=== sram_arbiter_flat ===
===== config.mk =====
export PLATFORM = sky130hd
export DESIGN_NAME = sram_arbiter_flat
export DESIGN_NICKNAME = d
export VERILOG_FILES = /design/src/rtl/sram_arbiter_if.sv /design/src/rtl/sram_arbiter.sv /design/src/flat_wrapper.sv
export SDC_FILE = /design/constraint.sdc
export NUM_CORES = 1
export LEC_CHECK = 0
export ABC_AREA = 1
export CORE_MARGIN = 3
export CORE_UTILIZATION = 35
export CTS_CLUSTER_DIAMETER = 120
export DETAILED_ROUTE_END_ITERATION = 6
export PLACE_DENSITY_LB_ADDON = 0.05
export RECOVER_POWER = 50
export SLEW_MARGIN = 20
export SYNTH_ARGS = -nofsm -noshare
export SYNTH_HDL_FRONTEND = slang
export SYNTH_SLANG_ARGS = --single-unit

===== constraint.sdc =====
create_clock -name clk -period 2.1 [get_ports clk]
set_input_delay 0.63 -clock clk [delete_from_list [all_inputs] [get_ports clk]]
set_output_delay 0.63 -clock clk [all_outputs]
set_load 0.03 [all_outputs]

===== src/rtl/sram_arbiter_if.sv =====
// Bus bundle between the SRAM arbiter, its two requesters and the external SRAM.
//   vga_*  : VGA glyph/character read port (req/addr in, ack/rdata out)
//   cpu_*  : CPU data port (req/we/addr/wdata in, ack/rdata out)
//   sram_* : SRAM address/data, SRAM_CE/SRAM_OE/SRAM_WE active-low strobes, sram_dq_oe
//   busy   : arbiter not idle
// Modport slave is the arbiter side; modport master is the requester/SRAM side.
interface sram_arbiter_if #(
  parameter int unsigned DATAWIDTH = 16,
  parameter int unsigned ADDRWIDTH = 16
);
  logic                 vga_req;
  logic [ADDRWIDTH-1:0] vga_addr;
  logic                 vga_ack;
  logic [DATAWIDTH-1:0] vga_rdata;

  logic                 cpu_req;
  logic                 cpu_we;
  logic [ADDRWIDTH-1:0] cpu_addr;
  logic [DATAWIDTH-1:0] cpu_wdata;
  logic                 cpu_ack;
  logic [DATAWIDTH-1:0] cpu_rdata;

  logic [ADDRWIDTH-1:0] sram_addr;
  logic [DATAWIDTH-1:0] sram_wdata;
  logic [DATAWIDTH-1:0] sram_rdata;
  logic                 sram_dq_oe;
  logic                 SRAM_CE;
  logic                 SRAM_OE;
  logic                 SRAM_WE;
  logic                 busy;

  modport slave (
    input  vga_req, vga_addr, cpu_req, cpu_we, cpu_addr, cpu_wdata, sram_rdata,
    output vga_ack, vga_rdata, cpu_ack, cpu_rdata, sram_addr, sram_wdata, sram_dq_oe,
           SRAM_CE, SRAM_OE, SRAM_WE, busy
  );

  modport master (
    output vga_req, vga_addr, cpu_req, cpu_we, cpu_addr, cpu_wdata, sram_rdata,
    input  vga_ack, vga_rdata, cpu_ack, cpu_rdata, sram_addr, sram_wdata, sram_dq_oe,
           SRAM_CE, SRAM_OE, SRAM_WE, busy
  );
endinterface


===== src/rtl/sram_arbiter.sv =====
// Shares one external SRAM between the CPU data port and the VGA fetch port.
// One requester is granted at a time; the strobes are held for ACCESS_CYCLES cycles, followed
// by a single all-strobes-high release cycle carrying the owner's one-cycle ack.
// VGA has priority, but after CPU_STARVE_LIMIT consecutive VGA wins over a pending CPU request
// the CPU is forced through.
// Ports:
//   clk : system clock
//   rst : synchronous, active-high reset
//   bus : sram_arbiter_if.slave (requester ports, SRAM pins, busy); all outputs registered
module sram_arbiter #(
  parameter int unsigned DATAWIDTH        = 16,
  parameter int unsigned ADDRWIDTH        = 16,
  parameter int unsigned ACCESS_CYCLES    = 2,  // 1..15
  parameter int unsigned CPU_STARVE_LIMIT = 4   // 1..15
) (
  input  logic           clk,
  input  logic           rst,
  sram_arbiter_if.slave  bus
);

  localparam logic [3:0] CntLoad   = 4'(ACCESS_CYCLES - 1);
  localparam logic [3:0] StarveMax = 4'(CPU_STARVE_LIMIT);

  typedef enum logic [1:0] {StIdle, StAccess, StRelease} state_e;

  state_e               state_q, state_d;
  logic [3:0]           cnt_q, cnt_d;
  logic [3:0]           starve_q, starve_d;
  logic                 op_we_q, op_we_d;      // latched op: 1 = write
  logic                 own_vga_q, own_vga_d;  // latched owner: 1 = VGA
  logic [ADDRWIDTH-1:0] addr_q, addr_d;
  logic [DATAWIDTH-1:0] wdata_q, wdata_d;
  logic [DATAWIDTH-1:0] vga_rdata_q, vga_rdata_d;
  logic [DATAWIDTH-1:0] cpu_rdata_q, cpu_rdata_d;
  logic                 ce_n_q, ce_n_d;
  logic                 oe_n_q, oe_n_d;
  logic                 we_n_q, we_n_d;
  logic                 dq_oe_q, dq_oe_d;
  logic                 vga_ack_q, vga_ack_d;
  logic                 cpu_ack_q, cpu_ack_d;
  logic                 busy_q, busy_d;
  logic                 cpu_wins;

  always_comb begin
    state_d     = state_q;
    cnt_d       = cnt_q;
    starve_d    = starve_q;
    op_we_d     = op_we_q;
    own_vga_d   = own_vga_q;
    addr_d      = addr_q;
    wdata_d     = wdata_q;
    vga_rdata_d = vga_rdata_q;
    cpu_rdata_d = cpu_rdata_q;
    ce_n_d      = 1'b1;
    oe_n_d      = 1'b1;
    we_n_d      = 1'b1;
    dq_oe_d     = 1'b0;
    vga_ack_d   = 1'b0;
    cpu_ack_d   = 1'b0;

    cpu_wins = bus.cpu_req && (!bus.vga_req || (starve_q == StarveMax));

    unique case (state_q)
      StIdle: begin
        // An idle sample with no CPU demand ends any starvation run.
        if (!bus.cpu_req) starve_d = '0;
        if (bus.vga_req || bus.cpu_req) begin
          state_d = StAccess;
          cnt_d   = CntLoad;
          if (cpu_wins) begin
            own_vga_d = 1'b0;
            op_we_d   = bus.cpu_we;
            addr_d    = bus.cpu_addr;
            wdata_d   = bus.cpu_wdata;
            starve_d  = '0;
          end else begin
            // VGA is read-only; sram_wdata keeps its last value.
            own_vga_d = 1'b1;
            op_we_d   = 1'b0;
            addr_d    = bus.vga_addr;
            if (bus.cpu_req && (starve_q != StarveMax)) starve_d = starve_q + 4'd1;
          end
        end
      end
      StAccess: begin
        if (cnt_q == 4'd0) begin
          state_d = StRelease;
          if (!op_we_q) begin
            if (own_vga_q) vga_rdata_d = bus.sram_rdata;
            else           cpu_rdata_d = bus.sram_rdata;
          end
          vga_ack_d = own_vga_q;
          cpu_ack_d = !own_vga_q;
        end else begin
          cnt_d = cnt_q - 4'd1;
        end
      end
      StRelease: state_d = StIdle;
      default:   state_d = StIdle;
    endcase

    // Strobes are registered, so they are derived from the state being entered.
    if (state_d == StAccess) begin
      ce_n_d  = 1'b0;
      oe_n_d  = op_we_d;
      we_n_d  = !op_we_d;
      dq_oe_d = op_we_d;
    end

    busy_d = (state_d != StIdle);
  end

  always_ff @(posedge clk) begin
    if (rst) begin
      state_q     <= StIdle;
      cnt_q       <= '0;
      starve_q    <= '0;
      op_we_q     <= 1'b0;
      own_vga_q   <= 1'b0;
      addr_q      <= '0;
      wdata_q     <= '0;
      vga_rdata_q <= '0;
      cpu_rdata_q <= '0;
      ce_n_q      <= 1'b1;
      oe_n_q      <= 1'b1;
      we_n_q      <= 1'b1;
      dq_oe_q     <= 1'b0;
      vga_ack_q   <= 1'b0;
      cpu_ack_q   <= 1'b0;
      busy_q      <= 1'b0;
    end else begin
      state_q     <= state_d;
      cnt_q       <= cnt_d;
      starve_q    <= starve_d;
      op_we_q     <= op_we_d;
      own_vga_q   <= own_vga_d;
      addr_q      <= addr_d;
      wdata_q     <= wdata_d;
      vga_rdata_q <= vga_rdata_d;
      cpu_rdata_q <= cpu_rdata_d;
      ce_n_q      <= ce_n_d;
      oe_n_q      <= oe_n_d;
      we_n_q      <= we_n_d;
      dq_oe_q     <= dq_oe_d;
      vga_ack_q   <= vga_ack_d;
      cpu_ack_q   <= cpu_ack_d;
      busy_q      <= busy_d;
    end
  end

  assign bus.sram_addr  = addr_q;
  assign bus.sram_wdata = wdata_q;
  assign bus.sram_dq_oe = dq_oe_q;
  assign bus.SRAM_CE    = ce_n_q;
  assign bus.SRAM_OE    = oe_n_q;
  assign bus.SRAM_WE    = we_n_q;
  assign bus.vga_ack    = vga_ack_q;
  assign bus.vga_rdata  = vga_rdata_q;
  assign bus.cpu_ack    = cpu_ack_q;
  assign bus.cpu_rdata  = cpu_rdata_q;
  assign bus.busy       = busy_q;

endmodule

===== src/flat_wrapper.sv =====
// flat-port wrapper written by rule: the top's interface ports become plain ports
module sram_arbiter_flat 
#(
  parameter int unsigned DATAWIDTH        = 16,
  parameter int unsigned ADDRWIDTH        = 16,
  parameter int unsigned ACCESS_CYCLES    = 2,          
  parameter int unsigned CPU_STARVE_LIMIT = 4           
)
  (clk, rst, bus_vga_req, bus_vga_addr, bus_cpu_req, bus_cpu_we, bus_cpu_addr, bus_cpu_wdata, bus_sram_rdata, bus_vga_ack, bus_vga_rdata, bus_cpu_ack, bus_cpu_rdata, bus_sram_addr, bus_sram_wdata, bus_sram_dq_oe, bus_SRAM_CE, bus_SRAM_OE, bus_SRAM_WE, bus_busy);
  sram_arbiter_if #(.DATAWIDTH(DATAWIDTH), .ADDRWIDTH(ADDRWIDTH)) bus_i ();
  input  logic clk;
  input  logic rst;
  input wire logic [$bits(bus_i.vga_req)-1:0] bus_vga_req;
  input wire logic [$bits(bus_i.vga_addr)-1:0] bus_vga_addr;
  input wire logic [$bits(bus_i.cpu_req)-1:0] bus_cpu_req;
  input wire logic [$bits(bus_i.cpu_we)-1:0] bus_cpu_we;
  input wire logic [$bits(bus_i.cpu_addr)-1:0] bus_cpu_addr;
  input wire logic [$bits(bus_i.cpu_wdata)-1:0] bus_cpu_wdata;
  input wire logic [$bits(bus_i.sram_rdata)-1:0] bus_sram_rdata;
  output wire logic [$bits(bus_i.vga_ack)-1:0] bus_vga_ack;
  output wire logic [$bits(bus_i.vga_rdata)-1:0] bus_vga_rdata;
  output wire logic [$bits(bus_i.cpu_ack)-1:0] bus_cpu_ack;
  output wire logic [$bits(bus_i.cpu_rdata)-1:0] bus_cpu_rdata;
  output wire logic [$bits(bus_i.sram_addr)-1:0] bus_sram_addr;
  output wire logic [$bits(bus_i.sram_wdata)-1:0] bus_sram_wdata;
  output wire logic [$bits(bus_i.sram_dq_oe)-1:0] bus_sram_dq_oe;
  output wire logic [$bits(bus_i.SRAM_CE)-1:0] bus_SRAM_CE;
  output wire logic [$bits(bus_i.SRAM_OE)-1:0] bus_SRAM_OE;
  output wire logic [$bits(bus_i.SRAM_WE)-1:0] bus_SRAM_WE;
  output wire logic [$bits(bus_i.busy)-1:0] bus_busy;
  assign bus_i.vga_req = bus_vga_req;
  assign bus_i.vga_addr = bus_vga_addr;
  assign bus_i.cpu_req = bus_cpu_req;
  assign bus_i.cpu_we = bus_cpu_we;
  assign bus_i.cpu_addr = bus_cpu_addr;
  assign bus_i.cpu_wdata = bus_cpu_wdata;
  assign bus_i.sram_rdata = bus_sram_rdata;
  assign bus_vga_ack = bus_i.vga_ack;
  assign bus_vga_rdata = bus_i.vga_rdata;
  assign bus_cpu_ack = bus_i.cpu_ack;
  assign bus_cpu_rdata = bus_i.cpu_rdata;
  assign bus_sram_addr = bus_i.sram_addr;
  assign bus_sram_wdata = bus_i.sram_wdata;
  assign bus_sram_dq_oe = bus_i.sram_dq_oe;
  assign bus_SRAM_CE = bus_i.SRAM_CE;
  assign bus_SRAM_OE = bus_i.SRAM_OE;
  assign bus_SRAM_WE = bus_i.SRAM_WE;
  assign bus_busy = bus_i.busy;
  sram_arbiter #(.DATAWIDTH(DATAWIDTH), .ADDRWIDTH(ADDRWIDTH), .ACCESS_CYCLES(ACCESS_CYCLES), .CPU_STARVE_LIMIT(CPU_STARVE_LIMIT)) u_core (.clk(clk), .rst(rst), .bus(bus_i));
endmodule

=== prng128_out_fifo ===
`config.mk`:
```
export PLATFORM = sky130hd
export DESIGN_NAME = prng128_out_fifo
export DESIGN_NICKNAME = d
export VERILOG_FILES = /design/src/rtl/prng128_pkg.sv /design/src/rtl/sync_fifo_fwft.sv /design/src/rtl/prng128_out_fifo.sv
export SDC_FILE = /design/constraint.sdc
export NUM_CORES = 1
export LEC_CHECK = 0
export CAP_MARGIN = 0
export CORE_MARGIN = 3
export CORE_UTILIZATION = 25
export DETAILED_ROUTE_END_ITERATION = 6
export GPL_TIMING_DRIVEN = 0
export PLACE_DENSITY = 0.43
export SYNTH_ARGS = -nofsm -noshare
export SYNTH_HDL_FRONTEND = slang
export SYNTH_SLANG_ARGS = --single-unit
```
`constraint.sdc`:
```
create_clock -name clk -period 6.4 [get_ports clk]
set_input_delay 0.64 -clock clk [delete_from_list [all_inputs] [get_ports clk]]
set_output_delay 0.64 -clock clk [all_outputs]
set_load 0.05 [all_outputs]
```
`src/rtl/prng128_pkg.sv`:
```
// Shared definitions for the 128-bit PRNG output path.
//   PRNG_DATA_W  : width of one PCG generator output
//   PRNG_OUT_W   : width of the concatenated {pcg1, pcg2} word
//   PRNG_WARMUP  : post-reset samples to discard (lcg + permutation latency)
//   state_t      : warm-up FSM encoding
package prng128_pkg;

    localparam int PRNG_DATA_W = 64;
    localparam int PRNG_OUT_W  = 2 * PRNG_DATA_W;
    localparam int PRNG_WARMUP = 4;

    typedef enum logic {
        ST_WARMUP = 1'b0,
        ST_RUN    = 1'b1
    } state_t;

endpackage

```
`src/rtl/sync_fifo_fwft.sv`:
```
// Generic first-word-fall-through FIFO, DEPTH x WIDTH.
//   clk, rst  : clock, synchronous active-high reset (flushes pointers/level)
//   push      : write wr_data this cycle (caller guarantees !full || pop)
//   wr_data   : write data
//   pop       : consume head this cycle (ignored while empty)
//   rd_data   : head entry, 0 while empty
//   rd_valid  : FIFO non-empty
//   full      : level == DEPTH
//   level     : occupancy 0..DEPTH
module sync_fifo_fwft #(
    parameter int DEPTH = 4,
    parameter int WIDTH = 128,
    localparam int AW    = (DEPTH > 1) ? $clog2(DEPTH) : 1,
    localparam int LVL_W = AW + 1
) (
    input  logic             clk,
    input  logic             rst,
    input  logic             push,
    input  logic [WIDTH-1:0] wr_data,
    input  logic             pop,
    output logic [WIDTH-1:0] rd_data,
    output logic             rd_valid,
    output logic             full,
    output logic [LVL_W-1:0] level
);

    logic [WIDTH-1:0] mem [DEPTH];
    logic [AW-1:0]    wr_ptr;
    logic [AW-1:0]    rd_ptr;
    logic             empty;
    logic             do_pop;

    assign empty    = (level == '0);
    assign full     = (level == LVL_W'(DEPTH));
    assign rd_valid = !empty;
    assign rd_data  = empty ? '0 : mem[rd_ptr];
    assign do_pop   = pop && !empty;

    // Storage is not reset; only the bookkeeping is.
    always_ff @(posedge clk) begin
        if (push)
            mem[wr_ptr] <= wr_data;
    end

    // DEPTH is a power of two, so pointer wrap is the natural overflow.
    always_ff @(posedge clk) begin
        if (rst) begin
            wr_ptr <= '0;
            rd_ptr <= '0;
            level  <= '0;
        end else begin
            if (push)
                wr_ptr <= wr_ptr + AW'(1);
            if (do_pop)
                rd_ptr <= rd_ptr + AW'(1);
            if (push && !do_pop)
                level <= level + LVL_W'(1);
            else if (do_pop && !push)
                level <= level - LVL_W'(1);
        end
    end

endmodule

```
`src/rtl/prng128_out_fifo.sv`:
```
// Output stage of the 128-bit PRNG: discards the generators' warm-up
// samples, packs {rand_a, rand_b} and buffers it in a FWFT FIFO.
// The generators never stall; a sample arriving while the FIFO is full
// (and nothing pops) is dropped and counted.
//   clk, rst      : clock, synchronous active-high reset (shared with pcg1/2)
//   rand_a/rand_b : pcg1/pcg2 outputs, sampled every cycle
//   out_data      : head word {rand_a, rand_b}, 0 when empty
//   out_valid     : head valid (FIFO non-empty)
//   out_ready     : consumer accepts head this cycle
//   fifo_level    : occupancy 0..DEPTH
//   overflow_cnt  : dropped samples, saturating
//   warm          : warm-up complete
module prng128_out_fifo
    import prng128_pkg::*;
#(
    parameter int DATA_W = PRNG_DATA_W,
    parameter int DEPTH  = 4,
    parameter int WARMUP = PRNG_WARMUP,
    parameter int CNT_W  = 16,
    localparam int LVL_W = $clog2(DEPTH) + 1
) (
    input  logic                clk,
    input  logic                rst,
    input  logic [DATA_W-1:0]   rand_a,
    input  logic [DATA_W-1:0]   rand_b,
    output logic [2*DATA_W-1:0] out_data,
    output logic                out_valid,
    input  logic                out_ready,
    output logic [LVL_W-1:0]    fifo_level,
    output logic [CNT_W-1:0]    overflow_cnt,
    output logic                warm
);

    localparam int              WC_W    = (WARMUP > 1) ? $clog2(WARMUP) : 1;
    localparam logic [WC_W-1:0] WC_INIT = (WARMUP == 0) ? '0 : WC_W'(WARMUP - 1);

    state_t          state;
    logic [WC_W-1:0] wcnt;
    logic            full;
    logic            pop;
    logic            push;

    // Warm-up: count WARMUP cycles from reset, then run until the next reset.
    always_ff @(posedge clk) begin
        if (rst) begin
            state <= (WARMUP == 0) ? ST_RUN : ST_WARMUP;
            warm  <= (WARMUP == 0);
            wcnt  <= WC_INIT;
        end else begin
            case (state)
                ST_WARMUP: begin
                    if (wcnt == '0) begin
                        state <= ST_RUN;
                        warm  <= 1'b1;
                    end else begin
                        wcnt <= wcnt - WC_W'(1);
                    end
                end
                default: ;
            endcase
        end
    end

    // A pop frees a slot in the same cycle, so a full FIFO still accepts.
    assign pop  = out_valid && out_ready;
    assign push = (state == ST_RUN) && (!full || pop);

    always_ff @(posedge clk) begin
        if (rst)
            overflow_cnt <= '0;
        else if (state == ST_RUN && full && !pop && overflow_cnt != '1)
            overflow_cnt <= overflow_cnt + CNT_W'(1);
    end

    sync_fifo_fwft #(
        .DEPTH (DEPTH),
        .WIDTH (2 * DATA_W)
    ) u_fifo (
        .clk      (clk),
        .rst      (rst),
        .push     (push),
        .wr_data  ({rand_a, rand_b}),
        .pop      (pop),
        .rd_data  (out_data),
        .rd_valid (out_valid),
        .full     (full),
        .level    (fifo_level)
    );

endmodule
```
=== q_mul_pipe ===
--- src/rtl/q_mul_pipe.sv ---
// Pipelined signed fixed-point multiplier.
// Stage 1 forms the full-width product. Any middle stages only carry it forward.
// The final stage rounds, saturates and registers the narrowed result.
// A single global advance stalls every stage together under backpressure.
module q_mul_pipe #(
    parameter int WIDTH  = 16,
    parameter int FRAC   = 8,
    parameter int STAGES = 3
) (
    input  logic             clk,
    input  logic             rst_n,
    input  logic             in_valid,
    output logic             in_ready,
    input  logic [WIDTH-1:0] in_a,
    input  logic [WIDTH-1:0] in_b,
    input  logic [1:0]       in_rnd,
    output logic             out_valid,
    input  logic             out_ready,
    output logic [WIDTH-1:0] out_result,
    output logic             out_sat,
    output logic [15:0]      sat_count,
    input  logic             clr_sat
);

    localparam int PW = 2 * WIDTH;

    // Mask selecting the fractional bits that are dropped by the final shift.
    localparam logic [PW-1:0] FRAC_MASK = (PW'(1) << FRAC) - PW'(1);

    // Weight of the most significant dropped bit. This is the "exactly half" point.
    localparam logic [PW-1:0] HALF_LSB = (PW'(1) << FRAC) >> 1;

    // Saturation limits, sign-extended to the width of the rounded value.
    localparam logic signed [PW:0] MAX_VAL =
        $signed({{(PW - WIDTH + 2){1'b0}}, {(WIDTH - 1){1'b1}}});
    localparam logic signed [PW:0] MIN_VAL =
        $signed({{(PW - WIDTH + 2){1'b1}}, {(WIDTH - 1){1'b0}}});

    logic                 advance;
    logic signed [PW-1:0] product;
    logic signed [PW-1:0] final_prod;
    logic [1:0]           final_rnd;
    logic                 final_valid;
    logic signed [PW-1:0] shifted;
    logic [PW-1:0]        frac_bits;
    logic                 round_up;
    logic signed [PW:0]   rounded;
    logic [WIDTH-1:0]     sat_result;
    logic                 sat_flag;

    assign advance  = out_ready || !out_valid;
    assign in_ready = advance;

    // Both operands are explicitly sign-extended.
    // This makes the multiply produce the full 2*WIDTH-bit signed product.
    assign product = $signed({{WIDTH{in_a[WIDTH-1]}}, in_a}) *
                     $signed({{WIDTH{in_b[WIDTH-1]}}, in_b});

    generate
        if (STAGES == 1) begin : g_single
            assign final_prod  = product;
            assign final_rnd   = in_rnd;
            assign final_valid = in_valid;
        end else begin : g_multi
            logic signed [PW-1:0] prod_pipe [STAGES-1];
            logic [1:0]           rnd_pipe  [STAGES-1];
            logic [STAGES-2:0]    valid_pipe;

            // Product stages shift together on advance and hold everything otherwise.
            always_ff @(posedge clk or negedge rst_n) begin
                if (!rst_n) begin
                    valid_pipe <= '0;
                    for (int i = 0; i < STAGES - 1; i++) begin
                        prod_pipe[i] <= '0;
                        rnd_pipe[i]  <= '0;
                    end
                end else if (advance) begin
                    valid_pipe[0] <= in_valid;
                    prod_pipe[0]  <= product;
                    rnd_pipe[0]   <= in_rnd;
                    for (int i = 1; i < STAGES - 1; i++) begin
                        valid_pipe[i] <= valid_pipe[i-1];
                        prod_pipe[i]  <= prod_pipe[i-1];
                        rnd_pipe[i]   <= rnd_pipe[i-1];
                    end
                end
            end

            assign final_prod  = prod_pipe[STAGES-2];
            assign final_rnd   = rnd_pipe[STAGES-2];
            assign final_valid = valid_pipe[STAGES-2];
        end
    endgenerate

    // Round the full product, then clamp it to the WIDTH-bit signed range.
    always_comb begin
        shifted   = final_prod >>> FRAC;
        frac_bits = final_prod & FRAC_MASK;
        round_up  = 1'b0;
        if (FRAC != 0) begin
            case (final_rnd)
                2'b00:   round_up = 1'b0;
                2'b10:   round_up = (frac_bits > HALF_LSB) ||
                                    ((frac_bits == HALF_LSB) && shifted[0]);
                default: round_up = (frac_bits >= HALF_LSB);
            endcase
        end
        rounded = $signed({shifted[PW-1], shifted}) + $signed({{PW{1'b0}}, round_up});
        if (rounded > MAX_VAL) begin
            sat_result = {1'b0, {(WIDTH - 1){1'b1}}};
            sat_flag   = 1'b1;
        end else if (rounded < MIN_VAL) begin
            sat_result = {1'b1, {(WIDTH - 1){1'b0}}};
            sat_flag   = 1'b1;
        end else begin
            sat_result = rounded[WIDTH-1:0];
            sat_flag   = 1'b0;
        end
    end

    // The output register is the last pipeline stage. It holds steady while stalled.
    always_ff @(posedge clk or negedge rst_n) begin
        if (!rst_n) begin
            out_valid  <= 1'b0;
            out_result <= '0;
            out_sat    <= 1'b0;
        end else if (advance) begin
            out_valid  <= final_valid;
            out_result <= sat_result;
            out_sat    <= final_valid && sat_flag;
        end
    end

    // Count saturated results as they are consumed.
    // The count sticks at all-ones, and a clear overrides a same-cycle increment.
    always_ff @(posedge clk or negedge rst_n) begin
        if (!rst_n) begin
            sat_count <= '0;
        end else if (clr_sat) begin
            sat_count <= '0;
        end else if (out_valid && out_ready && out_sat && (sat_count != 16'hFFFF)) begin
            sat_count <= sat_count + 16'd1;
        end
    end

endmodule

--- config.mk ---
export PLATFORM = sky130hd
export DESIGN_NAME = q_mul_pipe
export DESIGN_NICKNAME = d
export VERILOG_FILES = /design/src/rtl/q_mul_pipe.sv
export SDC_FILE = /design/constraint.sdc
export NUM_CORES = 1
export LEC_CHECK = 0
export CAP_MARGIN = 20
export CORE_MARGIN = 8
export CORE_UTILIZATION = 30
export DETAILED_ROUTE_END_ITERATION = 8
export GPL_TIMING_DRIVEN = 0
export PLACE_DENSITY = 0.47
export SYNTH_ARGS = -nofsm -noshare
export SYNTH_HDL_FRONTEND = slang
export SYNTH_SLANG_ARGS = --single-unit
--- constraint.sdc ---
create_clock -name clk -period 8.5 [get_ports clk]
set_input_delay 2.55 -clock clk [delete_from_list [all_inputs] [get_ports clk]]
set_output_delay 2.55 -clock clk [all_outputs]
set_load 0.005 [all_outputs]
==> sram_arbiter_flat/clk_routes.png <==
(4 px per µm)
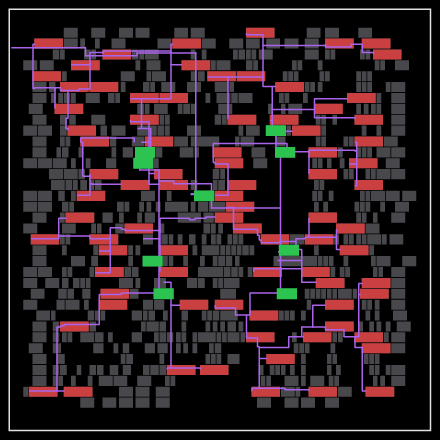
[flip-flops] red | count: 83
[clock drivers] green | count: 9
[clock wires] purple | length: 1,020 µm
flops lie: spread over the die
Worst-Skew Late Latency: 0.34 ns
largest clock skew in the final design: 0.0126 ns

==> sram_arbiter_flat/io_fan.png <==
(4 px per µm)
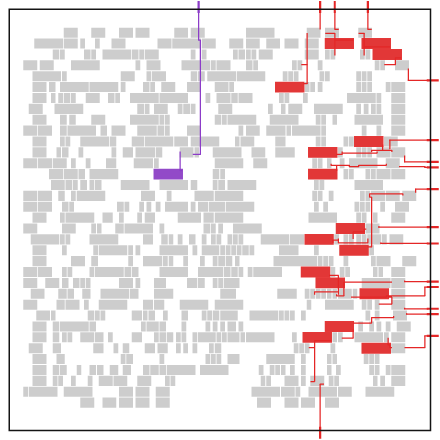
| port | colour | bits | direction | end cells | buffers | wire |
|---|---|---|---|---|---|---|
| bus_vga_rdata | red | 16 | output | 16 | 16 | 332 µm |
| bus_vga_ack | purple | 1 | output | 1 | 1 | 43.4 µm |

==> results.rst, sram_arbiter_flat <==
Flow metrics
------------

.. list-table::
   :header-rows: 1

   * - Metric
     - Value
   * - Clock buf/inv share
     - 3.95%
   * - Warnings, synthesis
     - 0
   * - Share of synthesized cell area in and, or, nand and nor gates
     - 36.9%
   * - Most frequent logic cell in the layout
     - sky130_fd_sc_hd__nand2_1
   * - Antenna viol nets, final
     - 0
   * - Number of remaining DRC errors
     - 0
   * - Max clock buf depth
     - 2
   * - Yosys cell count
     - 479
   * - Antenna Diode Count
     - 0
   * - WHS Endpoint
     - u_core.bus.sram_addr[11]$_SDFFE_PP0P_
   * - Instance count along the most critical hold path
     - 2
   * - Cts bufs inserted
     - 9
   * - CP Class
     - register to output pin
   * - Final global-route overflow total
     - 0
   * - Die height
     - 105 µm
   * - Number of instances in the synthesized netlist
     - 479
   * - Via count of the first global-routing pass
     - 3,201
   * - Chip area line of the yosys report
     - 3430 µm²
   * - Highest fanout seen on the critical path
     - 2
   * - Outcome
     - completed
   * - Most used flip-flop cell
     - sky130_fd_sc_hd__dfxtp_1
   * - Most instantiated logic cells after routing
     - 158 x sky130_fd_sc_hd__nand2_1, 136 x sky130_fd_sc_hd__clkdlybuf4s50_1, 83 x sky130_fd_sc_hd__nor2_1, 83 x sky130_fd_sc_hd__dfxtp_1, 38 x sky130_fd_sc_hd__inv_1
   * - Largest net degree at the start of global routing
     - 51
   * - Kind of start point of the critical path
     - register
sram_arbiter_flat: worst reg2reg max path, stage by stage (launching register included):
cell and delay [ns]:
sky130_fd_sc_hd__dfxtp_1 0.38, sky130_fd_sc_hd__inv_1 0.07, sky130_fd_sc_hd__ha_1 0.20, sky130_fd_sc_hd__nand3_1 0.13
sky130_fd_sc_hd__nand2_1 0.12, sky130_fd_sc_hd__nand3_1 0.16, sky130_fd_sc_hd__clkbuf_2 0.34, sky130_fd_sc_hd__nand2_1 0.09
sky130_fd_sc_hd__a21oi_1 0.16
sram_arbiter_flat: cells by family after synthesis:
family	Yosys count
AND-OR/OR-AND	27
XOR/XNOR	2
adder cells (fa/ha/maj)	3
buffers and inverters	66
flip-flops	83
AND/OR/NAND/NOR	298
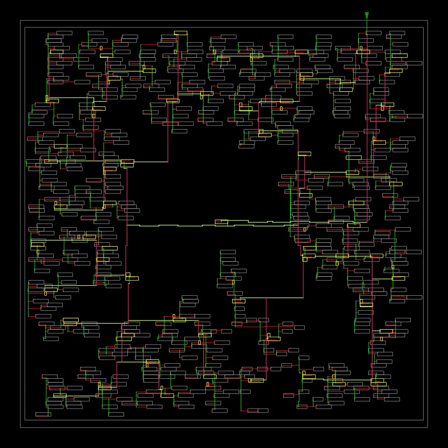
(prng128_out_fifo/clocks.png)
Worst-Skew Late Latency: 0.61 ns
Layout clock buffers: 76

==> results.rst, prng128_out_fifo <==
Flow metrics
------------

.. list-table::
   :header-rows: 1

   * - Metric
     - Value
   * - Inverters, non-clock
     - 7
   * - Largest cell class by area
     - flip-flops and latches
   * - Number of distinct library cells after synthesis
     - 37
   * - Clk slew on worst S/H paths
     - 0.06 ns
   * - Overall via count from detail_route
     - 10,400
   * - Outcome
     - completed
   * - Pre-antenna DRT Iters
     - 4
   * - Most instantiated logic cells after routing
     - 512 x sky130_fd_sc_hd__edfxtp_1, 279 x sky130_fd_sc_hd__clkdlybuf4s50_1, 128 x sky130_fd_sc_hd__mux4_2, 128 x sky130_fd_sc_hd__and2_1, 61 x sky130_fd_sc_hd__clkbuf_16
   * - Share of layout cells above drive strength 1
     - 16.9%
   * - FF+latch count
     - 541
   * - DRT iter0 DRCs
     - 500
   * - Chip area line of the yosys report
     - 20,600 µm²
   * - Placer Congestion
     - 0.690
   * - Total Neg Setup Slack
     - 0 ns
==> prng128_out_fifo: cell families (layout without fill, tap and decap cells) <==
group	count (synthesis)	in the layout	share of synthesized area [%]
adder cells (fa/ha/maj)	8	8	0.521
AND/OR/NAND/NOR	201	201	5.79
buffers and inverters	56	456	1.04
multiplexers	133	133	14.2
flip-flops	541	541	77.3
other	0	5	0
XOR/XNOR	6	6	0.255
AND-OR/OR-AND	30	30	0.867
==> prng128_out_fifo: metal layers <==
| metal | vias up | track usage [%] |
|---|---|---|
| met1 | 5471 | 14.8 |
| met3 | 80 | 3.17 |
| met2 | 209 | 20.6 |
| met4 | 4 | 3.20 |
| met5 | - | 0 |
| li1 | 4671 | - |
==> prng128_out_fifo: flip-flops by register name, summed over array words and instances, names as in the netlist, named ones only <==
name / cells
warm: 1
overflow_cnt: 16
u_fifo.rd_ptr: 2
u_fifo.level: 3
state: 1
u_fifo.mem: 512
u_fifo.wr_ptr: 2
wcnt: 2
==> prng128_out_fifo: critical path, delay by kind of cell, from the launching register on <==
kind / cells / cell delay (ns)
mux: 1 / 0.60
simple gates: 1 / 0.20
buf+inv: 3 / 2.50
flops: 1 / 0.32
==> q_mul_pipe/clocks.png <==
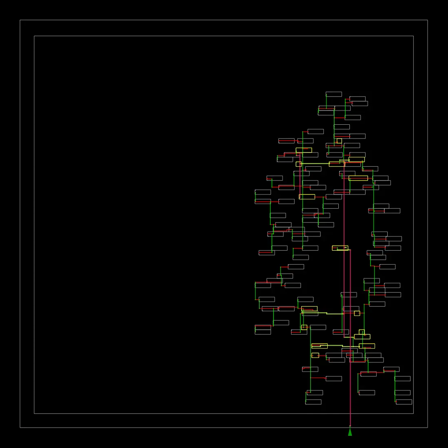
clk sinks: 104

==> results.rst, q_mul_pipe <==
Flow metrics
------------

.. list-table::
   :header-rows: 1

   * - Metric
     - Value
   * - Width of the die
     - 238 µm
   * - Kind of start point of the critical path
     - input pin
   * - Crit path top cell by count
     - sky130_fd_sc_hd__fa_1
   * - Largest cells by area after synthesis
     - sky130_fd_sc_hd__fa_1 36%, sky130_fd_sc_hd__dfrtp_1 18%, sky130_fd_sc_hd__inv_1 8.1%, sky130_fd_sc_hd__ha_1 7.2%, sky130_fd_sc_hd__nand2_1 7.1%
   * - Share of synthesized cell area in and, or, nand and nor gates
     - 19.0%
   * - Met3 WL post-DR
     - 1090 µm
   * - Share of layout cells above drive strength 1
     - 7.35%
   * - Cts bufs inserted
     - 9
   * - Outcome
     - completed
   * - Mean instance size in the synthesized netlist
     - 9.08 µm²
   * - Register area share after synthesis
     - 17.6%
   * - Proportion of register bits with asynchronous set or reset after synthesis
     - 100%
   * - Global routing's busiest layer
     - met2
   * - Filler Cells Inserted
     - 5,145
   * - Xor/xnor cell area share of the yosys netlist
     - 3.44%
   * - Pre-antenna DRT Iters
     - 4
   * - Via count of the first global-routing pass
     - 11,600
   * - Fraction of the core area occupied by cells at floorplan
     - 30.3%
   * - Routed wire length
     - 39,400 µm
   * - Largest clock skew in the final design
     - 0.00631 ns
   * - Area fraction of the dominant cell type after synthesis
     - 35.5%
   * - Complex-gate fraction of the synthesized area
     - 6.86%
   * - Placer Congestion
     - 0.828
   * - Warnings, synthesis
     - 0
   * - Yosys cell count
     - 1,625
   * - Post-CTS Repair Setup Buffers
     - 1
   * - Worst relative slew slack
     - 49.3%
   * - Proportion of synthesized area in mux cells
     - 0.297%
q_mul_pipe: per-stage QoR:
stage                     util [%]  hold WS, ns  setup TNS, ns  cell area [µm²]  setup WS (ns)
after floorplan                  -        0.431              0            14800        0.00791
after global placement        33.5        0.449         -20.59            16300          -1.49
after detailed placement      33.5        0.453         -20.87            16300          -1.52
after CTS                     34.5        0.469              0            16800         0.0114
after global routing          34.4        0.492              0            16800        0.00911
final                         34.4        0.464              0            16800          0.226
q_mul_pipe: layout make-up:
type	instances	area (µm²)	share of cell area (%)
multi-input combinational	1140	10700	64.0
sequential	104	2600	15.5
inverter	320	1200	7.16
tap	664	831	4.95
timing repair buffer	76	689	4.11
buffer	59	399	2.38
clock buffer	9	225	1.34
clock inverter	7	83.8	0.500
antenna	1	2.50	0.0149
q_mul_pipe: critical path: cells and delay by family:
kind	cells	cell delay, ns
xor+xnor	1	0.19
compound gates	5	0.89
buf+inv	5	0.76
simple gates	2	0.64
fa+ha+maj	7	3.44

==> gallery <==
The metal 3 layer.
panel A
(4 px per µm) Cells faint in the background.
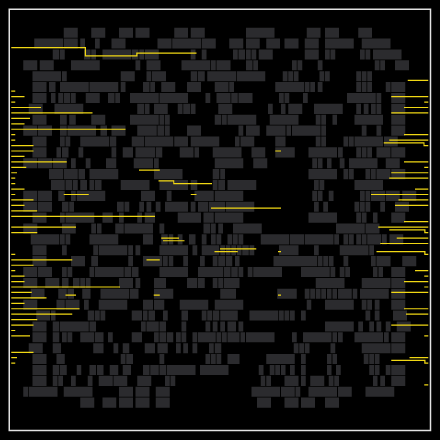
panel B
(1.5 px per µm) Cells faint in the background.
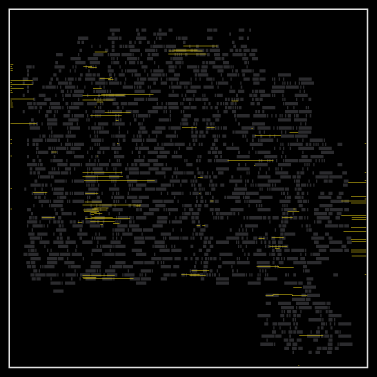
panel C
(1 px per µm) Cells faint in the background.
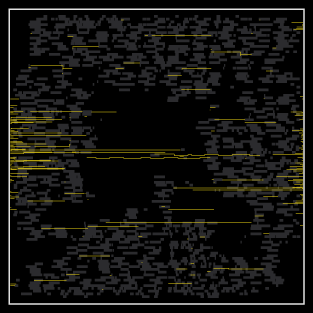
- largest die: panel C
- smallest die: panel A
| picture | from |
|---|---|
| panel C | prng128_out_fifo |
| panel A | sram_arbiter_flat |
| panel B | q_mul_pipe |

Key to panel B:
longest straight run: 46.9 µm
wire length on this layer: 1,090 µm
share of all routed wire: 2.8%


=== req_priority_encoder ===
[src/rtl/req_priority_encoder_pkg.sv]
// req_enc_pkg: shared types and helpers for req_priority_encoder.
// Optional rotating priority is enabled in the top with REQ_ROUND_ROBIN_EN.
package req_enc_pkg;

    localparam int N_REQ  = 4;
    localparam int CODE_W = $clog2(N_REQ);

    typedef enum logic [1:0] {
        IDLE,
        HOLD,
        RELEASE
    } enc_state_t;

    // Index of the first low bit found scanning upward from start, wrapping.
    function automatic logic [CODE_W-1:0] pri_pick(
        input logic [N_REQ-1:0]  vec,
        input logic [CODE_W-1:0] start
    );
        logic [CODE_W-1:0] idx;
        logic              found;
        pri_pick = start;
        found    = 1'b0;
        for (int i = 0; i < N_REQ; i++) begin
            idx = start + CODE_W'(i);
            if (!found && !vec[idx]) begin
                pri_pick = idx;
                found    = 1'b1;
            end
        end
    endfunction

    function automatic logic many_low(input logic [N_REQ-1:0] vec);
        logic [N_REQ-1:0] act;
        act = ~vec;
        many_low = (act & (act - 1'b1)) != '0;
    endfunction

endpackage

[src/rtl/req_priority_encoder_sync.sv]
// req_sync: STAGES-deep multi-bit synchroniser; every flop resets to 1 (idle for active-low lines).
module req_sync #(
    parameter int STAGES = 2,
    parameter int W      = 4
) (
    input  logic         clk,
    input  logic         rst_n,
    input  logic [W-1:0] i_d,
    output logic [W-1:0] o_q
);

    logic [W-1:0] r_ff [STAGES];

    always_ff @(posedge clk or negedge rst_n) begin
        if (!rst_n) begin
            for (int i = 0; i < STAGES; i++) r_ff[i] <= '1;
        end else begin
            r_ff[0] <= i_d;
            for (int i = 1; i < STAGES; i++) r_ff[i] <= r_ff[i-1];
        end
    end

    assign o_q = r_ff[STAGES-1];

endmodule

[src/rtl/req_priority_encoder.sv]
// req_priority_encoder: synchronised, handshaked 4-to-2 encoder of active-low requests.
// Define REQ_ROUND_ROBIN_EN for rotating priority; default is fixed priority, bit 0 highest.
module req_priority_encoder
    import req_enc_pkg::*;
#(
    parameter int SYNC_STAGES = 2
) (
    input  logic              clk,
    input  logic              rst_n,
    input  logic              dis,
    input  logic [N_REQ-1:0]  req_n,
    input  logic              ack,
    output logic [CODE_W-1:0] code,
    output logic              valid,
    output logic              multi,
    output logic              none
);

    enc_state_t        r_state, w_state_nx;
    logic [CODE_W-1:0] r_code, w_code_nx;
    logic [CODE_W-1:0] w_start, w_pick;
    logic              r_valid, w_valid_nx;
    logic              r_multi, w_multi_nx;
    logic              r_none;
    logic [N_REQ-1:0]  w_rq_s;

    req_sync #(
        .STAGES (SYNC_STAGES),
        .W      (N_REQ)
    ) u_sync (
        .clk   (clk),
        .rst_n (rst_n),
        .i_d   (req_n),
        .o_q   (w_rq_s)
    );

`ifdef REQ_ROUND_ROBIN_EN
    logic [CODE_W-1:0] r_last;

    // Reset value makes the first scan start at bit 0.
    always_ff @(posedge clk or negedge rst_n) begin
        if (!rst_n) r_last <= CODE_W'(N_REQ - 1);
        else if (r_state == IDLE && w_state_nx == HOLD) r_last <= w_pick;
    end

    assign w_start = r_last + 1'b1;
`else
    assign w_start = '0;
`endif

    assign w_pick = pri_pick(w_rq_s, w_start);

    always_comb begin
        w_state_nx = r_state;
        w_code_nx  = r_code;
        w_valid_nx = r_valid;
        w_multi_nx = r_multi;
        if (dis) begin
            w_state_nx = IDLE;
            w_valid_nx = 1'b0;
            w_multi_nx = 1'b0;
        end else begin
            case (r_state)
                IDLE: begin
                    if (w_rq_s != '1) begin
                        w_code_nx  = w_pick;
                        w_valid_nx = 1'b1;
                        w_multi_nx = many_low(w_rq_s);
                        w_state_nx = HOLD;
                    end
                end
                HOLD: begin
                    // ack has precedence over a simultaneous withdrawal.
                    if (ack) begin
                        w_valid_nx = 1'b0;
                        w_state_nx = RELEASE;
                    end else if (w_rq_s[r_code]) begin
                        w_valid_nx = 1'b0;
                        w_state_nx = IDLE;
                    end
                end
                RELEASE: begin
                    w_valid_nx = 1'b0;
                    w_state_nx = w_rq_s[r_code] ? IDLE : RELEASE;
                end
                default: begin
                    w_valid_nx = 1'b0;
                    w_state_nx = IDLE;
                end
            endcase
        end
    end

    always_ff @(posedge clk or negedge rst_n) begin
        if (!rst_n) begin
            r_state <= IDLE;
            r_code  <= '0;
            r_valid <= 1'b0;
            r_multi <= 1'b0;
            r_none  <= 1'b1;
        end else begin
            r_state <= w_state_nx;
            r_code  <= w_code_nx;
            r_valid <= w_valid_nx;
            r_multi <= w_multi_nx;
            r_none  <= &w_rq_s;
        end
    end

    assign code  = r_code;
    assign valid = r_valid;
    assign multi = r_multi;
    assign none  = r_none;

endmodule

[config.mk]
export PLATFORM = sky130hd
export DESIGN_NAME = req_priority_encoder
export DESIGN_NICKNAME = d
export VERILOG_FILES = /design/src/rtl/req_priority_encoder_pkg.sv /design/src/rtl/req_priority_encoder_sync.sv /design/src/rtl/req_priority_encoder.sv
export SDC_FILE = /design/constraint.sdc
export NUM_CORES = 1
export LEC_CHECK = 0
export CAP_MARGIN = 20
export CORE_AREA = 4 4 41 43
export DETAILED_ROUTE_END_ITERATION = 12
export DIE_AREA = 0 0 45 47
export PLACE_DENSITY = 0.7
export SLEW_MARGIN = 20
export SYNTH_ARGS = -nofsm -noshare
export SYNTH_HDL_FRONTEND = slang
export SYNTH_SLANG_ARGS = --single-unit
[constraint.sdc]
create_clock -name clk -period 1.85 [get_ports clk]
set_input_delay 0.37 -clock clk [delete_from_list [all_inputs] [get_ports clk]]
set_output_delay 0.37 -clock clk [all_outputs]
set_load 0.005 [all_outputs]
=== prog_clk_divider ===
[config.mk]
export PLATFORM = sky130hd
export DESIGN_NAME = prog_clk_divider
export DESIGN_NICKNAME = d
export VERILOG_FILES = /design/src/rtl/clk_div_pkg.sv /design/src/rtl/clk_div_channel.sv /design/src/rtl/prog_clk_divider.sv
export SDC_FILE = /design/constraint.sdc
export NUM_CORES = 1
export LEC_CHECK = 0
export CAP_MARGIN = 20
export CELL_PAD_IN_SITES_DETAIL_PLACEMENT = 1
export CELL_PAD_IN_SITES_GLOBAL_PLACEMENT = 1
export CORE_MARGIN = 4
export CORE_UTILIZATION = 47
export DETAILED_ROUTE_END_ITERATION = 10
export PLACE_DENSITY_LB_ADDON = 0.1
export SLEW_MARGIN = 0
export SYNTH_ARGS = -nofsm -noshare
export SYNTH_HDL_FRONTEND = slang
export SYNTH_HIERARCHICAL = 1
export SYNTH_SLANG_ARGS = --single-unit
[constraint.sdc]
create_clock -name clk_50MHz -period 10.9 [get_ports clk_50MHz]
set_input_delay 3.27 -clock clk_50MHz [delete_from_list [all_inputs] [get_ports clk_50MHz]]
set_output_delay 3.27 -clock clk_50MHz [all_outputs]
set_load 0.01 [all_outputs]
[src/rtl/clk_div_pkg.sv]
// Shared constants and helpers for the programmable clock-enable divider.
package clk_div_pkg;

  // Reset defaults: 50 MHz system clock divided down to 100 Hz, 50 % duty.
  localparam int unsigned DEF_DIV  = 500000;
  localparam int unsigned DEF_HIGH = 250000;

  // Clamp arithmetic runs at a fixed wide width; channels cast in and out.
  localparam int CW = 64;

  typedef struct packed {
    logic [CW-1:0] d;
    logic [CW-1:0] h;
  } dh_t;

  // Force a requested (D,H) pair into the legal range: D >= 2, H <= D.
  function automatic dh_t clamp_dh(input logic [CW-1:0] d, input logic [CW-1:0] h);
    dh_t r;
    r.d = (d < CW'(2)) ? CW'(2) : d;
    r.h = (h > r.d) ? r.d : h;
    return r;
  endfunction

  // Low bit index of channel ch inside a packed bus of w-bit fields.
  function automatic int slice_lo(input int ch, input int w);
    return ch * w;
  endfunction

endpackage

[src/rtl/clk_div_channel.sv]
// One divider channel: period counter, active and pending (D,H) registers,
// registered clk_out / tick / pending outputs.
module clk_div_channel
  import clk_div_pkg::*;
#(
  parameter int          W     = 32,
  parameter int unsigned DEF_D = DEF_DIV,
  parameter int unsigned DEF_H = DEF_HIGH
) (
  input  logic         clk,
  input  logic         rst_n,
  input  logic         en,
  input  logic         load,
  input  logic [W-1:0] div_in,
  input  logic [W-1:0] high_in,
  output logic         clk_out,
  output logic         tick,
  output logic         pending
);

  logic [W-1:0] cnt_q, cnt_d;
  logic [W-1:0] d_act_q, d_act_d;
  logic [W-1:0] h_act_q, h_act_d;
  logic [W-1:0] d_pend_q, d_pend_d;
  logic [W-1:0] h_pend_q, h_pend_d;
  logic         pend_q, pend_d;
  logic         clk_q, clk_d;
  logic         tick_q, tick_d;

  dh_t          cap;
  logic [W-1:0] cap_d;
  logic [W-1:0] cap_h;
  logic         wrap;

  // Next-state: settings only change at a period boundary (or while stopped),
  // so the period in flight is never shortened or stretched.
  always_comb begin
    cap      = clamp_dh(CW'(div_in), CW'(high_in));
    cap_d    = W'(cap.d);
    cap_h    = W'(cap.h);
    wrap     = (cnt_q == d_act_q - W'(1));
    cnt_d    = cnt_q;
    d_act_d  = d_act_q;
    h_act_d  = h_act_q;
    d_pend_d = d_pend_q;
    h_pend_d = h_pend_q;
    pend_d   = pend_q;
    clk_d    = 1'b0;
    tick_d   = 1'b0;
    if (!en) begin
      // Stopped: adopt new settings at once and park the counter so the
      // first enabled edge wraps to 0 and starts a fresh period.
      if (load) begin
        d_act_d = cap_d;
        h_act_d = cap_h;
      end else if (pend_q) begin
        d_act_d = d_pend_q;
        h_act_d = h_pend_q;
      end
      pend_d = 1'b0;
      cnt_d  = d_act_d - W'(1);
    end else begin
      if (wrap) begin
        cnt_d = '0;
        // A load on the wrap edge bypasses the pending stage.
        if (load) begin
          d_act_d = cap_d;
          h_act_d = cap_h;
        end else if (pend_q) begin
          d_act_d = d_pend_q;
          h_act_d = h_pend_q;
        end
        pend_d = 1'b0;
      end else begin
        cnt_d = cnt_q + W'(1);
        if (load) begin
          d_pend_d = cap_d;
          h_pend_d = cap_h;
          pend_d   = 1'b1;
        end
      end
      clk_d  = (cnt_d >= d_act_d - h_act_d);
      tick_d = (cnt_d == '0);
    end
  end

  // State and output registers; reset restores the default 100 Hz setting.
  always_ff @(posedge clk) begin
    if (!rst_n) begin
      cnt_q    <= W'(DEF_D - 1);
      d_act_q  <= W'(DEF_D);
      h_act_q  <= W'(DEF_H);
      d_pend_q <= W'(DEF_D);
      h_pend_q <= W'(DEF_H);
      pend_q   <= 1'b0;
      clk_q    <= 1'b0;
      tick_q   <= 1'b0;
    end else begin
      cnt_q    <= cnt_d;
      d_act_q  <= d_act_d;
      h_act_q  <= h_act_d;
      d_pend_q <= d_pend_d;
      h_pend_q <= h_pend_d;
      pend_q   <= pend_d;
      clk_q    <= clk_d;
      tick_q   <= tick_d;
    end
  end

  assign clk_out = clk_q;
  assign tick    = tick_q;
  assign pending = pend_q;

endmodule

[src/rtl/prog_clk_divider.sv]
// Multi-channel programmable clock-enable divider: N_CH independent channels
// sharing only the system clock and reset.
module prog_clk_divider #(
  parameter int          N_CH     = 2,
  parameter int          W        = 32,
  parameter int unsigned DEF_DIV  = clk_div_pkg::DEF_DIV,
  parameter int unsigned DEF_HIGH = clk_div_pkg::DEF_HIGH
) (
  input  logic              clk_50MHz,
  input  logic              reset,
  input  logic [N_CH-1:0]   en,
  input  logic [N_CH*W-1:0] div_in,
  input  logic [N_CH*W-1:0] high_in,
  input  logic [N_CH-1:0]   load,
  output logic [N_CH-1:0]   clk_out,
  output logic [N_CH-1:0]   tick,
  output logic [N_CH-1:0]   pending
);

  for (genvar i = 0; i < N_CH; i++) begin : g_ch
    localparam int LO = clk_div_pkg::slice_lo(i, W);

    clk_div_channel #(
      .W     (W),
      .DEF_D (DEF_DIV),
      .DEF_H (DEF_HIGH)
    ) u_ch (
      .clk     (clk_50MHz),
      .rst_n   (reset),
      .en      (en[i]),
      .load    (load[i]),
      .div_in  (div_in[LO +: W]),
      .high_in (high_in[LO +: W]),
      .clk_out (clk_out[i]),
      .tick    (tick[i]),
      .pending (pending[i])
    );
  end

endmodule

=== rr_arbiter8 ===
File: src/rtl/arb_pkg.sv
// Shared constants, state type and small helpers for the 8-way round-robin arbiter.
package arb_pkg;

  localparam int N_REQ = 8;
  localparam int IDX_W = 3;
  localparam int CNT_W = 8;

  typedef enum logic [0:0] {
    IDLE = 1'b0,
    BUSY = 1'b1
  } arb_state_t;

  // Rotate left within 8 bits: bit i moves to position (i + amt) mod 8.
  function automatic logic [N_REQ-1:0] rotl8(input logic [N_REQ-1:0] vec,
                                             input logic [IDX_W-1:0] amt);
    logic [2*N_REQ-1:0] dbl;
    dbl = {vec, vec} << amt;
    return dbl[2*N_REQ-1:N_REQ];
  endfunction

  function automatic logic [N_REQ-1:0] idx_to_onehot(input logic [IDX_W-1:0] idx);
    return 8'h01 << idx;
  endfunction

endpackage

File: src/rtl/prio_enc8.sv
// Combinational 8-input priority encoder; the highest set bit wins.
module prio_enc8
  import arb_pkg::*;
(
  input  logic [N_REQ-1:0] vec,
  output logic [IDX_W-1:0] idx,
  output logic             any
);

  // Highest-index-first priority decode.
  always_comb begin
    idx = 3'd0;
    any = 1'b1;
    priority casez (vec)
      8'b1???????: idx = 3'd7;
      8'b01??????: idx = 3'd6;
      8'b001?????: idx = 3'd5;
      8'b0001????: idx = 3'd4;
      8'b00001???: idx = 3'd3;
      8'b000001??: idx = 3'd2;
      8'b0000001?: idx = 3'd1;
      8'b00000001: idx = 3'd0;
      default: begin
        idx = 3'd0;
        any = 1'b0;
      end
    endcase
  end

endmodule

File: src/rtl/rr_arbiter8.sv
// Round-robin arbiter for 8 requesters with grant hold, hold-time timeout and a
// guaranteed one-cycle turnaround gap between owners. All outputs are registered.
module rr_arbiter8
  import arb_pkg::*;
#(
  parameter int unsigned MAX_HOLD = 16
) (
  input  logic             clk,
  input  logic             rst,
  input  logic [N_REQ-1:0] req,
  output logic [N_REQ-1:0] gnt,
  output logic [IDX_W-1:0] gnt_idx,
  output logic             gnt_vld,
  output logic             timeout
);

  localparam logic [CNT_W-1:0] MAX_HOLD_C  = CNT_W'(MAX_HOLD);
  localparam logic             TIMEOUT_EN  = (MAX_HOLD != 32'd0);
  localparam logic [CNT_W-1:0] CNT_SAT     = 8'hFF;

  arb_state_t       state_q, state_d;
  logic [IDX_W-1:0] ptr_q, ptr_d;
  logic [IDX_W-1:0] owner_q, owner_d;
  logic [CNT_W-1:0] hold_cnt_q, hold_cnt_d;
  logic [N_REQ-1:0] gnt_q, gnt_d;
  logic [IDX_W-1:0] gnt_idx_q, gnt_idx_d;
  logic             gnt_vld_q, gnt_vld_d;
  logic             timeout_q, timeout_d;

  logic [N_REQ-1:0] rot_req_s;
  logic [IDX_W-1:0] enc_idx_s;
  logic             enc_any_s;
  logic [IDX_W-1:0] win_idx_s;
  logic             owner_req_s;
  logic             hold_limit_s;

  // Bit ptr is rotated to position 7 so the encoder's top-down search starts there.
  assign rot_req_s = rotl8(req, 3'd7 - ptr_q);

  prio_enc8 u_prio_enc8 (
    .vec (rot_req_s),
    .idx (enc_idx_s),
    .any (enc_any_s)
  );

  assign win_idx_s    = enc_idx_s + ptr_q + 3'd1;
  assign owner_req_s  = req[owner_q];
  assign hold_limit_s = TIMEOUT_EN && (hold_cnt_q == MAX_HOLD_C);

  // Next-state, counter and output-register computation.
  always_comb begin
    state_d    = state_q;
    ptr_d      = ptr_q;
    owner_d    = owner_q;
    hold_cnt_d = hold_cnt_q;
    gnt_d      = gnt_q;
    gnt_idx_d  = gnt_idx_q;
    gnt_vld_d  = gnt_vld_q;
    timeout_d  = 1'b0;

    case (state_q)
      IDLE: begin
        if (enc_any_s) begin
          state_d    = BUSY;
          owner_d    = win_idx_s;
          hold_cnt_d = 8'd1;
          gnt_d      = idx_to_onehot(win_idx_s);
          gnt_idx_d  = win_idx_s;
          gnt_vld_d  = 1'b1;
        end else begin
          gnt_d      = 8'h00;
          gnt_idx_d  = 3'd0;
          gnt_vld_d  = 1'b0;
        end
      end

      BUSY: begin
        if (!owner_req_s || hold_limit_s) begin
          // Release and timeout both leave through one idle cycle and rotate priority.
          state_d    = IDLE;
          ptr_d      = owner_q - 3'd1;
          hold_cnt_d = 8'd0;
          gnt_d      = 8'h00;
          gnt_idx_d  = 3'd0;
          gnt_vld_d  = 1'b0;
          timeout_d  = owner_req_s;
        end else begin
          if (hold_cnt_q != CNT_SAT) begin
            hold_cnt_d = hold_cnt_q + 8'd1;
          end else begin
            hold_cnt_d = hold_cnt_q;
          end
        end
      end

      default: begin
        state_d    = IDLE;
        hold_cnt_d = 8'd0;
        gnt_d      = 8'h00;
        gnt_idx_d  = 3'd0;
        gnt_vld_d  = 1'b0;
      end
    endcase
  end

  // State and output registers with synchronous reset.
  always_ff @(posedge clk) begin
    if (rst) begin
      state_q    <= IDLE;
      ptr_q      <= 3'd7;
      owner_q    <= 3'd0;
      hold_cnt_q <= 8'd0;
      gnt_q      <= 8'h00;
      gnt_idx_q  <= 3'd0;
      gnt_vld_q  <= 1'b0;
      timeout_q  <= 1'b0;
    end else begin
      state_q    <= state_d;
      ptr_q      <= ptr_d;
      owner_q    <= owner_d;
      hold_cnt_q <= hold_cnt_d;
      gnt_q      <= gnt_d;
      gnt_idx_q  <= gnt_idx_d;
      gnt_vld_q  <= gnt_vld_d;
      timeout_q  <= timeout_d;
    end
  end

  assign gnt     = gnt_q;
  assign gnt_idx = gnt_idx_q;
  assign gnt_vld = gnt_vld_q;
  assign timeout = timeout_q;

endmodule
File: config.mk
export PLATFORM = sky130hd
export DESIGN_NAME = rr_arbiter8
export DESIGN_NICKNAME = d
export VERILOG_FILES = /design/src/rtl/arb_pkg.sv /design/src/rtl/prio_enc8.sv /design/src/rtl/rr_arbiter8.sv
export SDC_FILE = /design/constraint.sdc
export NUM_CORES = 1
export LEC_CHECK = 0
export CORE_MARGIN = 5
export CORE_UTILIZATION = 29
export DETAILED_ROUTE_END_ITERATION = 10
export PLACE_DENSITY = 0.48
export SYNTH_ARGS = -nofsm -noshare
export SYNTH_HDL_FRONTEND = slang
export SYNTH_SLANG_ARGS = --single-unit
File: constraint.sdc
create_clock -name clk -period 3.5 [get_ports clk]
set_input_delay 0.525 -clock clk [delete_from_list [all_inputs] [get_ports clk]]
set_output_delay 0.525 -clock clk [all_outputs]
set_load 0.01 [all_outputs]
=== fpmul_op_sender ===
`config.mk`:
```
export PLATFORM = sky130hd
export DESIGN_NAME = fpmul_op_sender
export DESIGN_NICKNAME = d
export VERILOG_FILES = /design/src/rtl/fpmul_op_sender.sv
export SDC_FILE = /design/constraint.sdc
export NUM_CORES = 1
export LEC_CHECK = 0
export CORE_MARGIN = 4
export CORE_UTILIZATION = 30
export DETAILED_ROUTE_END_ITERATION = 8
export HOLD_SLACK_MARGIN = 0.03
export SLEW_MARGIN = 20
export SYNTH_ARGS = -nofsm -noshare
export SYNTH_HDL_FRONTEND = slang
export SYNTH_SLANG_ARGS = --single-unit
```
`constraint.sdc`:
```
create_clock -name clk -period 3 [get_ports clk]
set_clock_uncertainty 0.15 [all_clocks]
set_input_delay 0.45 -clock clk [delete_from_list [all_inputs] [get_ports clk]]
set_output_delay 0.45 -clock clk [all_outputs]
set_load 0.1 [all_outputs]
```
`src/rtl/fpmul_op_sender.sv`:
```
// ---------------------------------------------------------------------------
// fpmul_op_sender
//   Initiator side of the FP-multiplier valid/ready stream. Operand pairs are
//   buffered in a small FIFO and issued one at a time to the multiplier
//   wrapper. The product is collected on the wrapper's result port, with at
//   most one transaction in flight. Lost pushes, spurious results and missing
//   results are reported through sticky error flags.
//
//   Optional feature macro: FP_SEND_STATS_EN
//     When defined, adds the issued_cnt, done_cnt and last_latency outputs
//     (CNT_W bits each, saturating). When undefined, those ports and the
//     counters behind them do not exist.
// ---------------------------------------------------------------------------
module fpmul_op_sender #(
    parameter int DATA_W         = 32,
    parameter int FIFO_DEPTH     = 4,
    parameter int TIMEOUT_CYCLES = 64,
    parameter int CNT_W          = 16
) (
    input  logic              clk,
    input  logic              rst,
    // operand writer side
    input  logic              op_wr_en,
    input  logic [DATA_W-1:0] op_wr_a,
    input  logic [DATA_W-1:0] op_wr_b,
    output logic              op_full,
    // wrapper input port
    output logic [DATA_W-1:0] A,
    output logic [DATA_W-1:0] B,
    output logic              valid,
    input  logic              ready,
    // wrapper output port
    input  logic [DATA_W-1:0] res_data,
    input  logic              res_valid,
    output logic              res_ready,
    // captured result and status
    output logic [DATA_W-1:0] result,
    output logic              result_valid,
    output logic              busy,
    input  logic              clear_err,
    output logic              err_overflow,
    output logic              err_timeout,
    output logic              err_spurious
`ifdef FP_SEND_STATS_EN
    ,
    output logic [CNT_W-1:0]  issued_cnt,
    output logic [CNT_W-1:0]  done_cnt,
    output logic [CNT_W-1:0]  last_latency
`endif
);

    // -----------------------------------------------------------------------
    // Derived widths
    // -----------------------------------------------------------------------
    localparam int PTR_W   = (FIFO_DEPTH > 1) ? $clog2(FIFO_DEPTH) : 1;
    localparam int FCNT_W  = PTR_W + 1;
    localparam int TIMER_W = $clog2(TIMEOUT_CYCLES);

    localparam logic [FCNT_W-1:0]  FIFO_FULL_CNT = FCNT_W'(FIFO_DEPTH);
    localparam logic [TIMER_W-1:0] TIMER_LAST    = TIMER_W'(TIMEOUT_CYCLES - 1);

    // Elaboration-time parameter sanity checks; none of these generate logic.
    if ((FIFO_DEPTH < 2) || ((FIFO_DEPTH & (FIFO_DEPTH - 1)) != 0)) begin : g_bad_depth
        $error("fpmul_op_sender: FIFO_DEPTH must be a power of 2 and >= 2");
    end
    if (TIMEOUT_CYCLES < 8) begin : g_bad_timeout
        $error("fpmul_op_sender: TIMEOUT_CYCLES must be >= 8");
    end
    if ((DATA_W < 1) || (CNT_W < 1)) begin : g_bad_width
        $error("fpmul_op_sender: DATA_W and CNT_W must be >= 1");
    end

    // -----------------------------------------------------------------------
    // Types and state
    // -----------------------------------------------------------------------
    typedef enum logic [1:0] {
        S_IDLE     = 2'd0,
        S_ISSUE    = 2'd1,
        S_WAIT_RES = 2'd2
    } state_t;

    state_t state_q, state_d;

    // FIFO storage and bookkeeping
    logic [DATA_W-1:0] mem_a [FIFO_DEPTH];
    logic [DATA_W-1:0] mem_b [FIFO_DEPTH];
    logic [PTR_W-1:0]  wr_ptr;
    logic [PTR_W-1:0]  rd_ptr;
    logic [FCNT_W-1:0] fifo_cnt;
    logic              fifo_empty;
    logic              push;
    logic              pop;

    // Response timer
    logic [TIMER_W-1:0] timer_q, timer_d;

    // Next values of the registered outputs
    logic [DATA_W-1:0] a_d, b_d, result_d;
    logic              valid_d, res_ready_d, result_valid_d;

    // Events produced by the FSM
    logic handshake;      // operand pair accepted by the wrapper
    logic capture;        // product accepted from the wrapper
    logic timeout_evt;    // gave up waiting for a product

    // Error set events
    logic overflow_set;
    logic spurious_set;

    // -----------------------------------------------------------------------
    // FIFO control
    // -----------------------------------------------------------------------
    assign op_full    = (fifo_cnt == FIFO_FULL_CNT);
    assign fifo_empty = (fifo_cnt == '0);
    // A push while full is dropped even if a pop frees a slot in the same
    // cycle, because op_full is the registered count.
    assign push       = op_wr_en && !op_full;

    // FIFO data write port
    // NOTE: the storage array has no reset; only the pointers and count are
    // reset, which is enough to make stale entries unreachable.
    always_ff @(posedge clk) begin
        if (push) begin
            mem_a[wr_ptr] <= op_wr_a;
            mem_b[wr_ptr] <= op_wr_b;
        end
    end

    // FIFO pointers and occupancy count
    // NOTE: sequential state is updated with non-blocking assignments so every
    // flop samples the pre-edge values of the others, independent of order.
    always_ff @(posedge clk) begin
        if (rst) begin
            wr_ptr   <= '0;
            rd_ptr   <= '0;
            fifo_cnt <= '0;
        end else begin
            if (push) begin
                wr_ptr <= wr_ptr + PTR_W'(1);
            end
            if (pop) begin
                rd_ptr <= rd_ptr + PTR_W'(1);
            end
            case ({push, pop})
                2'b10:   fifo_cnt <= fifo_cnt + FCNT_W'(1);
                2'b01:   fifo_cnt <= fifo_cnt - FCNT_W'(1);
                default: fifo_cnt <= fifo_cnt;
            endcase
        end
    end

    // -----------------------------------------------------------------------
    // Transaction FSM
    // -----------------------------------------------------------------------

    // State register and registered stream outputs
    always_ff @(posedge clk) begin
        if (rst) begin
            state_q      <= S_IDLE;
            valid        <= 1'b0;
            res_ready    <= 1'b0;
            A            <= '0;
            B            <= '0;
            result       <= '0;
            result_valid <= 1'b0;
            timer_q      <= '0;
        end else begin
            state_q      <= state_d;
            valid        <= valid_d;
            res_ready    <= res_ready_d;
            A            <= a_d;
            B            <= b_d;
            result       <= result_d;
            result_valid <= result_valid_d;
            timer_q      <= timer_d;
        end
    end

    // Next-state, output and event decode
    // NOTE: every signal written here gets a default first, so no path through
    // the case statement can leave one unassigned and infer a latch.
    always_comb begin
        state_d        = state_q;
        valid_d        = valid;
        res_ready_d    = res_ready;
        a_d            = A;
        b_d            = B;
        result_d       = result;
        result_valid_d = 1'b0;
        timer_d        = timer_q;
        pop            = 1'b0;
        handshake      = 1'b0;
        capture        = 1'b0;
        timeout_evt    = 1'b0;

        case (state_q)
            S_IDLE: begin
                if (!fifo_empty) begin
                    a_d     = mem_a[rd_ptr];
                    b_d     = mem_b[rd_ptr];
                    pop     = 1'b1;
                    valid_d = 1'b1;
                    state_d = S_ISSUE;
                end
            end

            // The wrapper may hold ready low indefinitely; no timeout here.
            S_ISSUE: begin
                if (valid && ready) begin
                    handshake   = 1'b1;
                    valid_d     = 1'b0;
                    res_ready_d = 1'b1;
                    timer_d     = '0;
                    state_d     = S_WAIT_RES;
                end
            end

            // A result arriving on the last timer cycle still wins.
            S_WAIT_RES: begin
                if (res_valid && res_ready) begin
                    capture        = 1'b1;
                    result_d       = res_data;
                    result_valid_d = 1'b1;
                    res_ready_d    = 1'b0;
                    state_d        = S_IDLE;
                end else if (timer_q == TIMER_LAST) begin
                    timeout_evt = 1'b1;
                    res_ready_d = 1'b0;
                    state_d     = S_IDLE;
                end else begin
                    timer_d = timer_q + TIMER_W'(1);
                end
            end

            default: begin
                valid_d     = 1'b0;
                res_ready_d = 1'b0;
                state_d     = S_IDLE;
            end
        endcase
    end

    assign busy = (state_q != S_IDLE);

    // -----------------------------------------------------------------------
    // Sticky error flags; a set event beats a simultaneous clear.
    // -----------------------------------------------------------------------
    assign overflow_set = op_wr_en && op_full;
    assign spurious_set = res_valid && (state_q != S_WAIT_RES);

    // Error flag registers
    always_ff @(posedge clk) begin
        if (rst) begin
            err_overflow <= 1'b0;
            err_timeout  <= 1'b0;
            err_spurious <= 1'b0;
        end else begin
            if (overflow_set) begin
                err_overflow <= 1'b1;
            end else if (clear_err) begin
                err_overflow <= 1'b0;
            end

            if (timeout_evt) begin
                err_timeout <= 1'b1;
            end else if (clear_err) begin
                err_timeout <= 1'b0;
            end

            if (spurious_set) begin
                err_spurious <= 1'b1;
            end else if (clear_err) begin
                err_spurious <= 1'b0;
            end
        end
    end

`ifdef FP_SEND_STATS_EN
    // -----------------------------------------------------------------------
    // Statistics (saturating)
    // -----------------------------------------------------------------------
    // The timer reads k-1 on the k-th edge after the handshake, so the
    // handshake-to-capture distance is timer + 1. The sum is formed wide
    // enough to never wrap before it is saturated into CNT_W bits.
    localparam int LAT_W = (CNT_W > TIMER_W) ? (CNT_W + 1) : (TIMER_W + 1);
    localparam logic [LAT_W-1:0] LAT_SAT = LAT_W'({CNT_W{1'b1}});

    logic [LAT_W-1:0] lat_ext;
    assign lat_ext = LAT_W'(timer_q) + LAT_W'(1);

    // Issue/done counters and latency of the last captured result
    always_ff @(posedge clk) begin
        if (rst) begin
            issued_cnt   <= '0;
            done_cnt     <= '0;
            last_latency <= '0;
        end else begin
            if (handshake && (issued_cnt != '1)) begin
                issued_cnt <= issued_cnt + CNT_W'(1);
            end
            if (capture) begin
                if (done_cnt != '1) begin
                    done_cnt <= done_cnt + CNT_W'(1);
                end
                last_latency <= (lat_ext > LAT_SAT) ? '1 : CNT_W'(lat_ext);
            end
        end
    end
`endif

endmodule

```
==> fpmul_op_sender/placement_by_type.png <==
(1 px per µm)
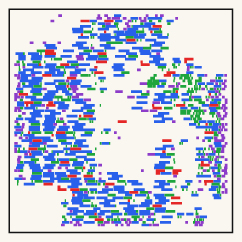
| class | colour | cells | share of their area |
|---|---|---|---|
| other buffers and delay cells | purple | 232 | 13% |
| combinational and other logic | green | 453 | 20% |
| flops | blue | 373 | 59% |
| clock drivers and dummy loads | red | 75 | 7.9% |

==> results.rst, fpmul_op_sender <==
Flow metrics
------------

.. list-table::
   :header-rows: 1

   * - Metric
     - Value
   * - Met3 WL post-DR
     - 2310 µm
   * - Routed wire length
     - 31,200 µm
   * - Outcome
     - completed
   * - Crit. End Element
     - register
   * - Total Neg Setup Slack
     - 0 ns
   * - Multi-input gate area
     - 3330 µm²
   * - Number of warnings the tools reported
     - 29
   * - Largest cells by area after synthesis
     - sky130_fd_sc_hd__edfxtp_1 56%, sky130_fd_sc_hd__dfxtp_1 17%, sky130_fd_sc_hd__mux4_2 11%, sky130_fd_sc_hd__nand2_1 5.2%, sky130_fd_sc_hd__a21oi_1 3.6%
   * - Clk slew on worst S/H paths
     - 0.06 ns
   * - Crit path top cell by count
     - sky130_fd_sc_hd__inv_1
   * - Mi-comb count
     - 444
   * - Worst setup slack for register-to-register paths
     - 0.78 ns
   * - Highest fanout seen on the critical path
     - 5
   * - I/O Buffers
     - 205
   * - Number of instances in the synthesized netlist
     - 875
   * - Total half-perimeter wirelength after legalization and detailed placement
     - 19,700 µm
   * - Final-layout non-clock buffer area share
     - 12.4%
   * - Largest cell class by area
     - flip-flops and latches
   * - Final Total Pwr
     - 17,700 µW
   * - Start point of the critical path
     - fifo_cnt[2]$_SDFFE_PP0P_
   * - Start of the worst register-to-register path
     - fifo_cnt[2]$_SDFFE_PP0P_
   * - Cell internal power dissipation
     - 10,800 µW
   * - Overall via count from detail_route
     - 7,879
   * - Number of distinct library cells after synthesis
     - 44
   * - Critical-path cell with the highest stage delay
     - sky130_fd_sc_hd__dfxtp_1
   * - Crit share post-route
     - 74.1%
   * - Placed cell count
     - 1,658
   * - Synthesis-to-layout area growth
     - 28.9%
## fpmul_op_sender: Yosys cell counts (4+ instances only)
cell and instances:
sky130_fd_sc_hd__nor2b_1 4, sky130_fd_sc_hd__buf_2 15, sky130_fd_sc_hd__buf_6 13, sky130_fd_sc_hd__edfxtp_1 256, sky130_fd_sc_hd__ha_1 6, sky130_fd_sc_hd__nand2_1 189, sky130_fd_sc_hd__dfxtp_1 117, sky130_fd_sc_hd__o21ai_0 5
sky130_fd_sc_hd__clkbuf_1 11, sky130_fd_sc_hd__nand3_1 6, sky130_fd_sc_hd__nand2_2 10, sky130_fd_sc_hd__nor2_1 18, sky130_fd_sc_hd__and2_1 4, sky130_fd_sc_hd__buf_1 4, sky130_fd_sc_hd__a21oi_1 98, sky130_fd_sc_hd__a21oi_2 10
sky130_fd_sc_hd__inv_1 8, sky130_fd_sc_hd__mux4_2 64
## fpmul_op_sender: metrics by stage
step                      hold slack [ns]  utilization (%)  setup slack, ns
after floorplan                     0.298                -           0.0356
after CTS                           0.179             39.0            0.748
final                               0.205             39.0            0.777
after detailed placement            0.299             36.1            0.453
after global routing                0.206             39.0            0.557
after global placement              0.292             36.1            0.422
==> rr_arbiter8/placement_by_type.png <==
(3 px per µm)
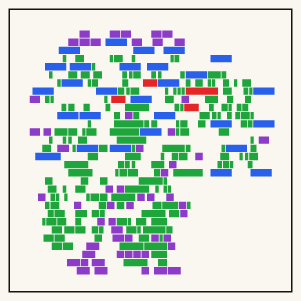
| class | colour | cells | share of their area |
|---|---|---|---|
| other buffers and delay cells | purple | 56 | 19% |
| flops | blue | 28 | 21% |
| combinational and other logic | green | 186 | 57% |
| clock drivers and dummy loads | red | 4 | 2.7% |
Layout Utilization: 40.5%
core area: 6790 µm²
final cell area excluding filler cells: 2750 µm²
sequential fraction of total cell area: 20.5%

==> results.rst, rr_arbiter8 <==
Flow metrics
------------

.. list-table::
   :header-rows: 1

   * - Metric
     - Value
   * - Gate power share
     - 63.7%
   * - Max_cap viols
     - 0
   * - Floorplan die area
     - 8780 µm²
   * - R2r endpoint
     - gnt[7]$_SDFFE_PP0N_
   * - Comb. pwr
     - 1280 µW
   * - Largest incremental delay on the critical path
     - 0.55 ns
   * - Highest achievable clock rate
     - 301 MHz
   * - Layout clock buffers
     - 3
   * - Filler Cells Inserted
     - 691
   * - Data arrival, critical path
     - 3.50 ns
   * - DRT iter0 DRCs
     - 69
   * - Outcome
     - completed
   * - Start of the worst register-to-register path
     - ptr_q[1]$_SDFFE_PP1P_
   * - Min Tclk post-route
     - 3.33 ns
   * - Number of instances in the synthesized netlist
     - 232
   * - Largest cells by area after synthesis
     - sky130_fd_sc_hd__dfxtp_1 28%, sky130_fd_sc_hd__mux4_2 8.9%, sky130_fd_sc_hd__mux2i_1 6.9%, sky130_fd_sc_hd__a21oi_1 4.2%, sky130_fd_sc_hd__nor2_1 4.1%
   * - Overall via count from detail_route
     - 1,879
   * - Power in sequential cells
     - 472 µW
   * - Clk slew on worst S/H paths
     - 0.10 ns
   * - Critical-path cell with the highest stage delay
     - sky130_fd_sc_hd__mux4_2
   * - Synthesis-to-layout area growth
     - 35.3%
   * - Worst setup slack for register-to-register paths
     - 0.17 ns
   * - Top non-seq family
     - simple AND/OR/NAND/NOR gates
   * - Crit share post-route
     - 95.1%
   * - Cell internal power dissipation
     - 1200 µW
-- rr_arbiter8: metrics by stage --
stage / total power (µW) / utilization (%) / setup WS, ns
6_report: 2020 / 40.5 / 0.173
5_1_grt: 2180 / 40.5 / -0.00626
4_1_cts: 1960 / 38.9 / 0.00489
3_5_place_dp: 1650 / 37.1 / -0.405
3_3_place_gp: 1650 / 37.1 / -0.396
2_1_floorplan: 1250 / - / 0.0895
-- rr_arbiter8: critical path: cells and delay by family (launching register included) --
| kind | cells | cell delay, ns |
|---|---|---|
| AND/OR/NAND/NOR | 4 | 0.75 |
| AND-OR/OR-AND | 4 | 0.62 |
| multiplexers | 1 | 0.55 |
| adder cells (fa/ha/maj) | 2 | 0.48 |
| XOR/XNOR | 2 | 0.41 |
| flip-flops | 1 | 0.40 |
-- rr_arbiter8: per-layer routing --
layer | part of all wire, % | wire (µm) | GRT usage [%] | vias up
met1 | 50 | 2700 | 17.4 | 912
met4 | 0.43 | 23 | 1.68 | 0
li1 | - | - | - | 950
met5 | 0 | 0 | 0 | -
met3 | 1.8 | 99 | 2.40 | 2
met2 | 48 | 2580 | 20.5 | 15
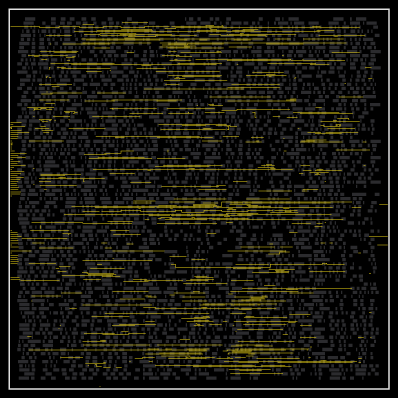
(prog_clk_divider/layer_met3.png)
(1.5 px per µm) Cells faint in the background.
nets with wire on the layer: 353
longest straight run: 164 µm
share of all routed wire: 8.1%
routed wire length: 114,000 µm
overall via count from detail_route: 28,500

==> results.rst, prog_clk_divider <==
Flow metrics
------------

.. list-table::
   :header-rows: 1

   * - Metric
     - Value
   * - Outcome
     - completed
   * - Count of final hold-check violations
     - 0
   * - Number of max-slew violations in the final report
     - 0
   * - Met1 WL
     - 54,400 µm
   * - Met2 wire length
     - 48,100 µm
   * - Required arrival time at the worst endpoint
     - 11.35 ns
   * - DRT iter0 DRCs
     - 2,611
   * - Xor/xnor cell area share of the yosys netlist
     - 7.81%
   * - Met1 global-route usage
     - 52.2%
   * - Worst Max-Slew Pin Slew
     - 1.11 ns
   * - Highest fanout seen on the critical path
     - 6
   * - Setup WS pre-CTS
     - -0.774 ns
   * - FF+latch area
     - 6530 µm²
   * - Start of the worst register-to-register path
     - g_ch[1].u_ch/d_act_q[1]$_SDFF_PN0_
   * - Filler Cells Inserted
     - 7,178
   * - Top non-seq family
     - AND-OR/OR-AND gates
   * - Worst IR Drop VDD
     - 118 µV
   * - Number of warnings the tools reported
     - 28
   * - Critical-path cell with the highest stage delay
     - sky130_fd_sc_hd__clkdlybuf4s50_1
   * - H-Tree Depth
     - 2
## prog_clk_divider: report_power, final
group / total (µW) / internal (µW) / switching (µW)
clock network: 1600 / 986 / 612
registers: 1390 / 1270 / 120
logic: 1480 / 627 / 856
## prog_clk_divider: sequential cells by signal, summed over array words and instances, names as in the netlist
name,count
g_ch.u_ch/h_pend_q,64
g_ch.u_ch/tick,2
g_ch.u_ch/d_pend_q,64
g_ch.u_ch/clk_out,2
g_ch.u_ch/h_act_q,64
g_ch.u_ch/d_act_q,64
g_ch.u_ch/cnt_q,64
g_ch.u_ch/pending,2
## prog_clk_divider: timing repair
item / in CTS / in global routing
gates resized: 1 / 11
cloned: 0 / 0
setup buffers: 0 / 1
hold endpoints to repair: 0 / 0
pin swaps: 0 / 1
endpoints found under the setup margin: 1 / 2
## prog_clk_divider: worst paths after layout
| check | to | depth (start not counted) |
|---|---|---|
| max | g_ch[1].u_ch/clk_out$_SDFF_PN0_ | 38 |
| min | g_ch[0].u_ch/d_pend_q[22]$_SDFFE_PN0P_ | 2 |
| max reg2reg | g_ch[1].u_ch/clk_out$_SDFF_PN0_ | 31 |
| min reg2reg | g_ch[0].u_ch/d_pend_q[22]$_SDFFE_PN0P_ | 2 |
==> req_priority_encoder/layer_met3.png <==
(8 px per µm) Cells faint in the background.
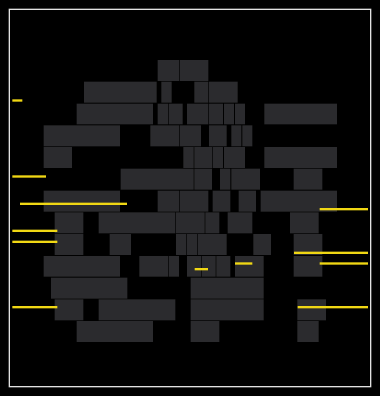
nets with wire on the layer: 11
longest straight run: 13.1 µm
routed wire length: 1100 µm
overall via count from detail_route: 453
GR met3 Demand/Resource: 3.45%

==> results.rst, req_priority_encoder <==
Flow metrics
------------

.. list-table::
   :header-rows: 1

   * - Metric
     - Value
   * - Post-cts gate resize count
     - 0
   * - Global Route Usage Sum
     - 11.5%
   * - Worst setup slack for register-to-register paths
     - 0.62 ns
   * - Min Tclk post-route
     - 1.66 ns
   * - Placed cell count
     - 78
   * - Number of max-slew violations in the final report
     - 0
   * - Share of layout cells above drive strength 1
     - 22.4%
   * - Number of warnings the tools reported
     - 26
   * - Largest cell class by area
     - flip-flops and latches
   * - Most used flip-flop cell
     - sky130_fd_sc_hd__dfstp_2
   * - Crit share post-route
     - 89.5%
   * - Synthesis-to-layout area growth
     - 28.7%
   * - Area fraction of the dominant cell type after synthesis
     - 39.3%
   * - Static leakage
     - 0.000317 µW
   * - H-Tree Depth
     - 1
   * - Register area share after synthesis
     - 64.2%
   * - Warnings, synthesis
     - 0
   * - Outcome
     - completed
   * - Largest clock skew in the final design
     - 0.00596 ns
   * - Number of antenna violations at the first check in global routing
     - 0
   * - Row count
     - 13
   * - Antenna viol nets, final
     - 0
   * - Max clock buf depth
     - 2
   * - Highest fanout seen on the critical path
     - 1
   * - Nets@finish
     - 76
   * - FF+latch count
     - 15
[req_priority_encoder: cells in the final DEF (no fill, tap or decap), types with 3 or more instances in the layout]
master and count:
sky130_fd_sc_hd__clkdlybuf4s50_1 12, sky130_fd_sc_hd__dfstp_2 9, sky130_fd_sc_hd__dfrtp_1 6, sky130_fd_sc_hd__nand2_1 5
sky130_fd_sc_hd__nor2_1 4, sky130_fd_sc_hd__a21oi_1 4, sky130_fd_sc_hd__mux2i_1 3, sky130_fd_sc_hd__nor2b_1 3
sky130_fd_sc_hd__clkbuf_4 3
[req_priority_encoder: layer usage]
metal	share of wire [%]	global-route usage, %
met1	45	12.4
met2	48	18.9
met3	6.0	3.45
met4	1.1	8.77
met5	0	0
[req_priority_encoder: power groups by stage]
| stage | Sequential, µW | Clock, µW | Combinational [µW] |
|---|---|---|---|
| 5_1_grt | 408 | 204 | 145 |
| 6_report | 403 | 180 | 133 |
| 3_3_place_gp | 406 | 0 | 132 |
| 2_1_floorplan | 402 | 0 | 62.8 |
| 4_1_cts | 403 | 190 | 134 |
| 3_5_place_dp | 408 | 0 | 133 |

==> notes/layouts.md <==
Pictures saved along the way, in no particular order.

Port wiring.
image #1
(4 px per µm)
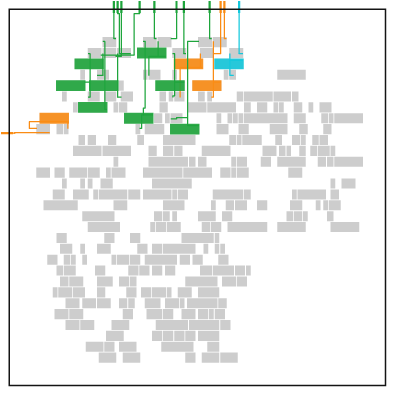
image #2
(10 px per µm)
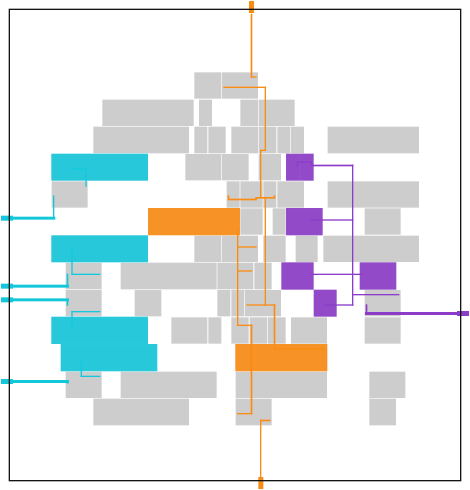
image #3
(2 px per µm)
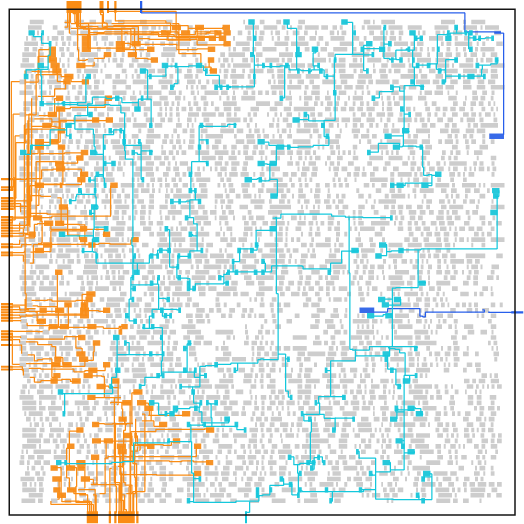
image #4
(2 px per µm)
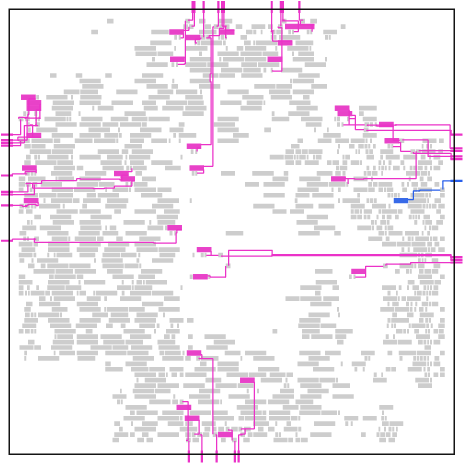
req_priority_encoder -> image #2
fpmul_op_sender -> image #4
rr_arbiter8 -> image #1
prog_clk_divider -> image #3

Key to image #1:
| port | colour | bits | direction | end cells | buffers | wire |
|---|---|---|---|---|---|---|
| gnt_vld | cyan | 1 | output | 1 | 1 | 21.2 µm |
| gnt_idx | orange | 3 | output | 3 | 3 | 77.1 µm |
| gnt | green | 8 | output | 8 | 8 | 223 µm |



## Gallery

Placed cells, one colour a class.
picture 1
(6 px per µm)
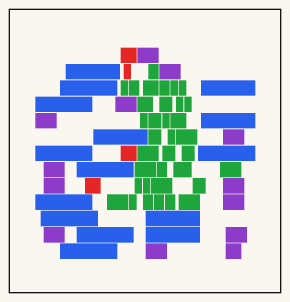
picture 2
(1 px per µm)
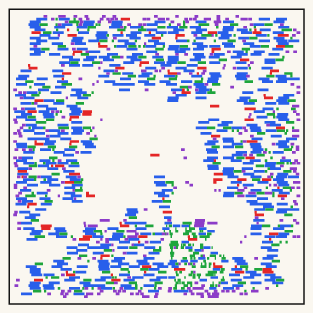
picture 3
(3 px per µm)
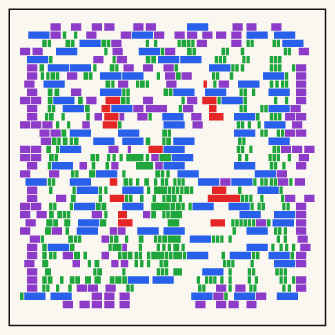
picture 4
(1 px per µm)
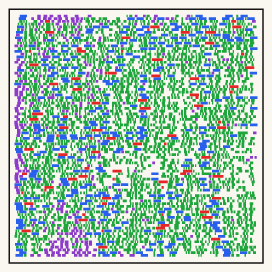
picture 5
(1 px per µm)
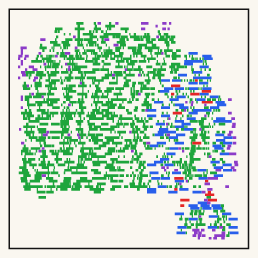
- picture 1 = req_priority_encoder
- picture 5 = q_mul_pipe
- picture 4 = prog_clk_divider
- picture 2 = prng128_out_fifo
- picture 3 = sram_arbiter_flat
- most cells: picture 4
- most sequential cells: picture 2


==> notes/layouts.md <==
Pictures saved along the way, in no particular order.

The clock network.
Plate I
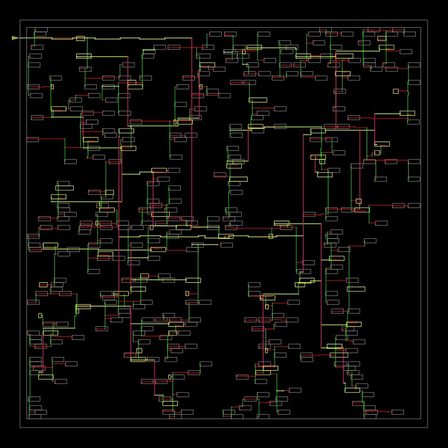
Plate II
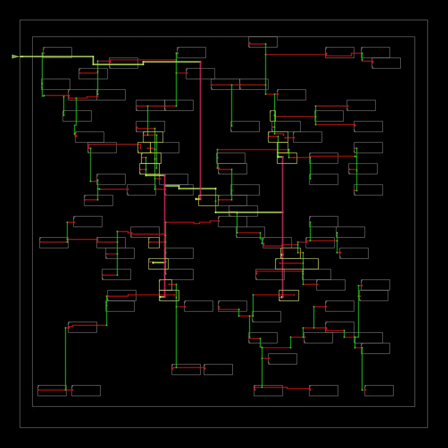
Plate III
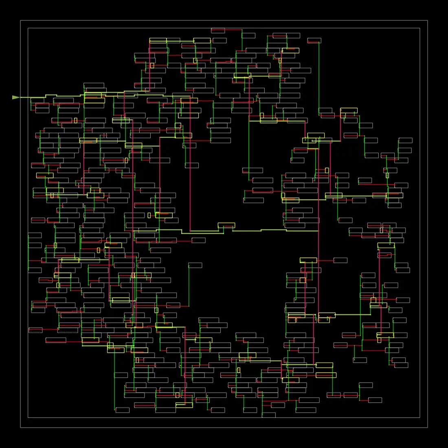
Plate IV
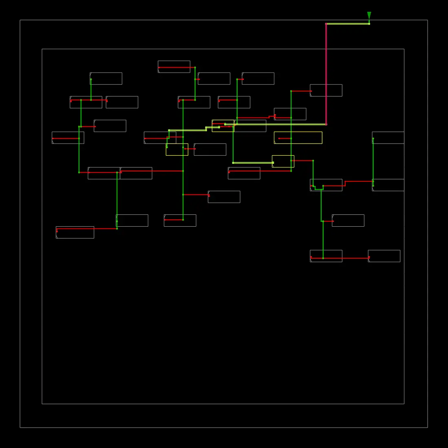
Plate V
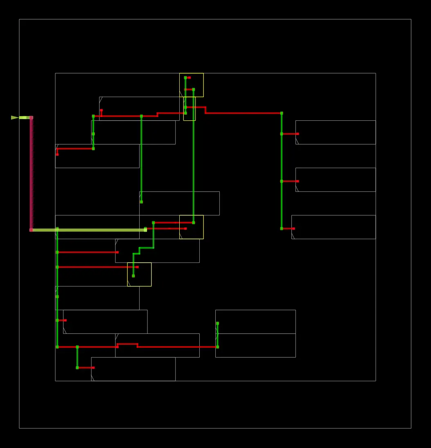
Of these, fewest sequential cells: Plate V
- Plate I = prog_clk_divider
- Plate IV = rr_arbiter8
- Plate III = fpmul_op_sender
- Plate V = req_priority_encoder
- Plate II = sram_arbiter_flat

No activity file was given, so power comes from the tool's default toggle rates.
